######## design 1 ########
**Design 1: clock routing**

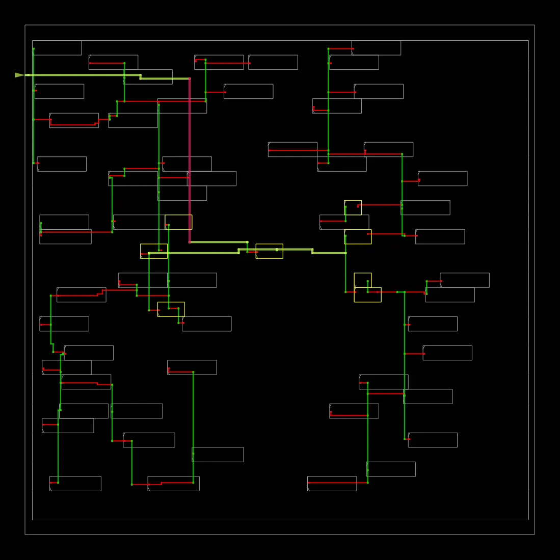
File: src/rtl/uart_pkg.sv
// rtl/uart_pkg.sv - shared UART baud constants and divisor config type
package uart_pkg;

  localparam int BAUD_CNT_W   = 16;
  localparam int BAUD_FRAC_W  = 4;
  localparam int UART_OS_RATE = 16;

  // 12 MHz / (9600 * 16) = 78.125 -> 78 + 2/16
  localparam int BAUD_DEFAULT_INT  = 78;
  localparam int BAUD_DEFAULT_FRAC = 2;

  typedef struct packed {
    logic [BAUD_CNT_W-1:0]  div_int;
    logic [BAUD_FRAC_W-1:0] div_frac;
  } baud_cfg_t;

endpackage

File: src/rtl/baud_frac_div.sv
// rtl/baud_frac_div.sv - period counter with fractional stretch
// Fractional accumulator is built only when UART_BAUD_FRAC_EN is defined.
module baud_frac_div
  import uart_pkg::*;
#(
  parameter int CNT_W  = BAUD_CNT_W,
  parameter int FRAC_W = BAUD_FRAC_W
) (
  input  logic              clk,
  input  logic              rst_n,
  input  logic              en,
  input  logic              clr,
  input  logic [CNT_W-1:0]  div_int,
  input  logic [FRAC_W-1:0] div_frac,
  output logic              period_end
);

  logic [CNT_W-1:0] per_cnt;
  logic [CNT_W-1:0] eff_int;
  logic [CNT_W:0]   last_cnt;

  assign eff_int = (div_int == '0) ? CNT_W'(1) : div_int;

`ifdef UART_BAUD_FRAC_EN
  logic [FRAC_W-1:0] acc;
  logic              extra;
  logic [FRAC_W:0]   acc_sum;

  assign acc_sum  = {1'b0, acc} + {1'b0, div_frac};
  assign last_cnt = {1'b0, eff_int - CNT_W'(1)} + {{CNT_W{1'b0}}, extra};

  always_ff @(posedge clk or negedge rst_n) begin
    if (!rst_n) begin
      acc   <= '0;
      extra <= 1'b0;
    end else if (clr) begin
      acc   <= '0;
      extra <= 1'b0;
    end else if (period_end) begin
      acc   <= acc_sum[FRAC_W-1:0];
      extra <= acc_sum[FRAC_W];
    end
  end
`else
  logic unused_frac;
  assign unused_frac = ^div_frac;
  assign last_cnt    = {1'b0, eff_int - CNT_W'(1)};
`endif

  // >= so a divisor shrunk while frozen ends the held period instead of overrunning
  assign period_end = en && ({1'b0, per_cnt} >= last_cnt);

  always_ff @(posedge clk or negedge rst_n) begin
    if (!rst_n) begin
      per_cnt <= '0;
    end else if (clr || period_end) begin
      per_cnt <= '0;
    end else if (en) begin
      per_cnt <= per_cnt + CNT_W'(1);
    end
  end

endmodule

File: src/rtl/uart_baud_gen.sv
// rtl/uart_baud_gen.sv - fractional UART baud generator with oversample and bit ticks
// Fractional divisor active only when UART_BAUD_FRAC_EN is defined.
module uart_baud_gen
  import uart_pkg::*;
#(
  parameter int CNT_W        = BAUD_CNT_W,
  parameter int FRAC_W       = BAUD_FRAC_W,
  parameter int OS_RATE      = UART_OS_RATE,
  parameter int DEFAULT_INT  = BAUD_DEFAULT_INT,
  parameter int DEFAULT_FRAC = BAUD_DEFAULT_FRAC
) (
  input  logic              clk,
  input  logic              rst_n,
  input  logic              en,
  input  logic              resync,
  input  logic              cfg_load,
  input  logic [CNT_W-1:0]  div_int,
  input  logic [FRAC_W-1:0] div_frac,
  output logic              os_tick,
  output logic              baud_tick,
  output logic              cfg_pend
);

  localparam int              OS_W    = $clog2(OS_RATE);
  localparam logic [OS_W-1:0] OS_LAST = OS_W'(OS_RATE - 1);
  localparam baud_cfg_t DEFAULT_CFG = '{
    div_int:  BAUD_CNT_W'(DEFAULT_INT),
    div_frac: BAUD_FRAC_W'(DEFAULT_FRAC)
  };

  baud_cfg_t       act;
  baud_cfg_t       pnd;
  logic [OS_W-1:0] os_cnt;
  logic            period_end;
  logic            tick;
  logic            apply;

  baud_frac_div #(
    .CNT_W  (CNT_W),
    .FRAC_W (FRAC_W)
  ) u_div (
    .clk        (clk),
    .rst_n      (rst_n),
    .en         (en),
    .clr        (resync),
    .div_int    (CNT_W'(act.div_int)),
    .div_frac   (FRAC_W'(act.div_frac)),
    .period_end (period_end)
  );

  assign tick = period_end && !resync;
  // Divisor swaps only on a period boundary, on resync, or while frozen
  assign apply = cfg_pend && (resync || period_end || !en);

  always_ff @(posedge clk or negedge rst_n) begin
    if (!rst_n) begin
      os_cnt    <= '0;
      os_tick   <= 1'b0;
      baud_tick <= 1'b0;
      cfg_pend  <= 1'b0;
      act       <= DEFAULT_CFG;
      pnd       <= DEFAULT_CFG;
    end else begin
      os_tick   <= tick;
      baud_tick <= tick && (os_cnt == OS_LAST);
      if (resync) begin
        os_cnt <= '0;
      end else if (tick) begin
        os_cnt <= os_cnt + OS_W'(1);
      end
      if (apply) begin
        act <= pnd;
      end
      if (cfg_load) begin
        pnd.div_int  <= BAUD_CNT_W'(div_int);
        pnd.div_frac <= BAUD_FRAC_W'(div_frac);
        cfg_pend     <= 1'b1;
      end else if (apply) begin
        cfg_pend <= 1'b0;
      end
    end
  end

endmodule

File: config.mk
export PLATFORM = sky130hd
export DESIGN_NAME = uart_baud_gen
export DESIGN_NICKNAME = d
export VERILOG_FILES = /design/src/rtl/uart_pkg.sv /design/src/rtl/baud_frac_div.sv /design/src/rtl/uart_baud_gen.sv
export SDC_FILE = /design/constraint.sdc
export NUM_CORES = 1
export LEC_CHECK = 0
export CAP_MARGIN = 40
export CORE_UTILIZATION = 40
export CTS_CLUSTER_SIZE = 10
export DETAILED_ROUTE_END_ITERATION = 8
export HOLD_SLACK_MARGIN = 0.1
export SYNTH_ARGS = -nofsm -noshare
export SYNTH_HDL_FRONTEND = slang
export SYNTH_HIERARCHICAL = 1
export SYNTH_SLANG_ARGS = --single-unit
File: constraint.sdc
create_clock -name clk -period 8.3 [get_ports clk]
set_clock_uncertainty 0.1 [all_clocks]
set_input_delay 1.66 -clock clk [delete_from_list [all_inputs] [get_ports clk]]
set_output_delay 1.66 -clock clk [all_outputs]
set_load 0.02 [all_outputs]
==> changes_impl.md <==
### Changed

* Hold Path Class: reg -> reg
* Die H at 95.40 um
* Post CTS Setup Buffer Count at 0
* Place WS at 3.439 ns
* Worst reg2reg path endpoint: act[18]$_DFFE_PN0P_
* Hold Crit Start: pnd[7]$_DFFE_PN1P_
* Worst EP arrival at 4.92 ns
* Core region area at 0.008341 sq mm
* Pins Over Slew Limit at 0
* Met1 wire length at 3099 um
* Vias at 2,389
* Status: complete, no violations
* Sw frac at 30.12%
* Leak Pwr at 1.574 nW
* Layout Utilization at 46.77%
* Biggest regs: act: 16 flops, pnd: 16 flops, u_div/per_cnt: 16 flops
* Fillers at 802
* NonClk Buf Share at 7.633%
* Die X at 95.40 um
* Final ANT Viol Nets at 0
* Met3 GRT Util at 2.791%
* Placed Area at 0.003801 sq mm
* Crit. Startpoint: act[11]$_DFFE_PN0P_
* Share of cells above drive strength 1 at 23.15%
* Final worst path period need at 4.821 ns
* Buffers excl. clock at 29
* Most Frequent Cell on Critical Path: ha_1
* DR DRC count at 0
* Largest net degree at the start of global routing at 56
* Seq area share at 35.54%
* Tot GR Track Use at 15.63%
* Largest stage delay, worst path at 0.58 ns
* Switching Power at 0.0001847 W
* Max Cap Violations at 0
* Gr ovfl total at 0
* Clk buf depth at 2
* FF+latch area at 0.001386 sq mm
* Comb area at 0.001967 sq mm
* Combinational share of cell area at 50.42%
* Highest routed layer: met4
* Global Route met1 Usage at 21.37%
About 'clock routing' of design 1:
Clk. pwr: 0.000163 W
clock buf count: 6
number of buffers created by CTS: 5
flop count: 55
Skew-Pair Late Insertion Delay: 0.31 ns


######## design 2 ########
## src/rtl/hsv_core_fetch_buffer_if.sv

```systemverilog
// ============================================================================
// hsv_core_fetch_buffer_if : fetch-beat type and fetch->decode buffer bus
// Revision : 1.0
// ============================================================================
`default_nettype none

package hsv_core_fetch_pkg;
    typedef struct packed {
        logic [31:0] pc;
        logic [31:0] insn;
        logic        fault;
        logic [2:0]  pc_increment;
    } fetch_data_t;
endpackage

interface hsv_core_fetch_buffer_if #(
    parameter int DEPTH = 8
);
    hsv_core_fetch_pkg::fetch_data_t fetch_data;
    logic                            valid_i;
    logic                            ready_o;
    hsv_core_fetch_pkg::fetch_data_t decode_data;
    logic                            valid_o;
    logic                            ready_i;
    logic                            flush_req;
    logic                            flush_ack;
    logic [$clog2(DEPTH):0]          level;

    modport slave (
        input  fetch_data, valid_i, ready_i, flush_req,
        output ready_o, decode_data, valid_o, flush_ack, level
    );

    modport master (
        output fetch_data, valid_i, ready_i, flush_req,
        input  ready_o, decode_data, valid_o, flush_ack, level
    );
endinterface

`default_nettype wire

```

## src/rtl/hsv_core_fetch_buffer.sv

```systemverilog
// ============================================================================
// hsv_core_fetch_buffer : in-order instruction queue between fetch and decode
// Optional macro HSV_FETCH_BUFFER_BYPASS_EN: zero-latency path when empty.
// Revision : 1.0
// ============================================================================
`default_nettype none

module hsv_core_fetch_buffer #(
    parameter int DEPTH = 8
) (
    input  wire logic              clk_core,
    input  wire logic              rst_core,
    hsv_core_fetch_buffer_if.slave bus
);
    import hsv_core_fetch_pkg::*;

    localparam int AW = $clog2(DEPTH);

    typedef logic [AW:0] ptr_t;

    ptr_t        wr_ptr_q, wr_ptr_d;
    ptr_t        rd_ptr_q, rd_ptr_d;
    logic        halted_q, halted_d;
    fetch_data_t mem_q [DEPTH];

    logic empty;
    logic full;
    logic push;
    logic pop;
    logic bypass_take;

    assign empty = (wr_ptr_q == rd_ptr_q);
    assign full  = (wr_ptr_q[AW-1:0] == rd_ptr_q[AW-1:0]) && (wr_ptr_q[AW] != rd_ptr_q[AW]);

    assign bus.flush_ack = bus.flush_req & empty;
    assign bus.level     = wr_ptr_q - rd_ptr_q;

    always_comb begin
        // During flush everything is accepted and dropped so imem bursts drain
        bus.ready_o     = bus.flush_req | (~full & ~halted_q);
        bus.valid_o     = ~empty & ~bus.flush_req;
        bus.decode_data = mem_q[rd_ptr_q[AW-1:0]];
        bypass_take     = 1'b0;
`ifdef HSV_FETCH_BUFFER_BYPASS_EN
        if (empty && !bus.flush_req && !halted_q) begin
            bus.valid_o     = bus.valid_i;
            bus.decode_data = bus.fetch_data;
            bypass_take     = bus.valid_i & bus.ready_i;
        end
`endif
        push = bus.valid_i & bus.ready_o & ~bus.flush_req & ~bypass_take;
        pop  = bus.valid_o & bus.ready_i & ~bypass_take;
    end

    always_comb begin
        wr_ptr_d = wr_ptr_q + ptr_t'(push);
        rd_ptr_d = rd_ptr_q + ptr_t'(pop);
        halted_d = halted_q | ((push | bypass_take) & bus.fetch_data.fault);
        if (bus.flush_req) begin
            wr_ptr_d = '0;
            rd_ptr_d = '0;
            halted_d = 1'b0;
        end
    end

    always_ff @(posedge clk_core or posedge rst_core) begin
        if (rst_core) begin
            wr_ptr_q <= '0;
            rd_ptr_q <= '0;
            halted_q <= 1'b0;
        end else begin
            wr_ptr_q <= wr_ptr_d;
            rd_ptr_q <= rd_ptr_d;
            halted_q <= halted_d;
        end
    end

    // Storage carries no reset; the pointers alone define what is valid
    always_ff @(posedge clk_core) begin
        if (push) begin
            mem_q[wr_ptr_q[AW-1:0]] <= bus.fetch_data;
        end
    end

endmodule

`default_nettype wire

```

## src/flat_wrapper.sv

```systemverilog
// flat-port wrapper written by rule: the top's interface ports become plain ports
module hsv_core_fetch_buffer_flat import hsv_core_fetch_pkg::*;
#(
    parameter int DEPTH = 8
)
  (clk_core, rst_core, bus_fetch_data, bus_valid_i, bus_ready_i, bus_flush_req, bus_ready_o, bus_decode_data, bus_valid_o, bus_flush_ack, bus_level);
  hsv_core_fetch_buffer_if #(.DEPTH(DEPTH)) bus_i ();
  input  wire logic clk_core;
  input  wire logic rst_core;
  input wire logic [$bits(bus_i.fetch_data)-1:0] bus_fetch_data;
  input wire logic [$bits(bus_i.valid_i)-1:0] bus_valid_i;
  input wire logic [$bits(bus_i.ready_i)-1:0] bus_ready_i;
  input wire logic [$bits(bus_i.flush_req)-1:0] bus_flush_req;
  output wire logic [$bits(bus_i.ready_o)-1:0] bus_ready_o;
  output wire logic [$bits(bus_i.decode_data)-1:0] bus_decode_data;
  output wire logic [$bits(bus_i.valid_o)-1:0] bus_valid_o;
  output wire logic [$bits(bus_i.flush_ack)-1:0] bus_flush_ack;
  output wire logic [$bits(bus_i.level)-1:0] bus_level;
  assign bus_i.fetch_data = bus_fetch_data;
  assign bus_i.valid_i = bus_valid_i;
  assign bus_i.ready_i = bus_ready_i;
  assign bus_i.flush_req = bus_flush_req;
  assign bus_ready_o = bus_i.ready_o;
  assign bus_decode_data = bus_i.decode_data;
  assign bus_valid_o = bus_i.valid_o;
  assign bus_flush_ack = bus_i.flush_ack;
  assign bus_level = bus_i.level;
  hsv_core_fetch_buffer #(.DEPTH(DEPTH)) u_core (.clk_core(clk_core), .rst_core(rst_core), .bus(bus_i));
endmodule
```

## config.mk

```make
export PLATFORM = sky130hd
export DESIGN_NAME = hsv_core_fetch_buffer_flat
export DESIGN_NICKNAME = d
export VERILOG_FILES = /design/src/rtl/hsv_core_fetch_buffer_if.sv /design/src/rtl/hsv_core_fetch_buffer.sv /design/src/flat_wrapper.sv
export SDC_FILE = /design/constraint.sdc
export NUM_CORES = 1
export LEC_CHECK = 0
export ABC_AREA = 1
export CORE_ASPECT_RATIO = 1.25
export CORE_UTILIZATION = 40
export CTS_CLUSTER_SIZE = 30
export DETAILED_ROUTE_END_ITERATION = 12
export GPL_TIMING_DRIVEN = 0
export PLACE_DENSITY = 0.62
export RECOVER_POWER = 100
export REMOVE_ABC_BUFFERS = 1
export SYNTH_ARGS = -nofsm -noshare
export SYNTH_HDL_FRONTEND = slang
export SYNTH_SLANG_ARGS = --single-unit
```

## constraint.sdc

```tcl
create_clock -name clk_core -period 15.5 [get_ports clk_core]
set_input_delay 1.55 -clock clk_core [delete_from_list [all_inputs] [get_ports clk_core]]
set_output_delay 1.55 -clock clk_core [all_outputs]
set_load 0.02 [all_outputs]
```

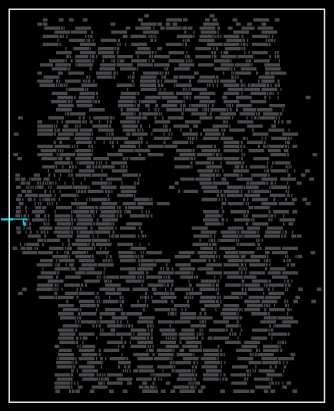
**Above:** design 2 (I/O nets highlighted).
(1.5 px per um)
bus_ready_o: in cyan, bits 1, direction output, edge west, end cells 1, wire 15.4 um.

==> changes_impl.md <==
### Changed

* Status: finished with violations
* Failing checks: max-capacitance violations, max-slew violations
* Final Worst Setup Slack at 5.760 ns
* Total negative slack at 0 ns
* Multi-input combinational cell count at 942
* Routability congestion estimate at 0.7076
* Tool warnings at 31
* Seq area share at 65.68%
* Main synth FF type: edfxtp_1
* Largest power group: registers
* Total wire length at 50,750 um
* Row cnt at 94
* Met2 GRT Util at 31.44%
* Layout Utilization at 47.77%
* Pins Over Slew Limit at 359
* Worst path required time at 15.65 ns
* Max Cap Violations at 13
* Post-synthesis xor/xnor area fraction at 0.1224%
* Final Hold Viols at 0
* Crit path to: u_core.mem_q[7][67]$_DFFE_PP_
* Avg Cell Area, Syn at 13.23 sq um
* Seq/Total Area, Yosys at 77.17%
* FF+latch area at 0.01657 sq mm
* Clk. pwr at 0.00116 W
* Met1 wire length at 21,580 um
* Leak Pwr at 8.518 nW
* Tap cell count at 672

######## design 3 ########
[config.mk]
export PLATFORM = sky130hd
export DESIGN_NAME = pesagem_filtro
export DESIGN_NICKNAME = d
export VERILOG_FILES = /design/src/rtl/pesagem_filtro.sv
export SDC_FILE = /design/constraint.sdc
export NUM_CORES = 1
export LEC_CHECK = 0
export CORE_MARGIN = 2
export CORE_UTILIZATION = 50
export DETAILED_ROUTE_END_ITERATION = 7
export GPL_TIMING_DRIVEN = 0
export PLACE_DENSITY = 0.71
export SYNTH_ARGS = -nofsm -noshare
export SYNTH_HDL_FRONTEND = slang
export SYNTH_SLANG_ARGS = --single-unit
[constraint.sdc]
create_clock -name clk -period 6.55 [get_ports clk]
set_input_delay 0.9825 -clock clk [delete_from_list [all_inputs] [get_ports clk]]
set_output_delay 0.9825 -clock clk [all_outputs]
set_load 0.005 [all_outputs]
[src/rtl/pesagem_filtro.sv]
// Load-cell acquisition: window averaging, tare offset, clamp to 12-bit grams.
// Produces overload/negative/stability flags for the display logic.
module pesagem_filtro #(
  parameter int K   = 2,
  parameter int TOL = 2
) (
  input  logic        clk,
  input  logic        rst_n,
  input  logic [15:0] amostra,
  input  logic        amostra_valida,
  input  logic        tara,
  input  logic        segurar,
  output logic [11:0] gramas,
  output logic        gramas_valida,
  output logic        sobrecarga,
  output logic        negativo,
  output logic        estavel
);

  localparam int AW = 16 + K;
  localparam int CW = (K > 0) ? K : 1;
  localparam logic [CW-1:0] CNT_LAST = CW'((1 << K) - 1);
  localparam logic [11:0] TOL_W = 12'(TOL);

  logic [AW-1:0] acc_q, acc_d;
  logic [CW-1:0] cnt_q, cnt_d;
  logic [15:0]   tara_q, tara_d;
  logic          pend_q, pend_d;
  logic [11:0]   prev_q, prev_d;
  logic [11:0]   gramas_q, gramas_d;
  logic          vld_q, vld_d;
  logic          ov_q, ov_d;
  logic          neg_q, neg_d;
  logic          est_q, est_d;

  logic [AW-1:0]      soma;
  logic [15:0]        media;
  logic               fim;
  logic               captura;
  logic signed [16:0] liq;
  logic               liq_neg;
  logic               liq_ov;
  logic [11:0]        cl;
  logic [11:0]        dif;

  always_comb begin
    soma    = acc_q + AW'(amostra);
    media   = soma[K +: 16];
    fim     = amostra_valida && (cnt_q == CNT_LAST);
    captura = fim && (pend_q || tara);
    // a capturing window measures against itself, so its net is zero
    if (captura) liq = '0;
    else liq = $signed({1'b0, media}) - $signed({1'b0, tara_q});
    liq_neg = liq[16];
    liq_ov  = !liq_neg && (liq[15:12] != 4'd0);
    if (liq_neg)     cl = 12'd0;
    else if (liq_ov) cl = 12'hFFF;
    else             cl = liq[11:0];
    dif = (cl >= prev_q) ? (cl - prev_q) : (prev_q - cl);

    acc_d    = acc_q;
    cnt_d    = cnt_q;
    tara_d   = tara_q;
    pend_d   = pend_q | tara;
    prev_d   = prev_q;
    gramas_d = gramas_q;
    vld_d    = 1'b0;
    ov_d     = ov_q;
    neg_d    = neg_q;
    est_d    = est_q;

    if (amostra_valida) begin
      if (fim) begin
        acc_d  = '0;
        cnt_d  = '0;
        prev_d = cl;
        if (captura) begin
          tara_d = media;
          pend_d = 1'b0;
        end
        if (!segurar) begin
          gramas_d = cl;
          vld_d    = 1'b1;
          ov_d     = liq_ov;
          neg_d    = liq_neg;
          est_d    = (dif <= TOL_W);
        end
      end else begin
        acc_d = soma;
        cnt_d = cnt_q + CW'(1);
      end
    end
  end

  always_ff @(posedge clk or negedge rst_n) begin
    if (!rst_n) begin
      acc_q    <= '0;
      cnt_q    <= '0;
      tara_q   <= '0;
      pend_q   <= 1'b0;
      prev_q   <= '0;
      gramas_q <= '0;
      vld_q    <= 1'b0;
      ov_q     <= 1'b0;
      neg_q    <= 1'b0;
      est_q    <= 1'b0;
    end else begin
      acc_q    <= acc_d;
      cnt_q    <= cnt_d;
      tara_q   <= tara_d;
      pend_q   <= pend_d;
      prev_q   <= prev_d;
      gramas_q <= gramas_d;
      vld_q    <= vld_d;
      ov_q     <= ov_d;
      neg_q    <= neg_d;
      est_q    <= est_d;
    end
  end

  assign gramas        = gramas_q;
  assign gramas_valida = vld_q;
  assign sobrecarga    = ov_q;
  assign negativo      = neg_q;
  assign estavel       = est_q;

endmodule

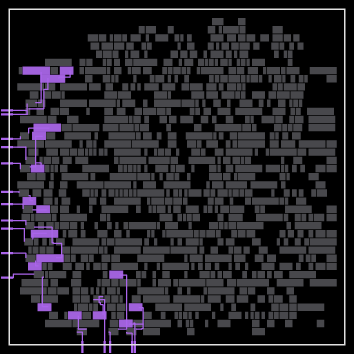
**Above:** design 3 (I/O nets highlighted).
(3 px per um)
amostra: in purple, bits 16, direction input, edge 11 west, 5 south, end cells 17, wire 276 um.

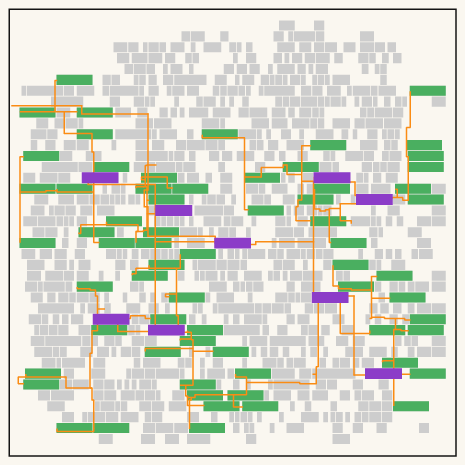
**Above:** design 3 (clock distribution).
(4 px per um)
clock wires: in orange, length 985 um. flip-flops: in green, count 65. clock drivers: in purple, count 9.
There are 10 routed clock nets.

==> changes_impl.md <==
### Changed

* Startpoint types: input port
* FF+latch area at 0.001627 sq mm
* Placed Instances at 865
* RSZ-0062 raised after global routing: yes
* Tot GR Track Use at 26.45%
* Seq/Total Area, Yosys at 28.25%
* Seq area share at 22.85%
* Max transition margin at 43.49%
* Worst EP arrival at 7.19 ns
* Post-synthesis xor/xnor area fraction at 3.955%
* Ant diodes at 0
* GRT Max-Usage Layer: met2
* Failing checks: negative setup slack
* Vias at 5,427
* Largest net degree at the start of global routing at 66
* Buffers excl. clock at 95
* Top cells excl fill/tap: 65 x dfrtp_1, 62 x inv_1, 60 x o21ai_0, 55 x a21oi_1, 46 x ha_1
* Final setup vio count at 1
* Final Worst Setup Slack at -0.4064 ns
* Crit. path cell count at 33
* Initial antenna violation count at 0
* Synthesized cell area at 0.005758 sq mm
* Layout Utilization at 62.88%
* Routed wl met2 at 7237 um
* Flops out of synthesis at 65
* Core region area at 0.01132 sq mm
* Status: finished with violations
* Gate Count Post-Synth at 686
* Clk buf depth at 2
* Most instantiated logic cell after routing: dfrtp_1
* Measured slew at the worst slew-check pin at 0.8476 ns

######## design 4 ########
**Design 4: I/O nets highlighted**

(4 px per um)
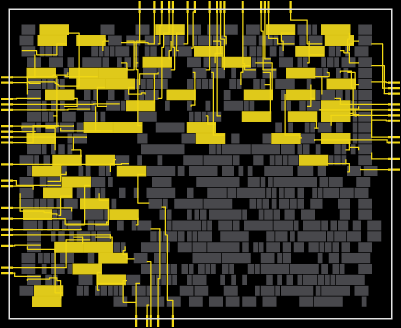
### config.mk
export PLATFORM = sky130hd
export DESIGN_NAME = mac_seq_ctrl
export DESIGN_NICKNAME = d
export VERILOG_FILES = /design/src/rtl/mac_seq_ctrl.sv
export SDC_FILE = /design/constraint.sdc
export NUM_CORES = 1
export LEC_CHECK = 0
export CORE_ASPECT_RATIO = 0.8
export CORE_MARGIN = 2
export CORE_UTILIZATION = 44
export CTS_CLUSTER_DIAMETER = 60
export DETAILED_ROUTE_END_ITERATION = 16
export GPL_TIMING_DRIVEN = 0
export HOLD_SLACK_MARGIN = 0.05
export PLACE_DENSITY = 0.85
export SLEW_MARGIN = 10
export SYNTH_ARGS = -nofsm -noshare
export SYNTH_HDL_FRONTEND = slang
export SYNTH_SLANG_ARGS = --single-unit
### constraint.sdc
create_clock -name clk_i -period 5 [get_ports clk_i]
set_input_delay 1 -clock clk_i [delete_from_list [all_inputs] [get_ports clk_i]]
set_output_delay 1 -clock clk_i [all_outputs]
set_load 0.005 [all_outputs]
### src/rtl/mac_seq_ctrl.sv
// MAC job sequencer: accepts one job, clears the shift-accumulator, streams the
// activation bits MSB-first, captures nout into a result register and holds it.
//
// state     | meaning
// S_IDLE    | waiting for a job, start_ready_o high
// S_CLEAR   | one cycle of st_o to clear the accumulator
// S_ACCUM   | N cycles streaming act_bit_o with acm_en_o high
// S_CAPTURE | accumulator settled, nout_i registered into res_data_o
// S_HOLD    | result presented until res_ready_i
module mac_seq_ctrl #(
  parameter int IN_BITS_MAX = 16,
  parameter int CNT_W       = 5,
  parameter int NOUT_W      = 51
) (
  input  logic                   clk_i,
  input  logic                   rst_i,
  input  logic                   start_valid_i,
  output logic                   start_ready_o,
  input  logic [IN_BITS_MAX-1:0] act_data_i,
  input  logic [CNT_W-1:0]       in_bits_i,
  input  logic                   wwidth_in_i,
  output logic                   act_bit_o,
  output logic                   st_o,
  output logic                   acm_en_o,
  output logic                   wwidth_o,
  input  logic [NOUT_W-1:0]      nout_i,
  output logic                   res_valid_o,
  input  logic                   res_ready_i,
  output logic [NOUT_W-1:0]      res_data_o,
  output logic                   busy_o
);

  localparam int IDX_W = (IN_BITS_MAX > 1) ? $clog2(IN_BITS_MAX) : 1;

  typedef enum logic [2:0] {
    S_IDLE,
    S_CLEAR,
    S_ACCUM,
    S_CAPTURE,
    S_HOLD
  } state_e;

  state_e                 state_q, state_d;
  logic [IN_BITS_MAX-1:0] act_q, act_d;
  logic [IDX_W-1:0]       idx_q, idx_d;
  logic                   wwidth_q, wwidth_d;
  logic [NOUT_W-1:0]      res_q, res_d;
  logic                   rdy_q, rdy_d;
  logic [CNT_W-1:0]       n_eff;

  // Out-of-range counts (zero or above the word width) run a full-width job.
  always_comb begin
    n_eff = in_bits_i;
    if ((in_bits_i == '0) || (in_bits_i > CNT_W'(IN_BITS_MAX))) begin
      n_eff = CNT_W'(IN_BITS_MAX);
    end
  end

  always_comb begin
    state_d  = state_q;
    act_d    = act_q;
    idx_d    = idx_q;
    wwidth_d = wwidth_q;
    res_d    = res_q;
    case (state_q)
      S_IDLE: begin
        if (start_valid_i && rdy_q) begin
          act_d    = act_data_i;
          wwidth_d = wwidth_in_i;
          idx_d    = IDX_W'(n_eff - CNT_W'(1));
          state_d  = S_CLEAR;
        end
      end
      S_CLEAR: state_d = S_ACCUM;
      S_ACCUM: begin
        if (idx_q == '0) begin
          state_d = S_CAPTURE;
        end else begin
          idx_d = idx_q - IDX_W'(1);
        end
      end
      S_CAPTURE: begin
        res_d   = nout_i;
        state_d = S_HOLD;
      end
      S_HOLD: begin
        if (res_ready_i) begin
          state_d = S_IDLE;
        end
      end
      default: state_d = S_IDLE;
    endcase
  end

  // Registered ready keeps start_ready_o low while reset is held.
  assign rdy_d = (state_d == S_IDLE);

  always_ff @(posedge clk_i) begin
    if (rst_i) begin
      state_q  <= S_IDLE;
      act_q    <= '0;
      idx_q    <= '0;
      wwidth_q <= 1'b0;
      res_q    <= '0;
      rdy_q    <= 1'b0;
    end else begin
      state_q  <= state_d;
      act_q    <= act_d;
      idx_q    <= idx_d;
      wwidth_q <= wwidth_d;
      res_q    <= res_d;
      rdy_q    <= rdy_d;
    end
  end

  assign start_ready_o = rdy_q;
  assign st_o          = (state_q == S_CLEAR);
  assign acm_en_o      = (state_q == S_ACCUM);
  assign act_bit_o     = (state_q == S_ACCUM) && act_q[idx_q];
  assign wwidth_o      = wwidth_q;
  assign res_valid_o   = (state_q == S_HOLD);
  assign res_data_o    = res_q;
  assign busy_o        = (state_q != S_IDLE);

endmodule

==> changes_impl.md <==
### Changed

* Yosys aoi share at 14.90%
* Main logic family after synthesis: simple AND/OR/NAND/NOR gates
* Fillers at 545
* Pwr Total at 0.001413 W
* Clk root buf: clkbuf_8
* Post CTS Setup Buffer Count at 0
* Worst path required time at 4.00 ns
* Tap cell count at 84
* Cells along the critical path: clkbuf_1 > mux4_2 > mux2i_1 > o22ai_1 > clkdlybuf4s50_1
* Most instantiated logic cell after routing: nand2_1
* Drt wl/cell at 14.00 um
* Met2 GRT Util at 40.21%
* Status: complete, no violations
* Flops out of synthesis at 76
* Seq area share at 33.12%
* Seq/Total Area, Yosys at 51.92%
* Power Density at 307.7 mW/mm^2
* Largest stage delay, worst path at 0.58 ns
* Highest routed layer: met4
* Layout clock area frac at 4.931%
* Final worst path period need at 3.318 ns
* Flop count at 76
About 'I/O nets highlighted' of design 4:
res_data_o: in yellow, bits 51, direction output, edge 19 west, 16 north, 11 east, 5 south, end cells 51, wire 1,320 um.


######## design 5 ########
==> config.mk <==
export PLATFORM = sky130hd
export DESIGN_NAME = alu_instr_sequencer
export DESIGN_NICKNAME = d
export VERILOG_FILES = /design/src/rtl/alu_instr_sequencer.sv
export SDC_FILE = /design/constraint.sdc
export NUM_CORES = 1
export LEC_CHECK = 0
export ABC_AREA = 1
export CORE_MARGIN = 2
export CORE_UTILIZATION = 28
export CTS_BUF_LIST = sky130_fd_sc_hd__clkbuf_8
export CTS_CLUSTER_SIZE = 12
export DETAILED_ROUTE_END_ITERATION = 12
export PLACE_DENSITY = 0.68
export SLEW_MARGIN = 10
export SYNTH_ARGS = -nofsm -noshare
export SYNTH_HDL_FRONTEND = slang
export SYNTH_SLANG_ARGS = --single-unit
==> constraint.sdc <==
create_clock -name clk -period 1.6 [get_ports clk]
set_input_delay 0.48 -clock clk [delete_from_list [all_inputs] [get_ports clk]]
set_output_delay 0.48 -clock clk [all_outputs]
set_load 0.05 [all_outputs]
==> src/rtl/alu_instr_sequencer.sv <==
// Purpose: multi-cycle decode/read/exec/write-back sequencer sitting in front of a register bank + ALU.
// Latency: handshake accepted in cycle N -> reg_we/done in cycle N+4 -> instr_ready again in cycle N+5.
// Backpressure: instr_ready is high only in IDLE; instr_valid is ignored while an instruction is in flight.
module alu_instr_sequencer #(
  parameter int DATA_W = 32,
  parameter int REG_AW = 4,
  parameter int CNT_W  = 16
) (
  input  logic              clk,
  input  logic              rst_n,
  input  logic              instr_valid,
  output logic              instr_ready,
  input  logic [31:0]       instr,
  output logic [REG_AW-1:0] rd_addr_a,
  output logic [REG_AW-1:0] rd_addr_b,
  input  logic [DATA_W-1:0] rd_data_a,
  input  logic [DATA_W-1:0] rd_data_b,
  output logic [7:0]        alu_func,
  output logic [DATA_W-1:0] alu_a,
  output logic [DATA_W-1:0] alu_b,
  input  logic [DATA_W-1:0] alu_result,
  output logic [REG_AW-1:0] wr_addr,
  output logic [DATA_W-1:0] wr_data,
  output logic              reg_we,
  output logic              busy,
  output logic              done,
  output logic              err,
  output logic [CNT_W-1:0]  retired_cnt
);

  typedef enum logic [2:0] {
    IDLE   = 3'd0,
    DECODE = 3'd1,
    READ   = 3'd2,
    EXEC   = 3'd3,
    WRITE  = 3'd4,
    ERROR  = 3'd5
  } state_t;

  state_t state;
  state_t next_state;

  // Only the fields needed after the handshake are kept; source fields live in rd_addr_a/b.
  logic [5:0]        cls_q;
  logic [REG_AW-1:0] dest_q;
  logic [7:0]        func_q;
  logic              legal;

  // Bits [13:8] carry no meaning for R-type instructions.
  logic unused_instr_bits;
  assign unused_instr_bits = ^instr[13:8];

  // Legality: class 0 plus one of the eight supported ALU function codes.
  always_comb begin
    legal = 1'b0;
    if (cls_q == 6'b000000) begin
      case (func_q)
        8'h02, 8'h03, 8'h08, 8'h0A, 8'h14, 8'h11, 8'h18, 8'h19: legal = 1'b1;
        default:                                                 legal = 1'b0;
      endcase
    end
  end

  // State register; async reset returns to IDLE so strobes drop immediately.
  always_ff @(posedge clk or negedge rst_n) begin
    if (!rst_n) begin
      state <= IDLE;
    end else begin
      state <= next_state;
    end
  end

  // Next-state and strobe decode; strobes are pure functions of state.
  always_comb begin
    next_state  = state;
    instr_ready = 1'b0;
    busy        = 1'b1;
    reg_we      = 1'b0;
    done        = 1'b0;
    err         = 1'b0;
    case (state)
      IDLE: begin
        instr_ready = 1'b1;
        busy        = 1'b0;
        if (instr_valid) next_state = DECODE;
      end
      DECODE: next_state = legal ? READ : ERROR;
      READ:   next_state = EXEC;
      EXEC:   next_state = WRITE;
      WRITE: begin
        reg_we     = 1'b1;
        done       = 1'b1;
        next_state = IDLE;
      end
      ERROR: begin
        err        = 1'b1;
        next_state = IDLE;
      end
      default: next_state = IDLE;
    endcase
  end

  // Datapath registers: each stage loads its outputs on leaving its state, and everything holds otherwise.
  always_ff @(posedge clk or negedge rst_n) begin
    if (!rst_n) begin
      cls_q       <= '0;
      dest_q      <= '0;
      func_q      <= '0;
      rd_addr_a   <= '0;
      rd_addr_b   <= '0;
      alu_a       <= '0;
      alu_b       <= '0;
      alu_func    <= '0;
      wr_addr     <= '0;
      wr_data     <= '0;
      retired_cnt <= '0;
    end else begin
      if (state == IDLE && instr_valid) begin
        cls_q     <= instr[31:26];
        rd_addr_a <= instr[25:22];
        rd_addr_b <= instr[21:18];
        dest_q    <= instr[17:14];
        func_q    <= instr[7:0];
      end
      // Operands are captured before write-back, so a destination aliasing a source is safe.
      if (state == READ) begin
        alu_a    <= rd_data_a;
        alu_b    <= rd_data_b;
        alu_func <= func_q;
      end
      if (state == EXEC) begin
        wr_data <= alu_result;
        wr_addr <= dest_q;
      end
      if (state == WRITE) begin
        retired_cnt <= retired_cnt + CNT_W'(1);
      end
    end
  end

endmodule
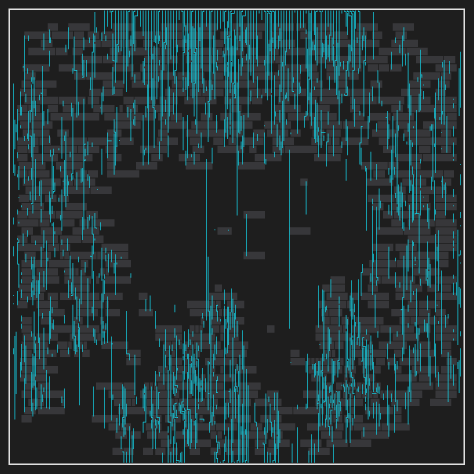
**Above:** design 5 (met2 routing).
(3 px per um) Cells faint in the background.
The wires run mostly vertical. The layer carries 8,410 um of wire. 796 nets have wire on it.

==> changes_impl.md <==
### Changed

* Status: finished with violations
* Failing checks: negative setup slack
* Final net count at 875
* Final Worst Setup Slack at -0.2511 ns
* Top delay family on crit path: flip-flops
* Async SR Flop Fraction at 100.0%
* Clk. pwr at 0.00304 W
* Clock Power Share at 24.2%
* Final setup vio count at 5
* Power Density at 1143 mW/mm^2
* Leak Pwr at 4.830 nW
* Total wire length at 15,900 um
* Post CTS Setup Buffer Count at 3
* Fillers at 1,759
* Area-dominant class: buffers
* Reg2Reg Depth at 9
* Tool warnings at 35
* Max transition margin at 76.18%
* Top cells excl fill/tap: 143 x buf_12, 140 x dfrtp_1, 123 x clkdlybuf4s50_1, 109 x mux2_2, 45 x nand2_1
* Register share of total power at 39.1%
* Hpwl dp at 12,260 um
* Highest routed layer: met4
* DR vias/cell at 4.283
* Drt wl/cell at 15.44 um
* Setup crit end kind: output port
* CTS H-tree lvls at 4
* Ant diodes at 0
* Yosys chip area at 0.006067 sq mm
* Final ANT Viol Nets at 0

######## design 6 ########
**Design 6: clock routing**

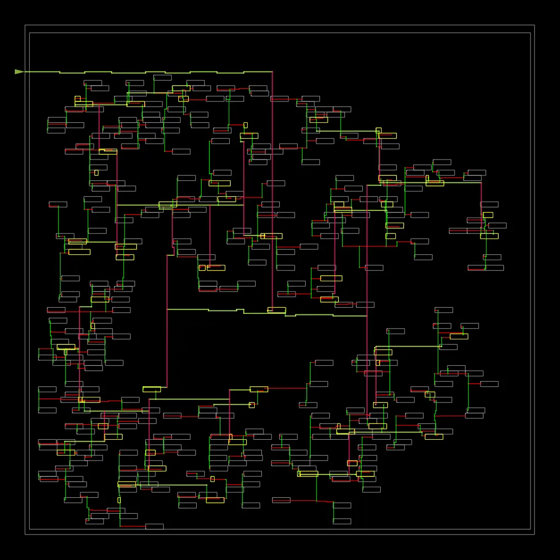
**Design 6: clock distribution**

(2 px per um)
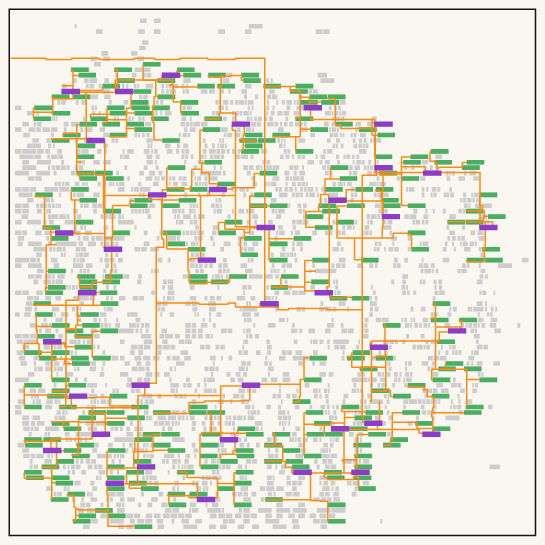
**Design 6: met2 routing**

(2 px per um) Cells faint in the background.
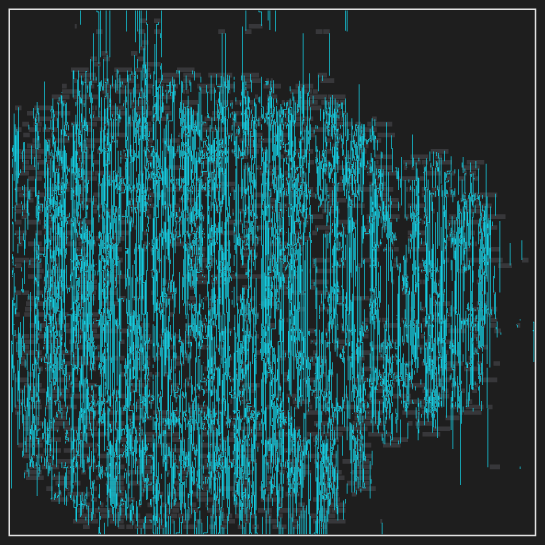
[config.mk]
export PLATFORM = sky130hd
export DESIGN_NAME = elbeth_csr_file
export DESIGN_NICKNAME = d
export VERILOG_FILES = /design/src/rtl/elbeth_csr_file.sv
export SDC_FILE = /design/constraint.sdc
export NUM_CORES = 1
export LEC_CHECK = 0
export CAP_MARGIN = 20
export CORE_MARGIN = 2
export CORE_UTILIZATION = 28
export DETAILED_ROUTE_END_ITERATION = 6
export PLACE_DENSITY = 0.55
export SKIP_CTS_REPAIR_TIMING = 1
export SYNTH_ARGS = -nofsm -noshare
export SYNTH_HDL_FRONTEND = slang
export SYNTH_SLANG_ARGS = --single-unit
[constraint.sdc]
create_clock -name clk -period 5.9 [get_ports clk]
set_input_delay 0.885 -clock clk [delete_from_list [all_inputs] [get_ports clk]]
set_output_delay 0.885 -clock clk [all_outputs]
set_load 0.03 [all_outputs]
[src/rtl/elbeth_csr_file.sv]
// elbeth_csr_file
// Machine-mode CSR file. Answers CSR read/write/set/clear commands from the
// decoder, owns the status, trap and counter registers, sequences trap entry
// and ERET, and feeds the current privilege and the redirect target back to
// the pipeline. Reads are combinational and return the pre-update value.

module elbeth_csr_file #(
  parameter logic [31:0] HART_ID     = 32'd0,
  parameter logic [31:0] MTVEC_RESET = 32'h0000_0100
) (
  input  logic        clk,
  input  logic        rst,
  input  logic [2:0]  csr_cmd,
  input  logic [11:0] csr_addr,
  input  logic [31:0] csr_wdata,
  input  logic        csr_stall,
  input  logic        retire,
  input  logic        exc_valid,
  input  logic [3:0]  exc_code,
  input  logic [31:0] exc_pc,
  input  logic [31:0] exc_badaddr,
  input  logic        eret,
  output logic [31:0] csr_rdata,
  output logic        csr_illegal,
  output logic [1:0]  csr_prv,
  output logic        redirect,
  output logic [31:0] redirect_pc
);

  // Command encodings
  localparam logic [2:0] CMD_IDLE  = 3'd0;
  localparam logic [2:0] CMD_READ  = 3'd4;
  localparam logic [2:0] CMD_WRITE = 3'd5;
  localparam logic [2:0] CMD_SET   = 3'd6;
  localparam logic [2:0] CMD_CLEAR = 3'd7;

  // CSR address map
  localparam logic [11:0] ADDR_MSTATUS   = 12'h300;
  localparam logic [11:0] ADDR_MTVEC     = 12'h305;
  localparam logic [11:0] ADDR_MSCRATCH  = 12'h340;
  localparam logic [11:0] ADDR_MEPC      = 12'h341;
  localparam logic [11:0] ADDR_MCAUSE    = 12'h342;
  localparam logic [11:0] ADDR_MBADADDR  = 12'h343;
  localparam logic [11:0] ADDR_MCYCLE    = 12'hB00;
  localparam logic [11:0] ADDR_MINSTRET  = 12'hB02;
  localparam logic [11:0] ADDR_MCYCLEH   = 12'hB80;
  localparam logic [11:0] ADDR_MINSTRETH = 12'hB82;
  localparam logic [11:0] ADDR_CYCLE     = 12'hC00;
  localparam logic [11:0] ADDR_INSTRET   = 12'hC02;
  localparam logic [11:0] ADDR_CYCLEH    = 12'hC80;
  localparam logic [11:0] ADDR_INSTRETH  = 12'hC82;
  localparam logic [11:0] ADDR_MHARTID   = 12'hF14;

  localparam logic [1:0] PRV_M = 2'b11;
  localparam logic [1:0] PRV_U = 2'b00;

  // Architectural state
  logic [1:0]  prv;
  logic        ie;
  logic [1:0]  prv1;
  logic        ie1;
  logic [31:0] mtvec;
  logic [31:0] mscratch;
  logic [31:0] mepc;
  logic [31:0] mcause;
  logic [31:0] mbadaddr;
  logic [63:0] mcycle;
  logic [63:0] minstret;

  // Decode / control
  logic [31:0] mstatus;
  logic        addr_valid;
  logic        cmd_active;
  logic        cmd_modify;
  logic        wr_en;
  logic [31:0] wr_val;
  logic        trap_take;
  logic        eret_take;
  logic        instret_inc;

  // Read-modify-write result for the three modifying commands; anything else
  // leaves the old value untouched.
  function automatic logic [31:0] csr_update(input logic [2:0]  cmd,
                                             input logic [31:0] old_val,
                                             input logic [31:0] operand);
    logic [31:0] res;
    case (cmd)
      CMD_WRITE: res = operand;
      CMD_SET:   res = old_val | operand;
      CMD_CLEAR: res = old_val & ~operand;
      default:   res = old_val;
    endcase
    return res;
  endfunction

  // Word-aligned addresses: the low two bits never hold state.
  function automatic logic [31:0] word_align(input logic [31:0] val);
    return val & 32'hFFFF_FFFC;
  endfunction

  assign mstatus = {26'd0, prv1, ie1, prv, ie};

  // Combinational read mux and address decode
  always_comb begin
    csr_rdata  = 32'd0;
    addr_valid = 1'b1;
    case (csr_addr)
      ADDR_MSTATUS:                  csr_rdata = mstatus;
      ADDR_MTVEC:                    csr_rdata = mtvec;
      ADDR_MSCRATCH:                 csr_rdata = mscratch;
      ADDR_MEPC:                     csr_rdata = mepc;
      ADDR_MCAUSE:                   csr_rdata = mcause;
      ADDR_MBADADDR:                 csr_rdata = mbadaddr;
      ADDR_MCYCLE,   ADDR_CYCLE:     csr_rdata = mcycle[31:0];
      ADDR_MCYCLEH,  ADDR_CYCLEH:    csr_rdata = mcycle[63:32];
      ADDR_MINSTRET, ADDR_INSTRET:   csr_rdata = minstret[31:0];
      ADDR_MINSTRETH, ADDR_INSTRETH: csr_rdata = minstret[63:32];
      ADDR_MHARTID:                  csr_rdata = HART_ID;
      default:                       addr_valid = 1'b0;
    endcase
  end

  assign cmd_active = (csr_cmd != CMD_IDLE);
  assign cmd_modify = (csr_cmd == CMD_WRITE) || (csr_cmd == CMD_SET) ||
                      (csr_cmd == CMD_CLEAR);

  // Access check: unknown address, insufficient privilege, or a modifying
  // command aimed at the read-only quadrant (addr[11:10] == 2'b11)
  always_comb begin
    csr_illegal = cmd_active &&
                  (!addr_valid ||
                   (prv < csr_addr[9:8]) ||
                   (cmd_modify && (csr_addr[11:10] == 2'b11)));
  end

  // Trap and ERET outrank CSR writes; a stall freezes everything but mcycle
  assign trap_take   = exc_valid && !csr_stall;
  assign eret_take   = eret && !exc_valid && !csr_stall;
  assign wr_en       = cmd_modify && !csr_illegal && !csr_stall && !exc_valid && !eret;
  assign wr_val      = csr_update(csr_cmd, csr_rdata, csr_wdata);
  assign instret_inc = retire && !csr_stall;

  assign csr_prv     = prv;
  assign redirect    = exc_valid | eret;
  assign redirect_pc = exc_valid ? mtvec : mepc;

  // Privilege/interrupt-enable stack: push on trap, pop on ERET
  always_ff @(posedge clk or negedge rst) begin
    if (!rst) begin
      prv  <= PRV_M;
      ie   <= 1'b0;
      prv1 <= PRV_U;
      ie1  <= 1'b0;
    end else if (trap_take) begin
      prv1 <= prv;
      ie1  <= ie;
      prv  <= PRV_M;
      ie   <= 1'b0;
    end else if (eret_take) begin
      prv  <= prv1;
      ie   <= ie1;
      prv1 <= PRV_U;
      ie1  <= 1'b1;
    end else if (wr_en && (csr_addr == ADDR_MSTATUS)) begin
      ie   <= wr_val[0];
      prv  <= wr_val[2:1];
      ie1  <= wr_val[3];
      prv1 <= wr_val[5:4];
    end
  end

  // Trap record registers: captured on trap entry, otherwise software-writable
  always_ff @(posedge clk or negedge rst) begin
    if (!rst) begin
      mepc     <= 32'd0;
      mcause   <= 32'd0;
      mbadaddr <= 32'd0;
    end else if (trap_take) begin
      mepc     <= word_align(exc_pc);
      mcause   <= {28'd0, exc_code};
      mbadaddr <= exc_badaddr;
    end else if (wr_en) begin
      if (csr_addr == ADDR_MEPC)     mepc     <= word_align(wr_val);
      if (csr_addr == ADDR_MCAUSE)   mcause   <= wr_val;
      if (csr_addr == ADDR_MBADADDR) mbadaddr <= wr_val;
    end
  end

  // Plain software-writable registers
  always_ff @(posedge clk or negedge rst) begin
    if (!rst) begin
      mtvec    <= MTVEC_RESET & 32'hFFFF_FFFC;
      mscratch <= 32'd0;
    end else if (wr_en) begin
      if (csr_addr == ADDR_MTVEC)    mtvec    <= word_align(wr_val);
      if (csr_addr == ADDR_MSCRATCH) mscratch <= wr_val;
    end
  end

  // Cycle counter: free-running even under stall; a write to one half
  // replaces that half and freezes the other for this cycle
  always_ff @(posedge clk or negedge rst) begin
    if (!rst) begin
      mcycle <= 64'd0;
    end else if (wr_en && (csr_addr == ADDR_MCYCLE)) begin
      mcycle <= {mcycle[63:32], wr_val};
    end else if (wr_en && (csr_addr == ADDR_MCYCLEH)) begin
      mcycle <= {wr_val, mcycle[31:0]};
    end else begin
      mcycle <= mcycle + 64'd1;
    end
  end

  // Retired-instruction counter: same write rule, counts only unstalled retires
  always_ff @(posedge clk or negedge rst) begin
    if (!rst) begin
      minstret <= 64'd0;
    end else if (wr_en && (csr_addr == ADDR_MINSTRET)) begin
      minstret <= {minstret[63:32], wr_val};
    end else if (wr_en && (csr_addr == ADDR_MINSTRETH)) begin
      minstret <= {wr_val, minstret[31:0]};
    end else if (instret_inc) begin
      minstret <= minstret + 64'd1;
    end
  end

endmodule

==> changes_impl.md <==
### Changed

* Status: complete, no violations
* Placed Area at 0.02202 sq mm
* IO Pins at 189
* Worst EP arrival at 4.38 ns
* Final net count at 2,431
* Crit path to: csr_rdata[29]
* Worst path required time at 5.02 ns
* Most instantiated logic cell after routing: dfrtp_1
* RSZ-0062 raised after global routing: no
* Fmax at 190.0 MHz
* Main logic family after synthesis: AND-OR/OR-AND gates
* Clock Power Share at 44.1%
* Worst path slowest cell: nor4b_2
* Power Density at 239.2 mW/mm^2
* Most frequent cell after synthesis: dfrtp_1
* Share of cells above drive strength 1 at 13.83%
Notes on 'clock routing' of design 6 above:
Skew-Pair Late Insertion Delay: 0.60 ns
clock net sink count: 290
number of buffers created by CTS: 38
clock buf count: 52

Notes on 'clock distribution' of design 6 above:
clock drivers: in purple, count 38. flip-flops: in green, count 290. clock wires: in orange, length 4,800 um.
Position of the flops: all over the die. There are 39 routed clock nets.

Notes on 'met2 routing' of design 6 above:
The wires run mostly vertical. The longest straight run is 106 um. The layer holds 44% of the routed length. 2,042 nets have wire on it. The layer carries 43.7 mm of wire.


######## design 7 ########
**src/rtl/track_para_rd_sched.sv**
```systemverilog
// Track parameter read scheduler: DDR burst fetch of per-track blocks,
// serialized to 32-bit words. Optional watchdog: TRACK_PARA_TIMEOUT_EN.
module track_para_rd_sched #(
  parameter real               TCQ            = 0.1,
  parameter int                ADDR_W         = 30,
  parameter logic [ADDR_W-1:0] PARA_BASE_ADDR = 30'h0100_0000,
  parameter int                BLOCK_BYTES    = 512,
  parameter int                BURST_LEN      = 16,
  parameter int                TRACK_W        = 10,
  parameter int                TIMEOUT_CYC    = 4096
) (
  input  logic              clk_i,
  input  logic              rst_n_i,
  input  logic              reload_req_i,
  input  logic              track_req_i,
  input  logic [TRACK_W-1:0] track_idx_i,
  output logic              busy_o,
  output logic              ddr_cmd_vld_o,
  output logic [ADDR_W-1:0] ddr_cmd_addr_o,
  input  logic              ddr_cmd_rdy_i,
  input  logic              ddr_rdata_vld_i,
  input  logic [255:0]      ddr_rdata_i,
  output logic              ddr_rdata_rdy_o,
  output logic              para_burst_end_o,
  input  logic              para_ren_i,
  output logic              para_vld_o,
  output logic [31:0]       para_data_o,
  output logic              fetch_done_o,
  output logic              fetch_err_o
);

  localparam int WORDS  = BURST_LEN * 8;
  localparam int BEAT_W = $clog2(BURST_LEN) + 1;
  localparam int WORD_W = $clog2(WORDS);

  typedef enum logic [1:0] {
    S_IDLE,
    S_CMD,
    S_STREAM,
    S_DONE
  } state_t;

  state_t state_q, state_d;

  logic               pend_rld_q;
  logic               pend_trk_q;
  logic [TRACK_W-1:0] pend_idx_q;
  logic [TRACK_W-1:0] cur_track_q;
  logic               grant_rld;
  logic               grant_trk;

  logic [255:0]       buf_q [2];
  logic               wr_ptr_q;
  logic               rd_ptr_q;
  logic [1:0]         cnt_q;
  logic [BEAT_W-1:0]  beat_cnt_q;
  logic [2:0]         wsel_q;
  logic [WORD_W-1:0]  word_cnt_q;
  logic               burst_end_q;

  logic [ADDR_W-1:0]  blk_addr;
  logic               cmd_hs;
  logic               beat_acc;
  logic               emit;
  logic               pop;
  logic               last_word;
  logic               tmo;

  assign blk_addr = PARA_BASE_ADDR
                  + (ADDR_W'(cur_track_q) * ADDR_W'(BLOCK_BYTES));

  assign cmd_hs    = (state_q == S_CMD) && ddr_cmd_rdy_i;
  assign beat_acc  = ddr_rdata_vld_i && ddr_rdata_rdy_o;
  assign emit      = (state_q == S_STREAM) && para_ren_i
                   && (cnt_q != 2'd0);
  assign pop       = emit && (wsel_q == 3'd7);
  assign last_word = emit && (word_cnt_q == WORD_W'(WORDS - 1));

  assign busy_o           = (state_q != S_IDLE);
  assign ddr_cmd_vld_o    = (state_q == S_CMD);
  assign ddr_cmd_addr_o   = (state_q == S_CMD) ? blk_addr : '0;
  assign ddr_rdata_rdy_o  = (state_q == S_STREAM) && (cnt_q != 2'd2)
                          && (beat_cnt_q < BEAT_W'(BURST_LEN));
  assign para_burst_end_o = burst_end_q;
  assign fetch_done_o     = (state_q == S_DONE);

`ifdef TRACK_PARA_TIMEOUT_EN
  localparam int WD_W = $clog2(TIMEOUT_CYC) + 1;

  logic [WD_W-1:0] wd_q;
  logic            err_q;
  logic            wd_live;

  assign wd_live = (state_q == S_CMD) || (state_q == S_STREAM);
  assign tmo     = wd_live && !cmd_hs && !beat_acc
                 && (wd_q == WD_W'(TIMEOUT_CYC - 1));
  assign fetch_err_o = err_q;

  // Watchdog: cycles without handshake progress; error is sticky
  always_ff @(posedge clk_i or negedge rst_n_i) begin
    if (!rst_n_i) begin
      wd_q  <= '0;
      err_q <= 1'b0;
    end else begin
      if (tmo) err_q <= 1'b1;
      if (!wd_live || cmd_hs || beat_acc || tmo) wd_q <= '0;
      else wd_q <= wd_q + 1'b1;
    end
  end
`else
  assign tmo         = 1'b0;
  assign fetch_err_o = 1'b0;
`endif

  // State register
  always_ff @(posedge clk_i or negedge rst_n_i) begin
    if (!rst_n_i) state_q <= S_IDLE;
    else state_q <= state_d;
  end

  // Next state and arbitration; reload beats new-track
  always_comb begin
    state_d   = state_q;
    grant_rld = 1'b0;
    grant_trk = 1'b0;
    unique case (state_q)
      S_IDLE: begin
        if (pend_rld_q) begin
          grant_rld = 1'b1;
          state_d   = S_CMD;
        end else if (pend_trk_q) begin
          grant_trk = 1'b1;
          state_d   = S_CMD;
        end
      end
      S_CMD: begin
        if (tmo) state_d = S_IDLE;
        else if (ddr_cmd_rdy_i) state_d = S_STREAM;
      end
      S_STREAM: begin
        if (tmo) state_d = S_IDLE;
        else if (last_word) state_d = S_DONE;
      end
      S_DONE:  state_d = S_IDLE;
      default: state_d = S_IDLE;
    endcase
  end

  // Pending requests; a fresh request outranks a same-cycle grant
  always_ff @(posedge clk_i or negedge rst_n_i) begin
    if (!rst_n_i) begin
      pend_rld_q  <= 1'b0;
      pend_trk_q  <= 1'b0;
      pend_idx_q  <= '0;
      cur_track_q <= '0;
    end else begin
      if (reload_req_i) pend_rld_q <= 1'b1;
      else if (grant_rld) pend_rld_q <= 1'b0;
      if (track_req_i) begin
        pend_trk_q <= 1'b1;
        pend_idx_q <= track_idx_i;
      end else if (grant_trk) begin
        pend_trk_q <= 1'b0;
      end
      if (grant_trk) cur_track_q <= pend_idx_q;
    end
  end

  // Beat buffer and word serializer; cleared at each new burst
  always_ff @(posedge clk_i or negedge rst_n_i) begin
    if (!rst_n_i) begin
      buf_q[0]    <= '0;
      buf_q[1]    <= '0;
      wr_ptr_q    <= 1'b0;
      rd_ptr_q    <= 1'b0;
      cnt_q       <= '0;
      beat_cnt_q  <= '0;
      wsel_q      <= '0;
      word_cnt_q  <= '0;
      para_vld_o  <= 1'b0;
      para_data_o <= '0;
      burst_end_q <= 1'b0;
    end else begin
      burst_end_q <= cmd_hs;
      para_vld_o  <= emit && !tmo;
      if (cmd_hs || tmo) begin
        wr_ptr_q   <= 1'b0;
        rd_ptr_q   <= 1'b0;
        cnt_q      <= '0;
        beat_cnt_q <= '0;
        wsel_q     <= '0;
        word_cnt_q <= '0;
      end else begin
        if (beat_acc) begin
          buf_q[wr_ptr_q] <= ddr_rdata_i;
          wr_ptr_q        <= ~wr_ptr_q;
          beat_cnt_q      <= beat_cnt_q + 1'b1;
        end
        if (emit) begin
          para_data_o <= buf_q[rd_ptr_q][{wsel_q, 5'd0} +: 32];
          wsel_q      <= wsel_q + 1'b1;
          word_cnt_q  <= word_cnt_q + 1'b1;
        end
        if (pop) rd_ptr_q <= ~rd_ptr_q;
        cnt_q <= cnt_q + 2'(beat_acc) - 2'(pop);
      end
    end
  end

endmodule
```
**config.mk**
```make
export PLATFORM = sky130hd
export DESIGN_NAME = track_para_rd_sched
export DESIGN_NICKNAME = d
export VERILOG_FILES = /design/src/rtl/track_para_rd_sched.sv
export SDC_FILE = /design/constraint.sdc
export NUM_CORES = 1
export LEC_CHECK = 0
export ABC_AREA = 1
export CORE_MARGIN = 2
export CORE_UTILIZATION = 56
export CTS_BUF_LIST = sky130_fd_sc_hd__clkbuf_4 sky130_fd_sc_hd__clkbuf_8 sky130_fd_sc_hd__clkbuf_16
export DETAILED_ROUTE_END_ITERATION = 7
export GPL_ROUTABILITY_DRIVEN = 0
export PLACE_DENSITY = 0.8
export SETUP_SLACK_MARGIN = 0.05
export SLEW_MARGIN = 20
export SYNTH_ARGS = -nofsm -noshare
export SYNTH_HDL_FRONTEND = slang
export SYNTH_SLANG_ARGS = --single-unit
```
**constraint.sdc**
```tcl
create_clock -name clk_i -period 2.3 [get_ports clk_i]
set_clock_uncertainty 0.1 [all_clocks]
set_input_delay 0.69 -clock clk_i [delete_from_list [all_inputs] [get_ports clk_i]]
set_output_delay 0.69 -clock clk_i [all_outputs]
set_load 0.02 [all_outputs]
```
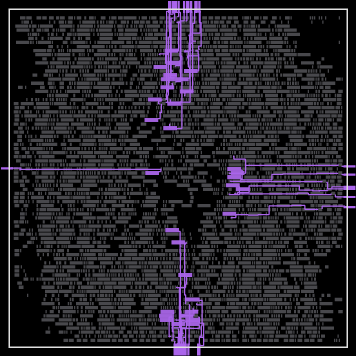
**Above:** design 7 (I/O nets highlighted).
(1.5 px per um)
para_data_o: in purple, bits 32, direction output, edge 13 north, 12 south, 6 east, 1 west, end cells 32, wire 1,880 um.

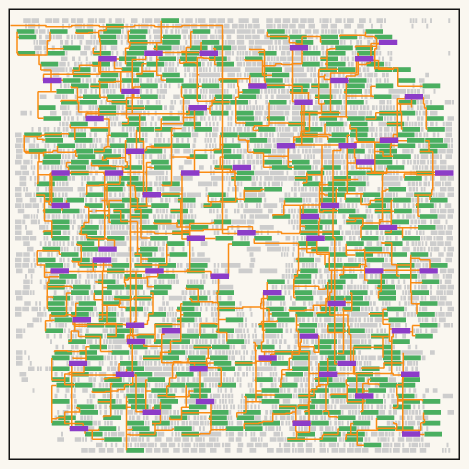
**Above:** design 7 (clock distribution).
(2 px per um)
clock drivers: in purple, count 60. clock wires: in orange, length 7,080 um. flip-flops: in green, count 589.
There are 61 routed clock nets.

==> changes_impl.md <==
### Changed

* Status: finished with violations
* Failing checks: negative setup slack
* PortBufs at 321
* Final Hold Viols at 0
* Final setup vio count at 17
* Top cells excl fill/tap: 1,230 x nand2_1, 586 x dfrtp_1, 448 x o21ai_1, 391 x nand3_1, 285 x inv_1
* Clk pin slew, worst setup/hold paths at 0.06 ns
* Fmax at 400.4 MHz
* Cells along the critical path: buf_6 > ha_4 > buf_8 > nand2_2 > inv_2 > buf_6
* Row cnt at 80
* Final Worst Setup Slack at -0.1976 ns
* Max IR drop VDD at 0.6105 mV
* Biggest regs: buf_q: 512 flops, para_data_o: 32 flops
* Hold Crit Start: beat_cnt_q[3]$_DFFE_PN0P_
* Max transition margin at 56.63%
* # hold bufs at CTS at 1
* Drt wl/cell at 20.17 um
* Switching Power at 0.01691 W
* Core region area at 0.04785 sq mm
* Post-synthesis xor/xnor area fraction at 0.06447%

######## design 8 ########
**Design 8: clock routing**

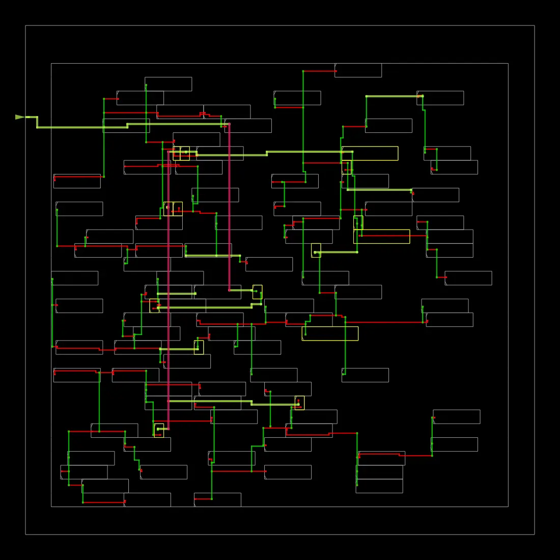
**Design 8: met2 routing**

(4 px per um) Cells faint in the background.
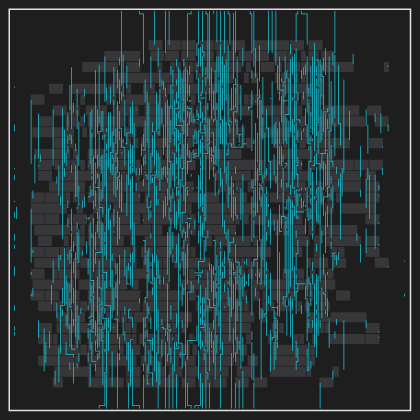
**Design 8: cell classes on the final placement**

(4 px per um) Fill, decap, tap and diode cells in grey.
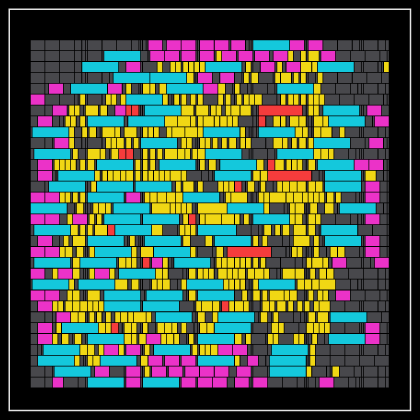
$ cat src/rtl/fetch_unit_pkg.sv
// Shared ISA header for the fetch stage: opcodes, NOP encoding, FSM states and IF/ID payload.
package fetch_unit_pkg;

  localparam int unsigned XLEN = 16;
  localparam int unsigned OPW  = 5;

  localparam logic [OPW-1:0]  OP_HALT           = 5'b00000;
  localparam logic [OPW-1:0]  OP_NOP            = 5'b00001;
  localparam logic [XLEN-1:0] DEFAULT_NOP_INSTR = {OP_NOP, 11'h000};

  typedef enum logic [2:0] {
    ST_IDLE,
    ST_REQ,
    ST_WAIT,
    ST_FULL,
    ST_DRAIN,
    ST_HALTED
  } fetch_state_t;

  typedef struct packed {
    logic [XLEN-1:0] instr;
    logic [XLEN-1:0] pc2;
  } ifid_entry_t;

  function automatic logic is_halt(input logic [XLEN-1:0] instr);
    return instr[XLEN-1 -: OPW] == OP_HALT;
  endfunction

endpackage

$ cat src/rtl/fetch_unit_skid.sv
// One-entry holding register for a fetched instruction that decode could not yet accept.
module fetch_skid_reg
  import fetch_unit_pkg::*;
(
  input  logic        clk,
  input  logic        rst,
  input  logic        load_i,
  input  logic        clear_i,
  input  ifid_entry_t entry_i,
  output ifid_entry_t entry_o,
  output logic        full_o
);

  ifid_entry_t entry_q;
  logic        full_q;

  // Clear wins over load so a redirect always empties the buffer.
  always_ff @(posedge clk or posedge rst) begin
    if (rst) begin
      entry_q <= '0;
      full_q  <= 1'b0;
    end else if (clear_i) begin
      full_q  <= 1'b0;
    end else if (load_i) begin
      entry_q <= entry_i;
      full_q  <= 1'b1;
    end
  end

  assign entry_o = entry_q;
  assign full_o  = full_q;

endmodule

$ cat src/rtl/fetch_unit.sv
// Instruction fetch stage: owns the PC, sequences multi-cycle imem reads and drives the IF/ID
// register, absorbing decode back-pressure with a skid entry and flushing on redirect.
module fetch_unit
  import fetch_unit_pkg::*;
#(
  parameter logic [15:0] RESET_PC  = 16'h0000,
  parameter logic [15:0] NOP_INSTR = DEFAULT_NOP_INSTR
) (
  input  logic        clk,
  input  logic        rst,
  output logic        imem_rd,
  output logic [15:0] imem_addr,
  input  logic [15:0] imem_data,
  input  logic        imem_done,
  input  logic        stall_id,
  input  logic        redirect,
  input  logic [15:0] redirect_pc,
  output logic [15:0] if_instr,
  output logic [15:0] if_pc2,
  output logic        if_valid,
  output logic        fetch_busy,
  output logic        err
);

  fetch_state_t    state_q, state_d;
  logic [XLEN-1:0] pc_q, pc_d;
  ifid_entry_t     ifid_q, ifid_d;
  logic            valid_q, valid_d;
  logic            err_q, err_d;
  logic            imem_rd_q;
  logic            busy_q;

  logic            skid_load, skid_clear, skid_full;
  ifid_entry_t     skid_entry;

  logic            consume, writable;
  logic [XLEN-1:0] pc_plus2;

  assign consume  = valid_q && !stall_id;
  assign writable = !valid_q || !stall_id;
  assign pc_plus2 = pc_q + XLEN'(2);

  fetch_skid_reg u_skid (
    .clk     (clk),
    .rst     (rst),
    .load_i  (skid_load),
    .clear_i (skid_clear),
    .entry_i ({imem_data, pc_plus2}),
    .entry_o (skid_entry),
    .full_o  (skid_full)
  );

  // Next-state, PC and IF/ID update; redirect overrides everything else.
  always_comb begin
    state_d    = state_q;
    pc_d       = pc_q;
    ifid_d     = ifid_q;
    valid_d    = valid_q;
    err_d      = err_q;
    skid_load  = 1'b0;
    skid_clear = 1'b0;

    if (consume) begin
      valid_d      = 1'b0;
      ifid_d.instr = NOP_INSTR;
    end

    if (redirect) begin
      pc_d         = {redirect_pc[15:1], 1'b0};
      ifid_d.instr = NOP_INSTR;
      valid_d      = 1'b0;
      skid_clear   = 1'b1;
      if (redirect_pc[0]) err_d = 1'b1;
      if (state_q == ST_REQ ||
          ((state_q == ST_WAIT || state_q == ST_DRAIN) && !imem_done)) begin
        state_d = ST_DRAIN;
      end else begin
        state_d = ST_REQ;
      end
    end else begin
      case (state_q)
        ST_IDLE: state_d = ST_REQ;
        ST_REQ:  state_d = ST_WAIT;
        ST_WAIT: begin
          if (imem_done) begin
            pc_d = pc_plus2;
            if (writable) begin
              ifid_d  = {imem_data, pc_plus2};
              valid_d = 1'b1;
              state_d = is_halt(imem_data) ? ST_HALTED : ST_REQ;
            end else begin
              skid_load = 1'b1;
              state_d   = ST_FULL;
            end
          end
        end
        ST_FULL: begin
          if (consume && skid_full) begin
            ifid_d     = skid_entry;
            valid_d    = 1'b1;
            skid_clear = 1'b1;
            state_d    = is_halt(skid_entry.instr) ? ST_HALTED : ST_REQ;
          end
        end
        ST_DRAIN:  if (imem_done) state_d = ST_REQ;
        ST_HALTED: state_d = ST_HALTED;
        default:   state_d = ST_IDLE;
      endcase
    end
  end

  // Moore outputs are registered from the next state so they align with the state register.
  always_ff @(posedge clk or posedge rst) begin
    if (rst) begin
      state_q   <= ST_IDLE;
      pc_q      <= RESET_PC;
      ifid_q    <= {NOP_INSTR, 16'h0000};
      valid_q   <= 1'b0;
      err_q     <= 1'b0;
      imem_rd_q <= 1'b0;
      busy_q    <= 1'b0;
    end else begin
      state_q   <= state_d;
      pc_q      <= pc_d;
      ifid_q    <= ifid_d;
      valid_q   <= valid_d;
      err_q     <= err_d;
      imem_rd_q <= (state_d == ST_REQ);
      busy_q    <= (state_d == ST_REQ) || (state_d == ST_WAIT) || (state_d == ST_DRAIN);
    end
  end

  assign imem_rd    = imem_rd_q;
  assign imem_addr  = pc_q;
  assign if_instr   = ifid_q.instr;
  assign if_pc2     = ifid_q.pc2;
  assign if_valid   = valid_q;
  assign fetch_busy = busy_q;
  assign err        = err_q;

endmodule

$ cat config.mk
export PLATFORM = sky130hd
export DESIGN_NAME = fetch_unit
export DESIGN_NICKNAME = d
export VERILOG_FILES = /design/src/rtl/fetch_unit_pkg.sv /design/src/rtl/fetch_unit_skid.sv /design/src/rtl/fetch_unit.sv
export SDC_FILE = /design/constraint.sdc
export NUM_CORES = 1
export LEC_CHECK = 0
export ABC_AREA = 1
export CORE_MARGIN = 5
export CORE_UTILIZATION = 53
export CTS_BUF_LIST = sky130_fd_sc_hd__clkbuf_2
export CTS_CLUSTER_SIZE = 28
export DETAILED_ROUTE_END_ITERATION = 12
export GPL_TIMING_DRIVEN = 1
export PLACE_DENSITY = 0.93
export SLEW_MARGIN = 10
export SYNTH_ARGS = -nofsm -noshare
export SYNTH_HDL_FRONTEND = slang
export SYNTH_SLANG_ARGS = --single-unit
export TNS_END_PERCENT = 1
$ cat constraint.sdc
create_clock -name clk -period 3.85 [get_ports clk]
set_input_delay 0.77 -clock clk [delete_from_list [all_inputs] [get_ports clk]]
set_output_delay 0.77 -clock clk [all_outputs]
set_load 0.03 [all_outputs]
==> changes_impl.md <==
### Changed

* Worst Hold End: err$_DFFE_PP0P_
* Tool warnings at 26
* Comb area at 0.001833 sq mm
* Clk buf depth at 2
* Yosys simple share at 27.56%
* Status: complete, no violations
* Final Worst Setup Slack at 1.275 ns
* Fp_density at 54.89%
* Crit path to: imem_addr[3]
* Sw frac at 36.86%
* Skew-Pair Late Insertion Delay at 0.55 ns
* Yosys aoi share at 14.01%
* GRT Max-Usage Layer: met2
* Main synth FF type: dfrtp_1
* Worst reg2reg path endpoint: if_instr[1]$_DFF_PP0_
* Gate Count Post-Synth at 535
* Most frequent cell after synthesis: nand2_1
* Top cells by count, synth: 169 x nand2_1, 85 x dfrtp_1, 52 x nor2_1
* Inverters, non-clock at 47
* Routed wl met2 at 5684 um
* Max FFs per register at 31
* P_comb at 0.000834 W
* Yosys Instances at 535
* Pins Over Slew Limit at 0
* Fillers at 637
* Met1 wire length at 4798 um
* Placed Area at 0.005192 sq mm
* Routability congestion estimate at 1.003
* Largest power group: registers
* Place WS at 0.9112 ns
* Seq/Total Area, Yosys at 50.25%
* Max IR drop VDD at 0.2654 mV
* Crit. Startpoint: imem_addr[3]$_DFFE_PP0P_
* Total wire length at 11,580 um
* Largest net degree at the start of global routing at 61
* Share of cells above drive strength 1 at 7.705%
* Reg2Reg Depth at 7
* Layout clock area frac at 2.788%
* Final worst path period need at 2.575 ns
* Hpwl dp at 8265 um
* Cells along the critical path: clkdlybuf4s50_1
* Internal power at 0.001612 W
About 'clock routing' of design 8:
Worst Skew: 0.03735 ns
Clk. pwr: 0.000589 W
clock buf count: 10
flop count: 86

About 'met2 routing' of design 8:
The layer carries 5,680 um of wire. The longest straight run is 32.6 um. The wires run mostly vertical. 556 nets have wire on it.

About 'cell classes on the final placement' of design 8:
other buffers and delay cells: in magenta, cells 91. combinational and other logic: in yellow, cells 431. flops: in cyan, cells 86. clock drivers and dummy loads: in red, cells 15.


######## design 9 ########
$ cat src/rtl/fifo_async.sv
// Single-clock FIFO with binary pointers mirrored in Gray code and registered flags/read data.
// Optional sticky wr_overflow/rd_underflow outputs are enabled with FIFO_ASYNC_ERR_FLAGS_EN.
module fifo_async #(
   parameter int DSIZE = 8,
   parameter int ASIZE = 4
) (
   input  logic             wr_clk,
   input  logic             w_rst,
   input  logic             wr_inc,
   input  logic [DSIZE-1:0] d_input,
   input  logic             rd_inc,
   output logic [DSIZE-1:0] d_output,
   output logic             wr_full,
`ifdef FIFO_ASYNC_ERR_FLAGS_EN
   output logic             rd_empty,
   output logic             wr_overflow,
   output logic             rd_underflow
`else
   output logic             rd_empty
`endif
);

   localparam int DEPTH = 1 << ASIZE;
   localparam logic [ASIZE:0] PTR_ONE = {{ASIZE{1'b0}}, 1'b1};

   logic [DSIZE-1:0] mem [DEPTH];

   logic [ASIZE:0]   wptr_q, wptr_d;
   logic [ASIZE:0]   rptr_q, rptr_d;
   logic [ASIZE:0]   wgray_q, wgray_d;
   logic [ASIZE:0]   rgray_q, rgray_d;
   logic             full_q, full_d;
   logic             empty_q, empty_d;
   logic [DSIZE-1:0] dout_q;
   logic             we, re;

   // Accept decisions use the registered flags, so a request against a full/empty FIFO
   // is dropped even if the opposite side frees or fills a slot on the same edge.
   always_comb begin
      we      = wr_inc & ~full_q;
      re      = rd_inc & ~empty_q;
      wptr_d  = we ? (wptr_q + PTR_ONE) : wptr_q;
      rptr_d  = re ? (rptr_q + PTR_ONE) : rptr_q;
      wgray_d = wptr_d ^ (wptr_d >> 1);
      rgray_d = rptr_d ^ (rptr_d >> 1);
      empty_d = (wgray_d == rgray_d);
      full_d  = (wgray_d == {~rgray_d[ASIZE:ASIZE-1], rgray_d[ASIZE-2:0]});
   end

   always_ff @(posedge wr_clk or posedge w_rst) begin
      if (w_rst) begin
         wptr_q  <= '0;
         rptr_q  <= '0;
         wgray_q <= '0;
         rgray_q <= '0;
         full_q  <= 1'b0;
         empty_q <= 1'b1;
         dout_q  <= '0;
      end else begin
         wptr_q  <= wptr_d;
         rptr_q  <= rptr_d;
         wgray_q <= wgray_d;
         rgray_q <= rgray_d;
         full_q  <= full_d;
         empty_q <= empty_d;
         if (re) begin
            dout_q <= mem[rptr_q[ASIZE-1:0]];
         end
      end
   end

   // Storage is deliberately left unreset; the pointers alone define valid contents.
   always_ff @(posedge wr_clk) begin
      if (we) begin
         mem[wptr_q[ASIZE-1:0]] <= d_input;
      end
   end

   assign d_output = dout_q;
   assign wr_full  = full_q;
   assign rd_empty = empty_q;

`ifdef FIFO_ASYNC_ERR_FLAGS_EN
   logic overflow_q, underflow_q;

   always_ff @(posedge wr_clk or posedge w_rst) begin
      if (w_rst) begin
         overflow_q  <= 1'b0;
         underflow_q <= 1'b0;
      end else begin
         overflow_q  <= overflow_q | (wr_inc & full_q);
         underflow_q <= underflow_q | (rd_inc & empty_q);
      end
   end

   assign wr_overflow  = overflow_q;
   assign rd_underflow = underflow_q;
`else
   logic unusedGray;
   assign unusedGray = ^{wgray_q, rgray_q};
`endif

`ifdef FIFO_ASYNC_ERR_FLAGS_EN
   logic unusedGrayErr;
   assign unusedGrayErr = ^{wgray_q, rgray_q};
`endif

endmodule

$ cat config.mk
export PLATFORM = sky130hd
export DESIGN_NAME = fifo_async
export DESIGN_NICKNAME = d
export VERILOG_FILES = /design/src/rtl/fifo_async.sv
export SDC_FILE = /design/constraint.sdc
export NUM_CORES = 1
export LEC_CHECK = 0
export CELL_PAD_IN_SITES_DETAIL_PLACEMENT = 1
export CELL_PAD_IN_SITES_GLOBAL_PLACEMENT = 1
export CORE_MARGIN = 5
export CORE_UTILIZATION = 45
export DETAILED_ROUTE_END_ITERATION = 6
export GPL_ROUTABILITY_DRIVEN = 0
export PLACE_DENSITY_LB_ADDON = 0.1
export SYNTH_ARGS = -nofsm -noshare
export SYNTH_HDL_FRONTEND = slang
export SYNTH_SLANG_ARGS = --single-unit
$ cat constraint.sdc
create_clock -name wr_clk -period 2.15 [get_ports wr_clk]
set_input_delay 0.43 -clock wr_clk [delete_from_list [all_inputs] [get_ports wr_clk]]
set_output_delay 0.43 -clock wr_clk [all_outputs]
set_load 0.05 [all_outputs]
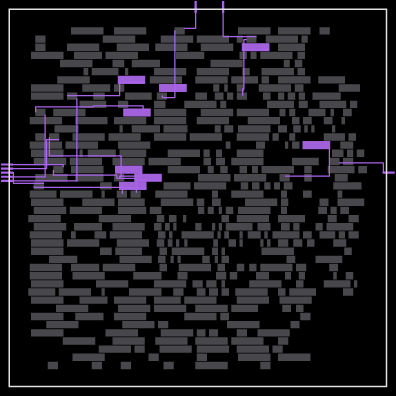
**Above:** design 9 (I/O nets highlighted).
(3 px per um)
d_output: in purple, bits 8, direction output, edge 5 west, 2 north, 1 east, end cells 8, wire 472 um.

==> changes_impl.md <==
### Changed

* Total wire length at 13,340 um
* Die area at 0.01570 sq mm
* Global-route wire length before repair at 20,710 um
* Fillers at 1,243
* CP Max Fanout at 2
* Skew-Pair Late Insertion Delay at 0.42 ns
* Die H at 125.3 um
* Yosys aoi share at 4.686%
* Buffers excl. clock at 60
* Reg2Reg Depth at 4
* Hpwl dp at 8766 um
* Clk root buf: clkbuf_16
* Top cells excl fill/tap: 128 x edfxtp_1, 37 x buf_4, 20 x clkdlybuf4s50_1, 18 x nor2b_1, 18 x dfrtp_1
* Top cells by area: edfxtp_1 64%, dfrtp_1 7.9%, mux4_1 6.2%, mux2i_1 2.7%, nor2b_1 1.9%
* Internal power at 0.006877 W
* Post-Syn Nets at 344
* Flop count at 148
* Status: complete, no violations
* FF+latch area at 0.004347 sq mm
* Worst path required time at 1.72 ns
* Worst reg2reg path endpoint: d_output[5]$_DFFE_PP0P_
* Main synth FF type: edfxtp_1
* Vias in the first global route at 3,406
* Post-synth EDFFs at 128
* Hold Path Class: in -> async

######## design 10 ########
**Design 10: clock routing**

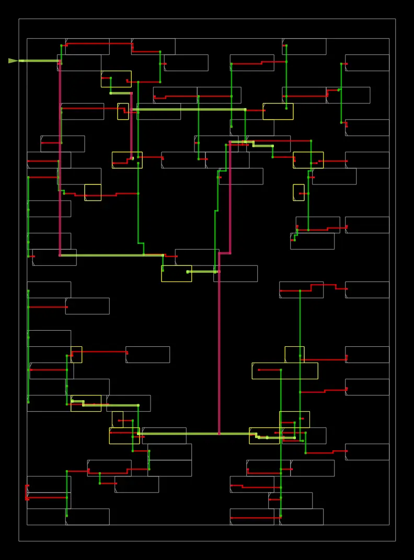
`config.mk`:
```
export PLATFORM = sky130hd
export DESIGN_NAME = amiga_keyboard_tx
export DESIGN_NICKNAME = d
export VERILOG_FILES = /design/src/rtl/amiga_kbd_pkg.sv /design/src/rtl/amiga_kbd_hs_detect.sv /design/src/rtl/amiga_keyboard_tx.sv
export SDC_FILE = /design/constraint.sdc
export NUM_CORES = 1
export LEC_CHECK = 0
export CAP_MARGIN = 20
export CORE_ASPECT_RATIO = 1.4
export CORE_MARGIN = 1
export CORE_UTILIZATION = 60
export CTS_BUF_LIST = sky130_fd_sc_hd__clkbuf_8 sky130_fd_sc_hd__clkbuf_16
export DETAILED_ROUTE_END_ITERATION = 10
export PLACE_DENSITY_LB_ADDON = 0.12
export SYNTH_ARGS = -nofsm -noshare
export SYNTH_HDL_FRONTEND = slang
export SYNTH_HIERARCHICAL = 1
export SYNTH_SLANG_ARGS = --single-unit
```
`constraint.sdc`:
```
create_clock -name CLK -period 4.5 [get_ports CLK]
set_input_delay 0.9 -clock CLK [delete_from_list [all_inputs] [get_ports CLK]]
set_output_delay 0.9 -clock CLK [all_outputs]
set_load 0.01 [all_outputs]
```
`src/rtl/amiga_kbd_pkg.sv`:
```
// Shared types and constants for the Amiga keyboard-side KCLK/KDAT transmitter.
package amiga_kbd_pkg;

  typedef enum logic [2:0] {
    ST_IDLE,
    ST_SETUP,
    ST_CLK_LOW,
    ST_CLK_HIGH,
    ST_WAIT_HS,
    ST_HS_END,
    ST_RESYNC,
    ST_HARD_RST
  } kbd_state_t;

  // Which byte the sequencer has in flight.
  typedef enum logic [1:0] {
    SEL_KEY,
    SEL_LOST,
    SEL_INIT,
    SEL_TERM
  } kbd_sel_t;

  localparam logic [7:0] KBD_LOST_SYNC  = 8'hF9;
  localparam logic [7:0] KBD_INIT_PWRUP = 8'hFD;
  localparam logic [7:0] KBD_TERM_PWRUP = 8'hFE;

  // Wire order is key bits 6..0 followed by the up/down flag.
  function automatic logic [7:0] kbd_wire_byte(input logic [7:0] code);
    return {code[6:0], code[7]};
  endfunction

endpackage

```
`src/rtl/amiga_kbd_hs_detect.sv`:
```
// KDAT handshake detector: 2-flop synchroniser plus a consecutive-low counter.
module amiga_kbd_hs_detect #(
  parameter int hs_min_cycles = 29
) (
  input  logic clk,
  input  logic rst,
  input  logic kdat_in,
  input  logic arm,
  output logic hs_seen,
  output logic line_high
);

  localparam int LW = $clog2(hs_min_cycles + 1);
  localparam logic [LW-1:0] LOW_MAX = LW'(hs_min_cycles);

  logic          sync1;
  logic          sync2;
  logic [LW-1:0] low_cnt;

  always_ff @(posedge clk) begin
    if (rst) begin
      sync1   <= 1'b1;
      sync2   <= 1'b1;
      low_cnt <= '0;
    end else begin
      sync1 <= kdat_in;
      sync2 <= sync1;
      // Lows seen while disarmed (our own data bits) never count.
      if (!arm || sync2) begin
        low_cnt <= '0;
      end else if (low_cnt != LOW_MAX) begin
        low_cnt <= low_cnt + LW'(1);
      end
    end
  end

  assign hs_seen   = (low_cnt == LOW_MAX);
  assign line_high = sync2;

endmodule

```
`src/rtl/amiga_keyboard_tx.sv`:
```
// Amiga keyboard transmitter: serialises keycodes on open-drain KCLK/KDAT with
// handshake wait, lost-sync recovery, power-up stream and Ctrl-Amiga-Amiga reset.
module amiga_keyboard_tx
  import amiga_kbd_pkg::*;
#(
  parameter int bit_cycles        = 573,
  parameter int hs_min_cycles     = 29,
  parameter int hs_timeout_cycles = 4095000,
  parameter int hard_reset_cycles = 14318180
) (
  input  logic       CLK,
  input  logic       RST,
  input  logic [7:0] key_code,
  input  logic       key_valid,
  output logic       key_ready,
  input  logic       reset_req,
  input  logic       KDAT_IN,
  output logic       KCLK_OE,
  output logic       KDAT_OE,
  output logic       sync_lost,
  output kbd_state_t fsm_state
);

  localparam int MAX_A = (bit_cycles > hs_min_cycles) ? bit_cycles : hs_min_cycles;
  localparam int MAX_B = (hs_timeout_cycles > hard_reset_cycles) ? hs_timeout_cycles
                                                                 : hard_reset_cycles;
  localparam int MAX_P = (MAX_A > MAX_B) ? MAX_A : MAX_B;
  localparam int CW    = (MAX_P > 2) ? $clog2(MAX_P) : 2;

  localparam logic [CW-1:0] BIT_LAST   = CW'(bit_cycles - 1);
  localparam logic [CW-1:0] TO_LAST    = CW'(hs_timeout_cycles - 1);
  localparam logic [CW-1:0] HR_LAST    = CW'(hard_reset_cycles - 1);
  localparam logic [CW-1:0] SYNC_FLUSH = CW'(2);

  kbd_state_t    state, state_d;
  logic [CW-1:0] cnt, cnt_d;
  logic [2:0]    bit_idx, bit_idx_d;
  logic [7:0]    shreg, shreg_d;
  logic [7:0]    hold, hold_d;
  kbd_sel_t      sel, sel_d;
  logic          resyncing, resyncing_d;
  logic          pwrup, pwrup_d;
  logic          lost_d, kclk_d, kdat_d, ready_d;
  logic          go_next;
  kbd_sel_t      nxt_sel;
  logic          phase_done;
  logic          arm, hs_seen, line_high;

  function automatic logic [7:0] sel_byte(input kbd_sel_t s, input logic [7:0] h);
    case (s)
      SEL_LOST: return kbd_wire_byte(KBD_LOST_SYNC);
      SEL_INIT: return kbd_wire_byte(KBD_INIT_PWRUP);
      SEL_TERM: return kbd_wire_byte(KBD_TERM_PWRUP);
      default:  return kbd_wire_byte(h);
    endcase
  endfunction

  // The synchroniser still holds our last driven bit for two cycles after release.
  assign arm = (state == ST_WAIT_HS) && (cnt >= SYNC_FLUSH);

  amiga_kbd_hs_detect #(
    .hs_min_cycles(hs_min_cycles)
  ) u_hs_detect (
    .clk      (CLK),
    .rst      (RST),
    .kdat_in  (KDAT_IN),
    .arm      (arm),
    .hs_seen  (hs_seen),
    .line_high(line_high)
  );

  assign phase_done = (cnt == BIT_LAST);
  assign fsm_state  = state;

  // key_code transfers on a cycle where key_valid and key_ready are both high;
  // key_ready is high only in IDLE and the upstream holds the key otherwise.
  always_comb begin
    state_d     = state;
    cnt_d       = cnt + CW'(1);
    bit_idx_d   = bit_idx;
    shreg_d     = shreg;
    hold_d      = hold;
    sel_d       = sel;
    resyncing_d = resyncing;
    pwrup_d     = pwrup;
    lost_d      = 1'b0;
    go_next     = 1'b0;
    nxt_sel     = sel;

    case (state)
      ST_IDLE: begin
        cnt_d = '0;
        if (reset_req) begin
          state_d = ST_HARD_RST;
        end else if (key_valid) begin
          hold_d    = key_code;
          sel_d     = SEL_KEY;
          shreg_d   = kbd_wire_byte(key_code);
          bit_idx_d = '0;
          state_d   = ST_SETUP;
        end
      end
      ST_SETUP, ST_RESYNC: begin
        if (phase_done) begin
          state_d = ST_CLK_LOW;
          cnt_d   = '0;
        end
      end
      ST_CLK_LOW: begin
        if (phase_done) begin
          state_d = ST_CLK_HIGH;
          cnt_d   = '0;
        end
      end
      ST_CLK_HIGH: begin
        if (phase_done) begin
          cnt_d = '0;
          if (resyncing || bit_idx == 3'd7) begin
            state_d = ST_WAIT_HS;
          end else begin
            bit_idx_d = bit_idx + 3'd1;
            shreg_d   = {shreg[6:0], 1'b0};
            state_d   = ST_SETUP;
          end
        end
      end
      ST_WAIT_HS: begin
        // Timeout wins over a handshake detected on the same cycle.
        if (cnt == TO_LAST) begin
          lost_d      = 1'b1;
          resyncing_d = 1'b1;
          state_d     = ST_RESYNC;
          cnt_d       = '0;
        end else if (hs_seen) begin
          state_d = ST_HS_END;
        end
      end
      ST_HS_END: begin
        cnt_d = '0;
        if (line_high) begin
          if (resyncing) begin
            resyncing_d = 1'b0;
            go_next     = 1'b1;
            nxt_sel     = pwrup ? SEL_INIT : SEL_LOST;
          end else begin
            case (sel)
              SEL_LOST: begin go_next = 1'b1; nxt_sel = SEL_KEY;  end
              SEL_INIT: begin go_next = 1'b1; nxt_sel = SEL_TERM; end
              SEL_TERM: begin pwrup_d = 1'b0; state_d = ST_IDLE; end
              default:  state_d = ST_IDLE;
            endcase
          end
        end
      end
      ST_HARD_RST: begin
        cnt_d = (cnt == HR_LAST) ? cnt : cnt + CW'(1);
        if (cnt == HR_LAST && !reset_req) begin
          state_d     = ST_RESYNC;
          cnt_d       = '0;
          pwrup_d     = 1'b1;
          resyncing_d = 1'b1;
        end
      end
      default: state_d = ST_RESYNC;
    endcase

    if (go_next) begin
      sel_d     = nxt_sel;
      shreg_d   = sel_byte(nxt_sel, hold);
      bit_idx_d = '0;
      state_d   = ST_SETUP;
    end

    // Line drives are registered from the next state so they change with it.
    kclk_d  = (state_d == ST_CLK_LOW) || (state_d == ST_HARD_RST);
    kdat_d  = (state_d == ST_RESYNC) ||
              (((state_d == ST_SETUP) || (state_d == ST_CLK_LOW) || (state_d == ST_CLK_HIGH)) &&
               (resyncing_d || shreg_d[7]));
    ready_d = (state_d == ST_IDLE);
  end

  always_ff @(posedge CLK) begin
    if (RST) begin
      state     <= ST_RESYNC;
      cnt       <= '0;
      bit_idx   <= '0;
      shreg     <= '0;
      hold      <= '0;
      sel       <= SEL_INIT;
      resyncing <= 1'b1;
      pwrup     <= 1'b1;
      KCLK_OE   <= 1'b0;
      KDAT_OE   <= 1'b0;
      key_ready <= 1'b0;
      sync_lost <= 1'b0;
    end else begin
      state     <= state_d;
      cnt       <= cnt_d;
      bit_idx   <= bit_idx_d;
      shreg     <= shreg_d;
      hold      <= hold_d;
      sel       <= sel_d;
      resyncing <= resyncing_d;
      pwrup     <= pwrup_d;
      KCLK_OE   <= kclk_d;
      KDAT_OE   <= kdat_d;
      key_ready <= ready_d;
      sync_lost <= lost_d;
    end
  end

endmodule

```
==> changes_impl.md <==
### Changed

* NonClk Buf Share at 5.556%
* Worst path slowest cell: a21o_1
* Fmax at 325.7 MHz
* Avg Cell Area, Syn at 8.097 sq um
* Clk pin slew, worst setup/hold paths at 0.07 ns
* Drt wl/cell at 15.31 um
* Core region area at 0.004955 sq mm
* Clk buf depth at 2
* Crit. Startpoint: cnt[7]$_SDFFE_PP0P_
* Final ANT Viol Nets at 0
* Status: complete, no violations
* Met3 wire length at 230 um
* Multi-input combinational cell count at 300
* Measured slew at the worst slew-check pin at 0.7610 ns
* Reg-to-Reg Start: cnt[7]$_SDFFE_PP0P_
* Worst EP arrival at 3.27 ns
* Power Density at 296.3 mW/mm^2
* Met3 GRT Util at 5.990%
* Flops out of synthesis at 61
* Setup crit end kind: flop
## Picture notes: 'clock routing' of design 10
Skew-Pair Late Insertion Delay: 0.34 ns
Clk. pwr: 0.000470 W


######## design 11 ########
**Design 11: met2 routing**

(4 px per um) Cells faint in the background.
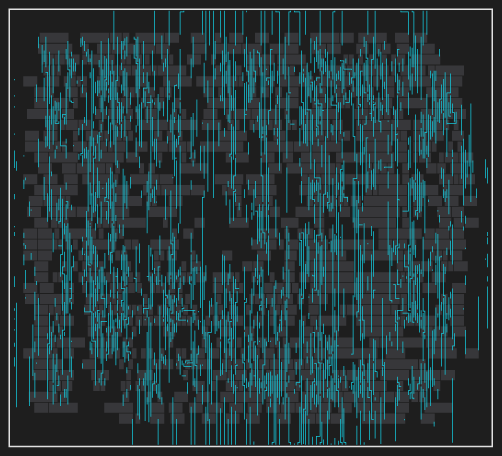
**Design 11: cell classes on the final placement**

(3 px per um) Fill, decap, tap and diode cells in grey.
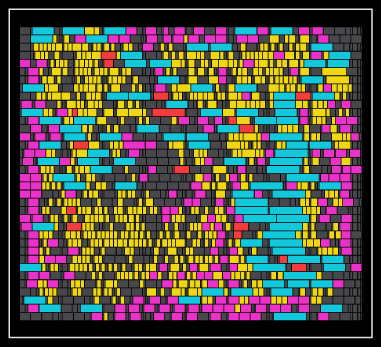
--- config.mk ---
export PLATFORM = sky130hd
export DESIGN_NAME = bp_update_sched
export DESIGN_NICKNAME = d
export VERILOG_FILES = /design/src/rtl/bp_update_sched.sv
export SDC_FILE = /design/constraint.sdc
export NUM_CORES = 1
export LEC_CHECK = 0
export ABC_AREA = 1
export CAP_MARGIN = 25
export CORE_ASPECT_RATIO = 0.9
export CORE_MARGIN = 3
export CORE_UTILIZATION = 45
export CTS_BUF_LIST = sky130_fd_sc_hd__clkbuf_4 sky130_fd_sc_hd__clkbuf_8
export CTS_CLUSTER_DIAMETER = 50
export DETAILED_ROUTE_END_ITERATION = 7
export PLACE_DENSITY = 0.75
export SYNTH_ARGS = -nofsm -noshare
export SYNTH_HDL_FRONTEND = slang
export SYNTH_SLANG_ARGS = --single-unit
--- constraint.sdc ---
create_clock -name clk -period 2.25 [get_ports clk]
set_input_delay 0.5625 -clock clk [delete_from_list [all_inputs] [get_ports clk]]
set_output_delay 0.5625 -clock clk [all_outputs]
set_load 0.01 [all_outputs]
--- src/rtl/bp_update_sched.sv ---
// Branch-resolution scheduler: queues predictor training updates from EX,
// raises a one-cycle fetch flush with redirect address on mispredicts, and keeps statistics.
module bp_update_sched #(
  parameter int QDEPTH = 4,
  parameter int CNTW   = 16
) (
  input  logic            clk,
  input  logic            rst,
  input  logic            rdy,
  input  logic            ex_valid,
  input  logic            ex_is_btype,
  input  logic            ex_taken,
  input  logic            ex_pred_taken,
  input  logic [31:0]     ex_pc,
  input  logic [31:0]     ex_target,
  output logic            ex_ready,
  output logic            upd_valid,
  output logic            upd_taken,
  output logic [3:0]      upd_pc_bus,
  input  logic            upd_ready,
  output logic            flush,
  output logic [31:0]     redirect_pc,
  output logic [CNTW-1:0] br_cnt,
  output logic [CNTW-1:0] mis_cnt
);

  localparam int AW = $clog2(QDEPTH);
  localparam int CW = AW + 1;
  localparam logic [CW-1:0] FULL_CNT = CW'(QDEPTH);

  typedef enum logic {ST_RUN = 1'b0, ST_FLUSH = 1'b1} state_t;

  state_t          r_state;
  state_t          w_state_nxt;
  logic [AW-1:0]   r_wptr;
  logic [AW-1:0]   r_rptr;
  logic [CW-1:0]   r_count;
  logic [4:0]      r_q [QDEPTH];
  logic [31:0]     r_redirect;
  logic [CNTW-1:0] r_br_cnt;
  logic [CNTW-1:0] r_mis_cnt;

  logic w_full;
  logic w_accept;
  logic w_push;
  logic w_mis;
  logic w_pop;

  function automatic logic [CNTW-1:0] sat_inc(input logic [CNTW-1:0] v);
    return (&v) ? v : v + CNTW'(1);
  endfunction

  assign w_full   = (r_count == FULL_CNT);
  assign w_accept = ex_valid && ex_ready && rdy;
  assign w_push   = w_accept && ex_is_btype;
  assign w_mis    = w_push && (ex_taken != ex_pred_taken);
  assign w_pop    = upd_valid && upd_ready && rdy;

  // State register
  always_ff @(posedge clk) begin
    if (rst) r_state <= ST_RUN;
    else     r_state <= w_state_nxt;
  end

  // Next-state logic; FLUSH lasts exactly one rdy cycle
  always_comb begin
    w_state_nxt = r_state;
    case (r_state)
      ST_RUN:   if (w_mis) w_state_nxt = ST_FLUSH;
      ST_FLUSH: if (rdy)   w_state_nxt = ST_RUN;
      default:             w_state_nxt = ST_RUN;
    endcase
  end

  // Outputs decoded from registered state only
  always_comb begin
    flush       = (r_state == ST_FLUSH);
    ex_ready    = (r_state == ST_RUN) && !w_full;
    upd_valid   = (r_count != '0);
    upd_taken   = r_q[r_rptr][4];
    upd_pc_bus  = r_q[r_rptr][3:0];
    redirect_pc = r_redirect;
    br_cnt      = r_br_cnt;
    mis_cnt     = r_mis_cnt;
  end

  // Queue control and statistics
  always_ff @(posedge clk) begin
    if (rst) begin
      r_wptr     <= '0;
      r_rptr     <= '0;
      r_count    <= '0;
      r_redirect <= '0;
      r_br_cnt   <= '0;
      r_mis_cnt  <= '0;
    end else begin
      if (w_push) r_wptr <= r_wptr + AW'(1);
      if (w_pop)  r_rptr <= r_rptr + AW'(1);
      if (w_push && !w_pop)      r_count <= r_count + CW'(1);
      else if (w_pop && !w_push) r_count <= r_count - CW'(1);
      if (w_push) r_br_cnt <= sat_inc(r_br_cnt);
      if (w_mis) begin
        r_mis_cnt  <= sat_inc(r_mis_cnt);
        r_redirect <= ex_taken ? ex_target : ex_pc + 32'd4;
      end
    end
  end

  // Queue storage carries no reset; validity comes from the count
  always_ff @(posedge clk) begin
    if (w_push) r_q[r_wptr] <= {ex_taken, ex_pc[5:2]};
  end

endmodule

==> changes_impl.md <==
### Changed

* Switching Power at 0.0009628 W
* Yosys top cell area share at 27.95%
* Worst path slowest cell: clkdlybuf4s50_1
* Post-synth EDFFs at 20
* Skew-Pair Late Insertion Delay at 0.38 ns
* Highest routed layer: met4
* Flop2flop setup slack at 0.32 ns
* Hpwl dp at 12,190 um
* Worst Hold End: redirect_pc[26]$_SDFFE_PP0P_
* GRT Max-Usage Layer: met2
* Tap cell count at 152
* Final ANT Viol Nets at 0
* Main synth FF type: dfxtp_1
* Tot GR Track Use at 24.86%
* Placed Instances at 1,087
* Worst Skew at 0.01014 ns
* Design Area, Final at 0.007392 sq mm
* Status: complete, no violations
* Setup CP Type: in -> reg
* Combinational share of cell area at 38.68%
* # resized after CTS at 7
* Largest power group: registers
* DR vias/cell at 5.107
* WHS at 0.4697 ns
* CTS tree: built
* Reg-to-Reg Start: r_count[0]$_SDFFE_PP0P_
## Picture notes: 'met2 routing' of design 11
The layer holds 46% of the routed length. The layer carries 7,270 um of wire. The wires run mostly vertical.

## Picture notes: 'cell classes on the final placement' of design 11
clock drivers and dummy loads: in red, cells 16. flops: in cyan, cells 94. combinational and other logic: in yellow, cells 645. other buffers and delay cells: in magenta, cells 196.


######## design 12 ########
**Design 12: cell classes on the final placement**

(1 px per um) Fill, decap, tap and diode cells in grey.
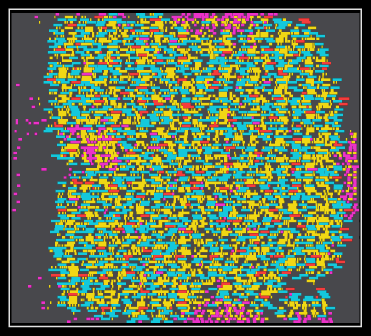
## src/rtl/wb_regfile_if.sv

```systemverilog
// wb_regfile_if: MEM/WB-to-register-file bus bundle.
//   master: drives the MEM/WB fields and read indices, receives read data, forwarding and debug outputs
//   slave:  the write-back/register-file side
interface wb_regfile_if #(
    parameter int DATA_W = 32,
    parameter int ADDR_W = 5,
    parameter int CNT_W  = 16
);
    logic [1:0]        mem_to_reg_in;
    logic              reg_write_in;
    logic [DATA_W-1:0] data_from_memory_in;
    logic [DATA_W-1:0] alu_result_in;
    logic [ADDR_W-1:0] write_reg_in;
    logic [DATA_W-1:0] adder1_in;
    logic [ADDR_W-1:0] read_reg1;
    logic [ADDR_W-1:0] read_reg2;
    logic [DATA_W-1:0] read_data1;
    logic [DATA_W-1:0] read_data2;
    logic [DATA_W-1:0] wb_data;
    logic              wb_commit;
    logic [CNT_W-1:0]  write_count;
    logic              illegal_sel;

    modport master (
        output mem_to_reg_in, reg_write_in, data_from_memory_in, alu_result_in,
               write_reg_in, adder1_in, read_reg1, read_reg2,
        input  read_data1, read_data2, wb_data, wb_commit, write_count, illegal_sel
    );

    modport slave (
        input  mem_to_reg_in, reg_write_in, data_from_memory_in, alu_result_in,
               write_reg_in, adder1_in, read_reg1, read_reg2,
        output read_data1, read_data2, wb_data, wb_commit, write_count, illegal_sel
    );
endinterface

```

## src/rtl/wb_regfile.sv

```systemverilog
// wb_regfile: MIPS write-back stage and 32x32 register file with write-through read bypass.
//   clock, reset : rising-edge clock, asynchronous active-high reset
//   bus (slave)  : MEM/WB inputs, two ID read ports, wb_data forwarding value,
//                  wb_commit, saturating write_count, sticky illegal_sel
module wb_regfile #(
    parameter int DATA_W = 32,
    parameter int ADDR_W = 5,
    parameter int CNT_W  = 16
) (
    input  logic        clock,
    input  logic        reset,
    wb_regfile_if.slave bus
);
    logic [DATA_W-1:0] regs [2**ADDR_W];
    logic [CNT_W-1:0]  cnt;
    logic              ill;

    assign bus.wb_data = bus.mem_to_reg_in == 2'b00 ? bus.alu_result_in :
                         bus.mem_to_reg_in == 2'b01 ? bus.data_from_memory_in :
                         bus.mem_to_reg_in == 2'b10 ? bus.adder1_in : '0;

    assign bus.wb_commit = bus.reg_write_in & (|bus.write_reg_in) &
                           (bus.mem_to_reg_in != 2'b11) & ~reset;

    // wb_commit already excludes register 0, so a matching index implies a live bypass
    assign bus.read_data1 = bus.read_reg1 == '0 ? '0 :
                            (bus.wb_commit && bus.write_reg_in == bus.read_reg1) ? bus.wb_data :
                            regs[bus.read_reg1];
    assign bus.read_data2 = bus.read_reg2 == '0 ? '0 :
                            (bus.wb_commit && bus.write_reg_in == bus.read_reg2) ? bus.wb_data :
                            regs[bus.read_reg2];

    assign bus.write_count = cnt;
    assign bus.illegal_sel = ill;

    always_ff @(posedge clock or posedge reset) begin
        if (reset) begin
            for (int i = 0; i < 2**ADDR_W; i++) regs[i] <= '0;
            cnt <= '0;
            ill <= 1'b0;
        end else begin
            if (bus.wb_commit) regs[bus.write_reg_in] <= bus.wb_data;
            if (bus.wb_commit && !(&cnt)) cnt <= cnt + 1'b1;
            if (bus.reg_write_in && bus.mem_to_reg_in == 2'b11) ill <= 1'b1;
        end
    end
endmodule

```

## src/flat_wrapper.sv

```systemverilog
// flat-port wrapper written by rule: the top's interface ports become plain ports
module wb_regfile_flat 
#(
    parameter int DATA_W = 32,
    parameter int ADDR_W = 5,
    parameter int CNT_W  = 16
)
  (clock, reset, bus_mem_to_reg_in, bus_reg_write_in, bus_data_from_memory_in, bus_alu_result_in, bus_write_reg_in, bus_adder1_in, bus_read_reg1, bus_read_reg2, bus_read_data1, bus_read_data2, bus_wb_data, bus_wb_commit, bus_write_count, bus_illegal_sel);
  wb_regfile_if #(.DATA_W(DATA_W), .ADDR_W(ADDR_W), .CNT_W(CNT_W)) bus_i ();
  input  logic clock;
  input  logic reset;
  input wire logic [$bits(bus_i.mem_to_reg_in)-1:0] bus_mem_to_reg_in;
  input wire logic [$bits(bus_i.reg_write_in)-1:0] bus_reg_write_in;
  input wire logic [$bits(bus_i.data_from_memory_in)-1:0] bus_data_from_memory_in;
  input wire logic [$bits(bus_i.alu_result_in)-1:0] bus_alu_result_in;
  input wire logic [$bits(bus_i.write_reg_in)-1:0] bus_write_reg_in;
  input wire logic [$bits(bus_i.adder1_in)-1:0] bus_adder1_in;
  input wire logic [$bits(bus_i.read_reg1)-1:0] bus_read_reg1;
  input wire logic [$bits(bus_i.read_reg2)-1:0] bus_read_reg2;
  output wire logic [$bits(bus_i.read_data1)-1:0] bus_read_data1;
  output wire logic [$bits(bus_i.read_data2)-1:0] bus_read_data2;
  output wire logic [$bits(bus_i.wb_data)-1:0] bus_wb_data;
  output wire logic [$bits(bus_i.wb_commit)-1:0] bus_wb_commit;
  output wire logic [$bits(bus_i.write_count)-1:0] bus_write_count;
  output wire logic [$bits(bus_i.illegal_sel)-1:0] bus_illegal_sel;
  assign bus_i.mem_to_reg_in = bus_mem_to_reg_in;
  assign bus_i.reg_write_in = bus_reg_write_in;
  assign bus_i.data_from_memory_in = bus_data_from_memory_in;
  assign bus_i.alu_result_in = bus_alu_result_in;
  assign bus_i.write_reg_in = bus_write_reg_in;
  assign bus_i.adder1_in = bus_adder1_in;
  assign bus_i.read_reg1 = bus_read_reg1;
  assign bus_i.read_reg2 = bus_read_reg2;
  assign bus_read_data1 = bus_i.read_data1;
  assign bus_read_data2 = bus_i.read_data2;
  assign bus_wb_data = bus_i.wb_data;
  assign bus_wb_commit = bus_i.wb_commit;
  assign bus_write_count = bus_i.write_count;
  assign bus_illegal_sel = bus_i.illegal_sel;
  wb_regfile #(.DATA_W(DATA_W), .ADDR_W(ADDR_W), .CNT_W(CNT_W)) u_core (.clock(clock), .reset(reset), .bus(bus_i));
endmodule
```

## config.mk

```make
export PLATFORM = sky130hd
export DESIGN_NAME = wb_regfile_flat
export DESIGN_NICKNAME = d
export VERILOG_FILES = /design/src/rtl/wb_regfile_if.sv /design/src/rtl/wb_regfile.sv /design/src/flat_wrapper.sv
export SDC_FILE = /design/constraint.sdc
export NUM_CORES = 2
export LEC_CHECK = 0
export CAP_MARGIN = 40
export CORE_ASPECT_RATIO = 0.9
export CORE_UTILIZATION = 50
export DETAILED_ROUTE_END_ITERATION = 8
export PLACE_DENSITY = 0.68
export RECOVER_POWER = 25
export SYNTH_ARGS = -nofsm -noshare
export SYNTH_HDL_FRONTEND = slang
export SYNTH_SLANG_ARGS = --single-unit
```

## constraint.sdc

```tcl
create_clock -name clock -period 60.3 [get_ports clock]
set_input_delay 18.09 -clock clock [delete_from_list [all_inputs] [get_ports clock]]
set_output_delay 18.09 -clock clock [all_outputs]
set_load 0.02 [all_outputs]
```

==> changes_impl.md <==
### Changed

* Pins Over Slew Limit at 523
* Clk pin slew, worst setup/hold paths at 0.06 ns
* Met2 GRT Util at 50.04%
* Max Cap Violations at 9
* Worst reg2reg path endpoint: u_core.bus.write_count[6]$_DFFE_PP0P_
* Status: finished with violations
* Routed wl met2 at 82,200 um
* Post-synth EDFFs at 0
* Seq/Total Area, Yosys at 47.64%
* Clock net sink count at 1,041
* Yosys Instances at 5,231
* Failing checks: max-capacitance violations, max-slew violations
* Area-dominant class: logic gates
* Worst EP arrival at 24.23 ns
* Routability congestion estimate at 0.8635
* Die H at 315.7 um
* Leak Pwr at 26.69 nW
About 'cell classes on the final placement' of design 12:
combinational and other logic: in yellow, cells 3,626. flops: in cyan, cells 1,041. other buffers and delay cells: in magenta, cells 385. clock drivers and dummy loads: in red, cells 202.


######## design 13 ########
**Design 13: clock routing**

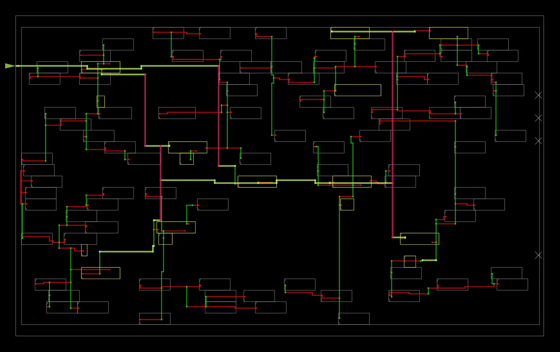
**Design 13: cell classes on the final placement**

(4 px per um) Fill, decap, tap and diode cells in grey.
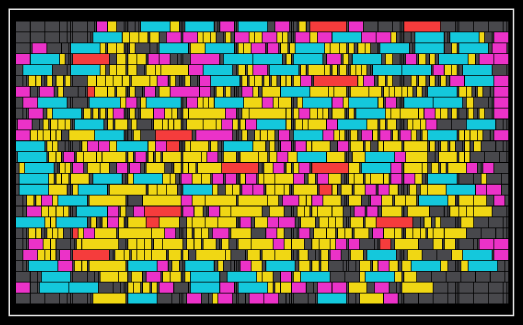
File: src/rtl/mda_motor_control_pwm_capture_pkg.sv
// Shared constants for the motor-control PWM capture path: default result
// width and the capture FSM state encodings.
package mda_motor_control_pwm_capture_pkg;

  localparam int PERIOD_LENGTH = 16;

  localparam logic [1:0] PWMCAP_IDLE = 2'd0;
  localparam logic [1:0] PWMCAP_HIGH = 2'd1;
  localparam logic [1:0] PWMCAP_LOW  = 2'd2;

endpackage

File: src/rtl/mda_motor_control_sync_edge.sv
// Multi-stage synchronizer for an asynchronous level input with rise/fall
// detection; shared by PWM capture, encoder and limit-switch inputs.
module mda_motor_control_sync_edge #(
  parameter int SYNC_STAGES = 2
) (
  input  logic clk,
  input  logic reset_n,
  input  logic sig_in,
  output logic sig_s,
  output logic rise,
  output logic fall
);

  logic [SYNC_STAGES-1:0] sync_q;
  logic [SYNC_STAGES-1:0] sync_d;
  logic                   dly_q;
  logic                   dly_d;

  // shift the raw input through the synchronizer and keep one delayed copy
  always_comb begin
    sync_d = {sync_q[SYNC_STAGES-2:0], sig_in};
    dly_d  = sync_q[SYNC_STAGES-1];
  end

  // synchronizer and delay flops
  always_ff @(posedge clk) begin
    if (!reset_n) begin
      sync_q <= '0;
      dly_q  <= 1'b0;
    end else begin
      sync_q <= sync_d;
      dly_q  <= dly_d;
    end
  end

  assign sig_s = sync_q[SYNC_STAGES-1];
  assign rise  = sig_s & ~dly_q;
  assign fall  = ~sig_s & dly_q;

endmodule

File: src/rtl/mda_motor_control_pwm_capture.sv
// PWM receive-side capture: measures period and high time of pwm_in and turns
// them into a 50%-centred direction/magnitude command, with loss-of-signal.
module mda_motor_control_pwm_capture
  import mda_motor_control_pwm_capture_pkg::*;
#(
  parameter int WIDTH       = PERIOD_LENGTH,
  parameter int SYNC_STAGES = 2,
  parameter int TIMEOUT     = 16'hFFFF
) (
  input  logic             clk,
  input  logic             reset_n,
  input  logic             enable,
  input  logic             pwm_in,
  output logic [WIDTH-1:0] period_out,
  output logic [WIDTH-1:0] high_out,
  output logic             direction,
  output logic [WIDTH-1:0] magnitude,
  output logic             valid,
  output logic             timeout,
  output logic             stuck_level
);

  localparam logic [WIDTH-1:0] ONE  = {{(WIDTH-1){1'b0}}, 1'b1};
  localparam logic [WIDTH-1:0] TO_W = WIDTH'(TIMEOUT);

  logic             pwm_s;
  logic             rise;
  logic             fall;

  logic [1:0]       state_q, state_d;
  logic [WIDTH-1:0] cnt_q, cnt_d;
  logic [WIDTH-1:0] high_cnt_q, high_cnt_d;
  logic [WIDTH-1:0] period_q, period_d;
  logic [WIDTH-1:0] high_q, high_d;
  logic             dir_q, dir_d;
  logic [WIDTH-1:0] mag_q, mag_d;
  logic             valid_q, valid_d;
  logic             timeout_q, timeout_d;
  logic             stuck_q, stuck_d;
  logic [WIDTH-1:0] half_s;
  logic [WIDTH-1:0] diff_s;

  mda_motor_control_sync_edge #(
    .SYNC_STAGES(SYNC_STAGES)
  ) u_sync_edge (
    .clk    (clk),
    .reset_n(reset_n),
    .sig_in (pwm_in),
    .sig_s  (pwm_s),
    .rise   (rise),
    .fall   (fall)
  );

  // capture FSM, counters and result computation; cnt_q is the period on a LOW-state rise
  always_comb begin
    state_d    = state_q;
    cnt_d      = cnt_q;
    high_cnt_d = high_cnt_q;
    period_d   = period_q;
    high_d     = high_q;
    dir_d      = dir_q;
    mag_d      = mag_q;
    valid_d    = 1'b0;
    timeout_d  = timeout_q;
    stuck_d    = stuck_q;

    half_s = {1'b0, cnt_q[WIDTH-1:1]};
    if (high_cnt_q >= half_s) begin
      diff_s = high_cnt_q - half_s;
    end else begin
      diff_s = half_s - high_cnt_q;
    end

    if (!enable) begin
      state_d    = PWMCAP_IDLE;
      cnt_d      = '0;
      high_cnt_d = '0;
    end else begin
      case (state_q)
        PWMCAP_IDLE: begin
          if (rise) begin
            state_d = PWMCAP_HIGH;
            cnt_d   = ONE;
          end else begin
            cnt_d = '0;
          end
        end
        PWMCAP_HIGH: begin
          if (fall) begin
            state_d    = PWMCAP_LOW;
            high_cnt_d = cnt_q;
            cnt_d      = cnt_q + ONE;
          end else if (cnt_q == TO_W) begin
            state_d   = PWMCAP_IDLE;
            cnt_d     = '0;
            timeout_d = 1'b1;
            stuck_d   = pwm_s;
          end else begin
            cnt_d = cnt_q + ONE;
          end
        end
        PWMCAP_LOW: begin
          // a rise coinciding with the timeout count still completes the period
          if (rise) begin
            state_d   = PWMCAP_HIGH;
            cnt_d     = ONE;
            period_d  = cnt_q;
            high_d    = high_cnt_q;
            dir_d     = (high_cnt_q >= half_s);
            mag_d     = {diff_s[WIDTH-2:0], 1'b0};
            valid_d   = 1'b1;
            timeout_d = 1'b0;
          end else if (cnt_q == TO_W) begin
            state_d   = PWMCAP_IDLE;
            cnt_d     = '0;
            timeout_d = 1'b1;
            stuck_d   = pwm_s;
          end else begin
            cnt_d = cnt_q + ONE;
          end
        end
        default: begin
          state_d = PWMCAP_IDLE;
          cnt_d   = '0;
        end
      endcase
    end
  end

  // state and result registers
  always_ff @(posedge clk) begin
    if (!reset_n) begin
      state_q    <= PWMCAP_IDLE;
      cnt_q      <= '0;
      high_cnt_q <= '0;
      period_q   <= '0;
      high_q     <= '0;
      dir_q      <= 1'b0;
      mag_q      <= '0;
      valid_q    <= 1'b0;
      timeout_q  <= 1'b0;
      stuck_q    <= 1'b0;
    end else begin
      state_q    <= state_d;
      cnt_q      <= cnt_d;
      high_cnt_q <= high_cnt_d;
      period_q   <= period_d;
      high_q     <= high_d;
      dir_q      <= dir_d;
      mag_q      <= mag_d;
      valid_q    <= valid_d;
      timeout_q  <= timeout_d;
      stuck_q    <= stuck_d;
    end
  end

  assign period_out  = period_q;
  assign high_out    = high_q;
  assign direction   = dir_q;
  assign magnitude   = mag_q;
  assign valid       = valid_q;
  assign timeout     = timeout_q;
  assign stuck_level = stuck_q;

endmodule

File: config.mk
export PLATFORM = sky130hd
export DESIGN_NAME = mda_motor_control_pwm_capture
export DESIGN_NICKNAME = d
export VERILOG_FILES = /design/src/rtl/mda_motor_control_pwm_capture_pkg.sv /design/src/rtl/mda_motor_control_sync_edge.sv /design/src/rtl/mda_motor_control_pwm_capture.sv
export SDC_FILE = /design/constraint.sdc
export NUM_CORES = 1
export LEC_CHECK = 0
export CORE_ASPECT_RATIO = 0.6
export CORE_UTILIZATION = 51
export CTS_BUF_LIST = sky130_fd_sc_hd__clkbuf_8 sky130_fd_sc_hd__clkbuf_16
export DETAILED_ROUTE_END_ITERATION = 8
export PLACE_DENSITY = 0.84
export SYNTH_ARGS = -nofsm -noshare
export SYNTH_HDL_FRONTEND = slang
export SYNTH_SLANG_ARGS = --single-unit
File: constraint.sdc
create_clock -name clk -period 2.4 [get_ports clk]
set_input_delay 0.48 -clock clk [delete_from_list [all_inputs] [get_ports clk]]
set_output_delay 0.48 -clock clk [all_outputs]
set_load 0.005 [all_outputs]
==> changes_impl.md <==
### Changed

* Status: finished with violations
* Failing checks: design-rule violations, negative setup slack
* Leak Pwr at 2.488 nW
* DR DRC count at 4
* Final Worst Setup Slack at -0.1071 ns
* Global Route met1 Usage at 38.00%
* Setup CP Type: reg -> reg
* Ys Warns at 0
* Pwr Total at 0.002948 W
* Yosys Instances at 601
* Place WS at -0.2506 ns
* Max IR drop VDD at 0.4456 mV
* Post CTS Setup Buffer Count at 5
* Cells along the critical path: inv_1 > ha_2 > fa_2 > nand2b_4 > a211oi_4 > o31ai_4 > a211o_1 > o211a_1 > or3_1 > a31oi_1
* Total negative slack at -0.2754 ns
* Clock net sink count at 88
* Worst hold stages at 2
* Yosys top cell by area: dfxtp_1
* Routability congestion estimate at 0.9225
* Largest power group: registers
* Multi-input combinational cell count at 444
* Final setup vio count at 7
About 'clock routing' of design 13:
flop count: 88
clock buf count: 9
Clk. pwr: 0.00143 W
Worst Skew: 0.007087 ns
number of buffers created by CTS: 9

About 'cell classes on the final placement' of design 13:
clock drivers and dummy loads: in red, cells 16. other buffers and delay cells: in magenta, cells 152. flops: in cyan, cells 88. combinational and other logic: in yellow, cells 481.


######## design 14 ########
File: config.mk
export PLATFORM = sky130hd
export DESIGN_NAME = demux_1ton_buf
export DESIGN_NICKNAME = d
export VERILOG_FILES = /design/src/rtl/demux_1ton_buf.sv
export SDC_FILE = /design/constraint.sdc
export NUM_CORES = 1
export LEC_CHECK = 0
export CELL_PAD_IN_SITES_DETAIL_PLACEMENT = 1
export CELL_PAD_IN_SITES_GLOBAL_PLACEMENT = 1
export CORE_ASPECT_RATIO = 1.2
export CORE_MARGIN = 2
export CORE_UTILIZATION = 34
export DETAILED_ROUTE_END_ITERATION = 12
export GPL_ROUTABILITY_DRIVEN = 1
export PLACE_DENSITY_LB_ADDON = 0.3
export SLEW_MARGIN = 40
export SYNTH_ARGS = -nofsm -noshare
export SYNTH_HDL_FRONTEND = slang
export SYNTH_SLANG_ARGS = --single-unit
File: constraint.sdc
create_clock -name clk -period 5.6 [get_ports clk]
set_input_delay 1.12 -clock clk [delete_from_list [all_inputs] [get_ports clk]]
set_output_delay 1.12 -clock clk [all_outputs]
set_load 0.02 [all_outputs]
File: src/rtl/demux_1ton_buf.sv
// demux_1ton_buf
//   Routes one input word stream to NUM_CH independent first-word-fall-through
//   FIFOs, each FIFO_DEPTH entries deep. The selected channel takes a word when
//   valid_in is high and that channel is not full.
//
// Ports
//   clk        rising-edge clock
//   reset      synchronous, active-low reset
//   data_in    input word
//   valid_in   push request for data_in
//   selector   destination channel index
//   ready_in   selected channel can accept a word (combinational)
//   data_out   flattened head words, channel i at [i*DATA_WIDTH +: DATA_WIDTH]
//   valid_out  per-channel head word valid (channel not empty)
//   pop        per-channel head removal request
//   full       per-channel FIFO full
//   ovf_err    sticky per-channel overflow (push attempted while full)
//   sel_err    sticky out-of-range selector on a push request
module demux_1ton_buf #(
  parameter int DATA_WIDTH = 8,
  parameter int NUM_CH     = 4,
  parameter int SEL_WIDTH  = 2,
  parameter int FIFO_DEPTH = 4
) (
  input  logic                         clk,
  input  logic                         reset,
  input  logic [DATA_WIDTH-1:0]        data_in,
  input  logic                         valid_in,
  input  logic [SEL_WIDTH-1:0]         selector,
  output logic                         ready_in,
  output logic [NUM_CH*DATA_WIDTH-1:0] data_out,
  output logic [NUM_CH-1:0]            valid_out,
  input  logic [NUM_CH-1:0]            pop,
  output logic [NUM_CH-1:0]            full,
  output logic [NUM_CH-1:0]            ovf_err,
  output logic                         sel_err
);

  localparam int PW = $clog2(FIFO_DEPTH);
  localparam int CW = PW + 1;

  logic [DATA_WIDTH-1:0] mem_q    [NUM_CH][FIFO_DEPTH];
  logic [PW-1:0]         wr_ptr_q [NUM_CH];
  logic [PW-1:0]         wr_ptr_d [NUM_CH];
  logic [PW-1:0]         rd_ptr_q [NUM_CH];
  logic [PW-1:0]         rd_ptr_d [NUM_CH];
  logic [CW-1:0]         cnt_q    [NUM_CH];
  logic [CW-1:0]         cnt_d    [NUM_CH];
  logic [NUM_CH-1:0]     ovf_q, ovf_d;
  logic                  sel_err_q, sel_err_d;

  logic [NUM_CH-1:0]     hit;
  logic [NUM_CH-1:0]     full_w;
  logic [NUM_CH-1:0]     empty_w;
  logic [NUM_CH-1:0]     push_ch;
  logic [NUM_CH-1:0]     pop_ch;
  logic                  sel_ok;

  // One-hot decode of the selector; an out-of-range index matches no channel,
  // which keeps every per-channel index below in range.
  always_comb begin
    hit = '0;
    for (int unsigned i = 0; i < NUM_CH; i++) begin
      hit[i] = (selector == SEL_WIDTH'(i));
    end
  end

  always_comb begin
    full_w  = '0;
    empty_w = '0;
    for (int unsigned i = 0; i < NUM_CH; i++) begin
      full_w[i]  = (cnt_q[i] == CW'(FIFO_DEPTH));
      empty_w[i] = (cnt_q[i] == '0);
    end
  end

  // Acceptance looks only at registered fullness, so a pop in the same cycle
  // never opens room for a push to a full channel.
  assign sel_ok   = |hit;
  assign ready_in = |(hit & ~full_w);
  assign push_ch  = {NUM_CH{valid_in}} & hit & ~full_w;
  assign pop_ch   = pop & ~empty_w;

  always_comb begin
    for (int unsigned i = 0; i < NUM_CH; i++) begin
      wr_ptr_d[i] = wr_ptr_q[i] + PW'(push_ch[i]);
      rd_ptr_d[i] = rd_ptr_q[i] + PW'(pop_ch[i]);
      cnt_d[i]    = cnt_q[i] + CW'(push_ch[i]) - CW'(pop_ch[i]);
    end
    ovf_d     = ovf_q | ({NUM_CH{valid_in}} & hit & full_w);
    sel_err_d = sel_err_q | (valid_in & ~sel_ok);
  end

  // Storage carries no reset; an empty channel masks its head to zero.
  always_ff @(posedge clk) begin
    if (reset) begin
      for (int unsigned i = 0; i < NUM_CH; i++) begin
        if (push_ch[i]) begin
          mem_q[i][wr_ptr_q[i]] <= data_in;
        end
      end
    end
  end

  always_ff @(posedge clk) begin
    if (!reset) begin
      for (int unsigned i = 0; i < NUM_CH; i++) begin
        wr_ptr_q[i] <= '0;
        rd_ptr_q[i] <= '0;
        cnt_q[i]    <= '0;
      end
      ovf_q     <= '0;
      sel_err_q <= 1'b0;
    end else begin
      for (int unsigned i = 0; i < NUM_CH; i++) begin
        wr_ptr_q[i] <= wr_ptr_d[i];
        rd_ptr_q[i] <= rd_ptr_d[i];
        cnt_q[i]    <= cnt_d[i];
      end
      ovf_q     <= ovf_d;
      sel_err_q <= sel_err_d;
    end
  end

  always_comb begin
    data_out = '0;
    for (int unsigned i = 0; i < NUM_CH; i++) begin
      if (!empty_w[i]) begin
        data_out[i*DATA_WIDTH +: DATA_WIDTH] = mem_q[i][rd_ptr_q[i]];
      end
    end
  end

  assign valid_out = ~empty_w;
  assign full      = full_w;
  assign ovf_err   = ovf_q;
  assign sel_err   = sel_err_q;

endmodule

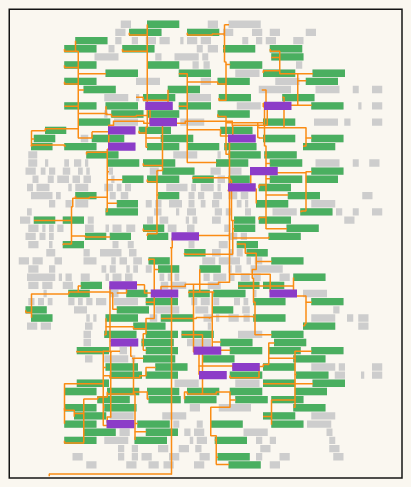
**Above:** design 14 (clock distribution).
(3 px per um)
clock drivers: in purple, count 17. flip-flops: in green, count 161. clock wires: in orange, length 1,920 um.
There are 18 routed clock nets.

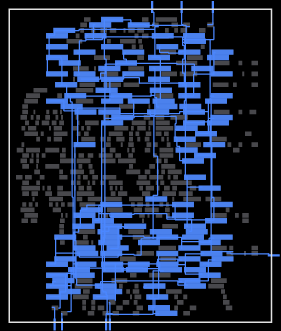
**Above:** design 14 (I/O nets highlighted).
(2 px per um)
data_in: in blue, bits 8, direction input, edge 4 south, 3 north, 1 east, end cells 128, wire 2,510 um.

==> changes_impl.md <==
### Changed

* Status: complete, no violations
* Startpoint types: input port
* Clk. pwr at 0.00121 W
* Yosys top cell area share at 58.94%
* Top delay family on crit path: buffers and inverters
* Worst EP arrival at 2.93 ns
* Setup crit end kind: output port
* Inverters, non-clock at 16
* Most frequent cell after synthesis: edfxtp_1
* Flop count at 161
* Share of cells above drive strength 1 at 17.72%
* Number of buffers created by CTS at 17
* Leak Pwr at 2.689 nW
* Worst path required time at 4.48 ns
* Tool warnings at 26
* Yosys Instances at 387
* CP Max Fanout at 7
* Most instantiated logic cell after routing: edfxtp_1
* Clock buf count at 18
* Flop2flop setup slack at 3.22 ns
* Fillers at 1,892
* Max IR drop VDD at 0.1637 mV
* Synthesized cell area at 0.006521 sq mm
* Area-dominant class: flip-flops and latches
* Routability congestion estimate at 0.7542
* # resized after CTS at 0
* IO Pins at 63
* Core region area at 0.01886 sq mm
* Die area at 0.02031 sq mm
* Yosys chip area at 0.006521 sq mm
* Cells along the critical path: clkdlybuf4s50_1 > mux4_1 > clkdlybuf4s50_1
* WHS at 0.4794 ns
* Final ANT Viol Nets at 0
* Largest net degree at the start of global routing at 30
* Yosys top cell by area: edfxtp_1
* Max transition margin at 43.23%
* Top cells by count, synth: 128 x edfxtp_1, 35 x nor2b_1, 33 x dfxtp_1
* Main logic family after synthesis: multiplexers
* FF+latch area at 0.004504 sq mm
* Combinational share of power at 30.0%
* Reg-to-Reg Start: cnt_q[1][2]$_SDFF_PN0_
* Worst Skew at 0.008645 ns
* Area grow syn2layout at 24.27%
* Post-Syn Nets at 416


==> notes/layouts.md <==
Pictures saved along the way, in no particular order.

Clock routing.
image #1
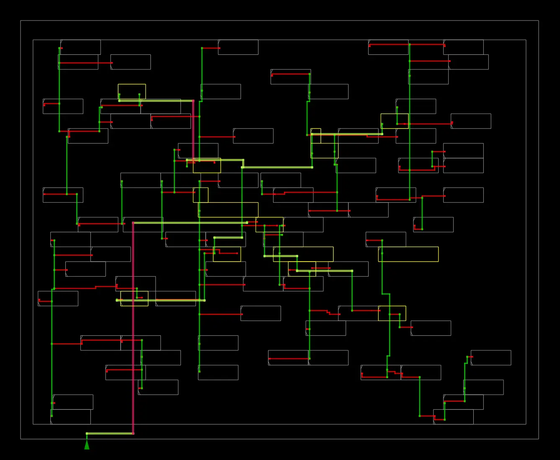
image #2
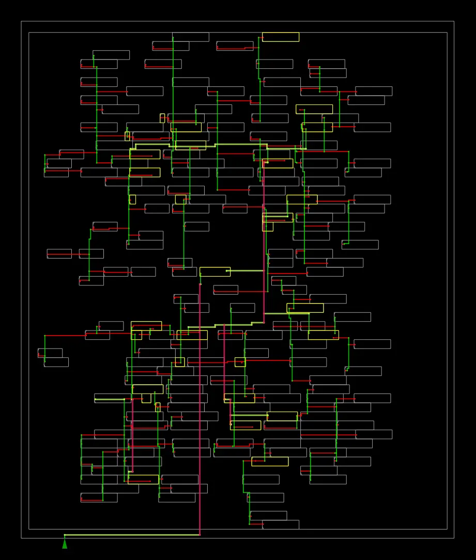
image #3
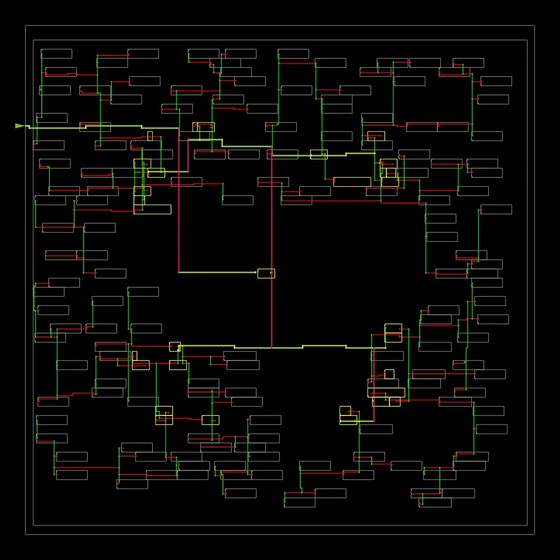
image #4
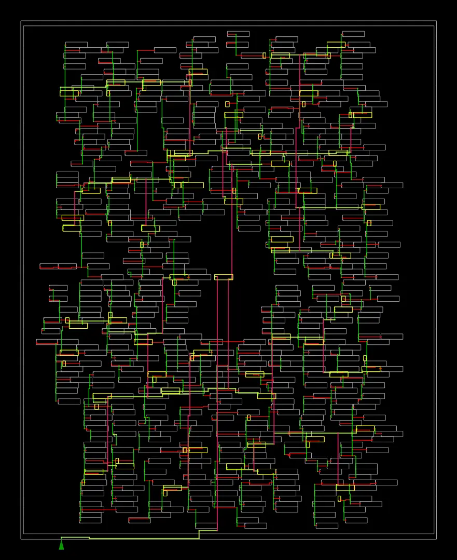
image #5
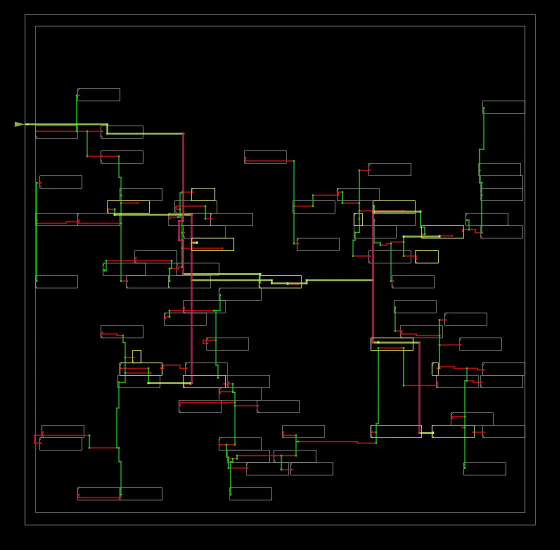
image #6
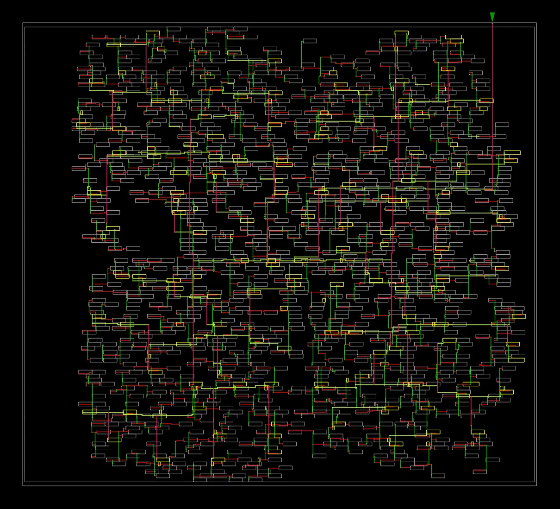
Of these, most clock buffers: image #6
Of these, most sequential cells: image #6
Image #1 is design 4.
Image #2 is design 14.
Image #4 is design 2.
Image #3 is design 5.
Image #5 is design 3.
Image #6 is design 12.


==> layout pictures side by side <==
I/O nets highlighted.
shot_01.png
(4 px per um)
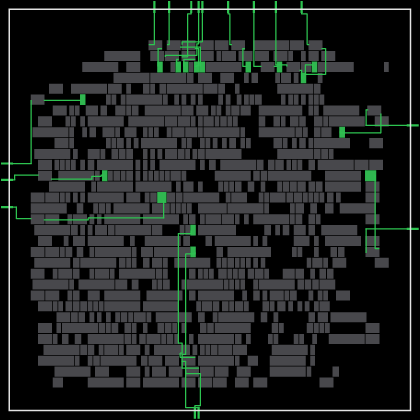
shot_02.png
(4 px per um)
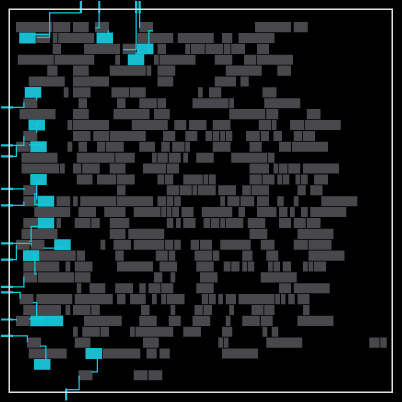
shot_03.png
(3 px per um)
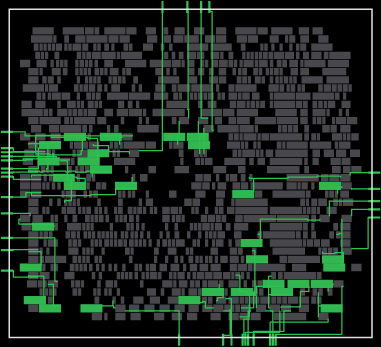
shot_04.png
(1 px per um)
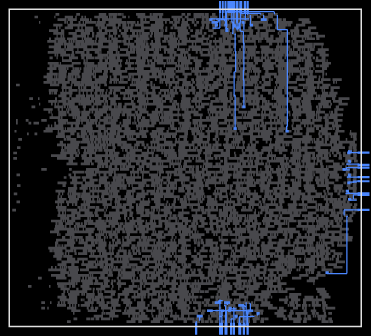
shot_05.png
(1.5 px per um)
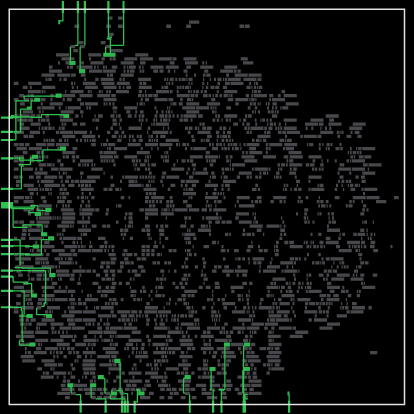
shot_06.png
(4 px per um)
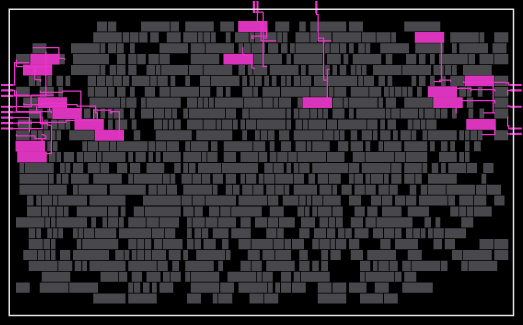
- largest die: shot_04.png
- shot_02.png = design 1
- shot_06.png = design 13
- shot_05.png = design 6
- shot_03.png = design 11
- shot_01.png = design 8
- shot_04.png = design 12

Power and IR drop assume default switching activity.
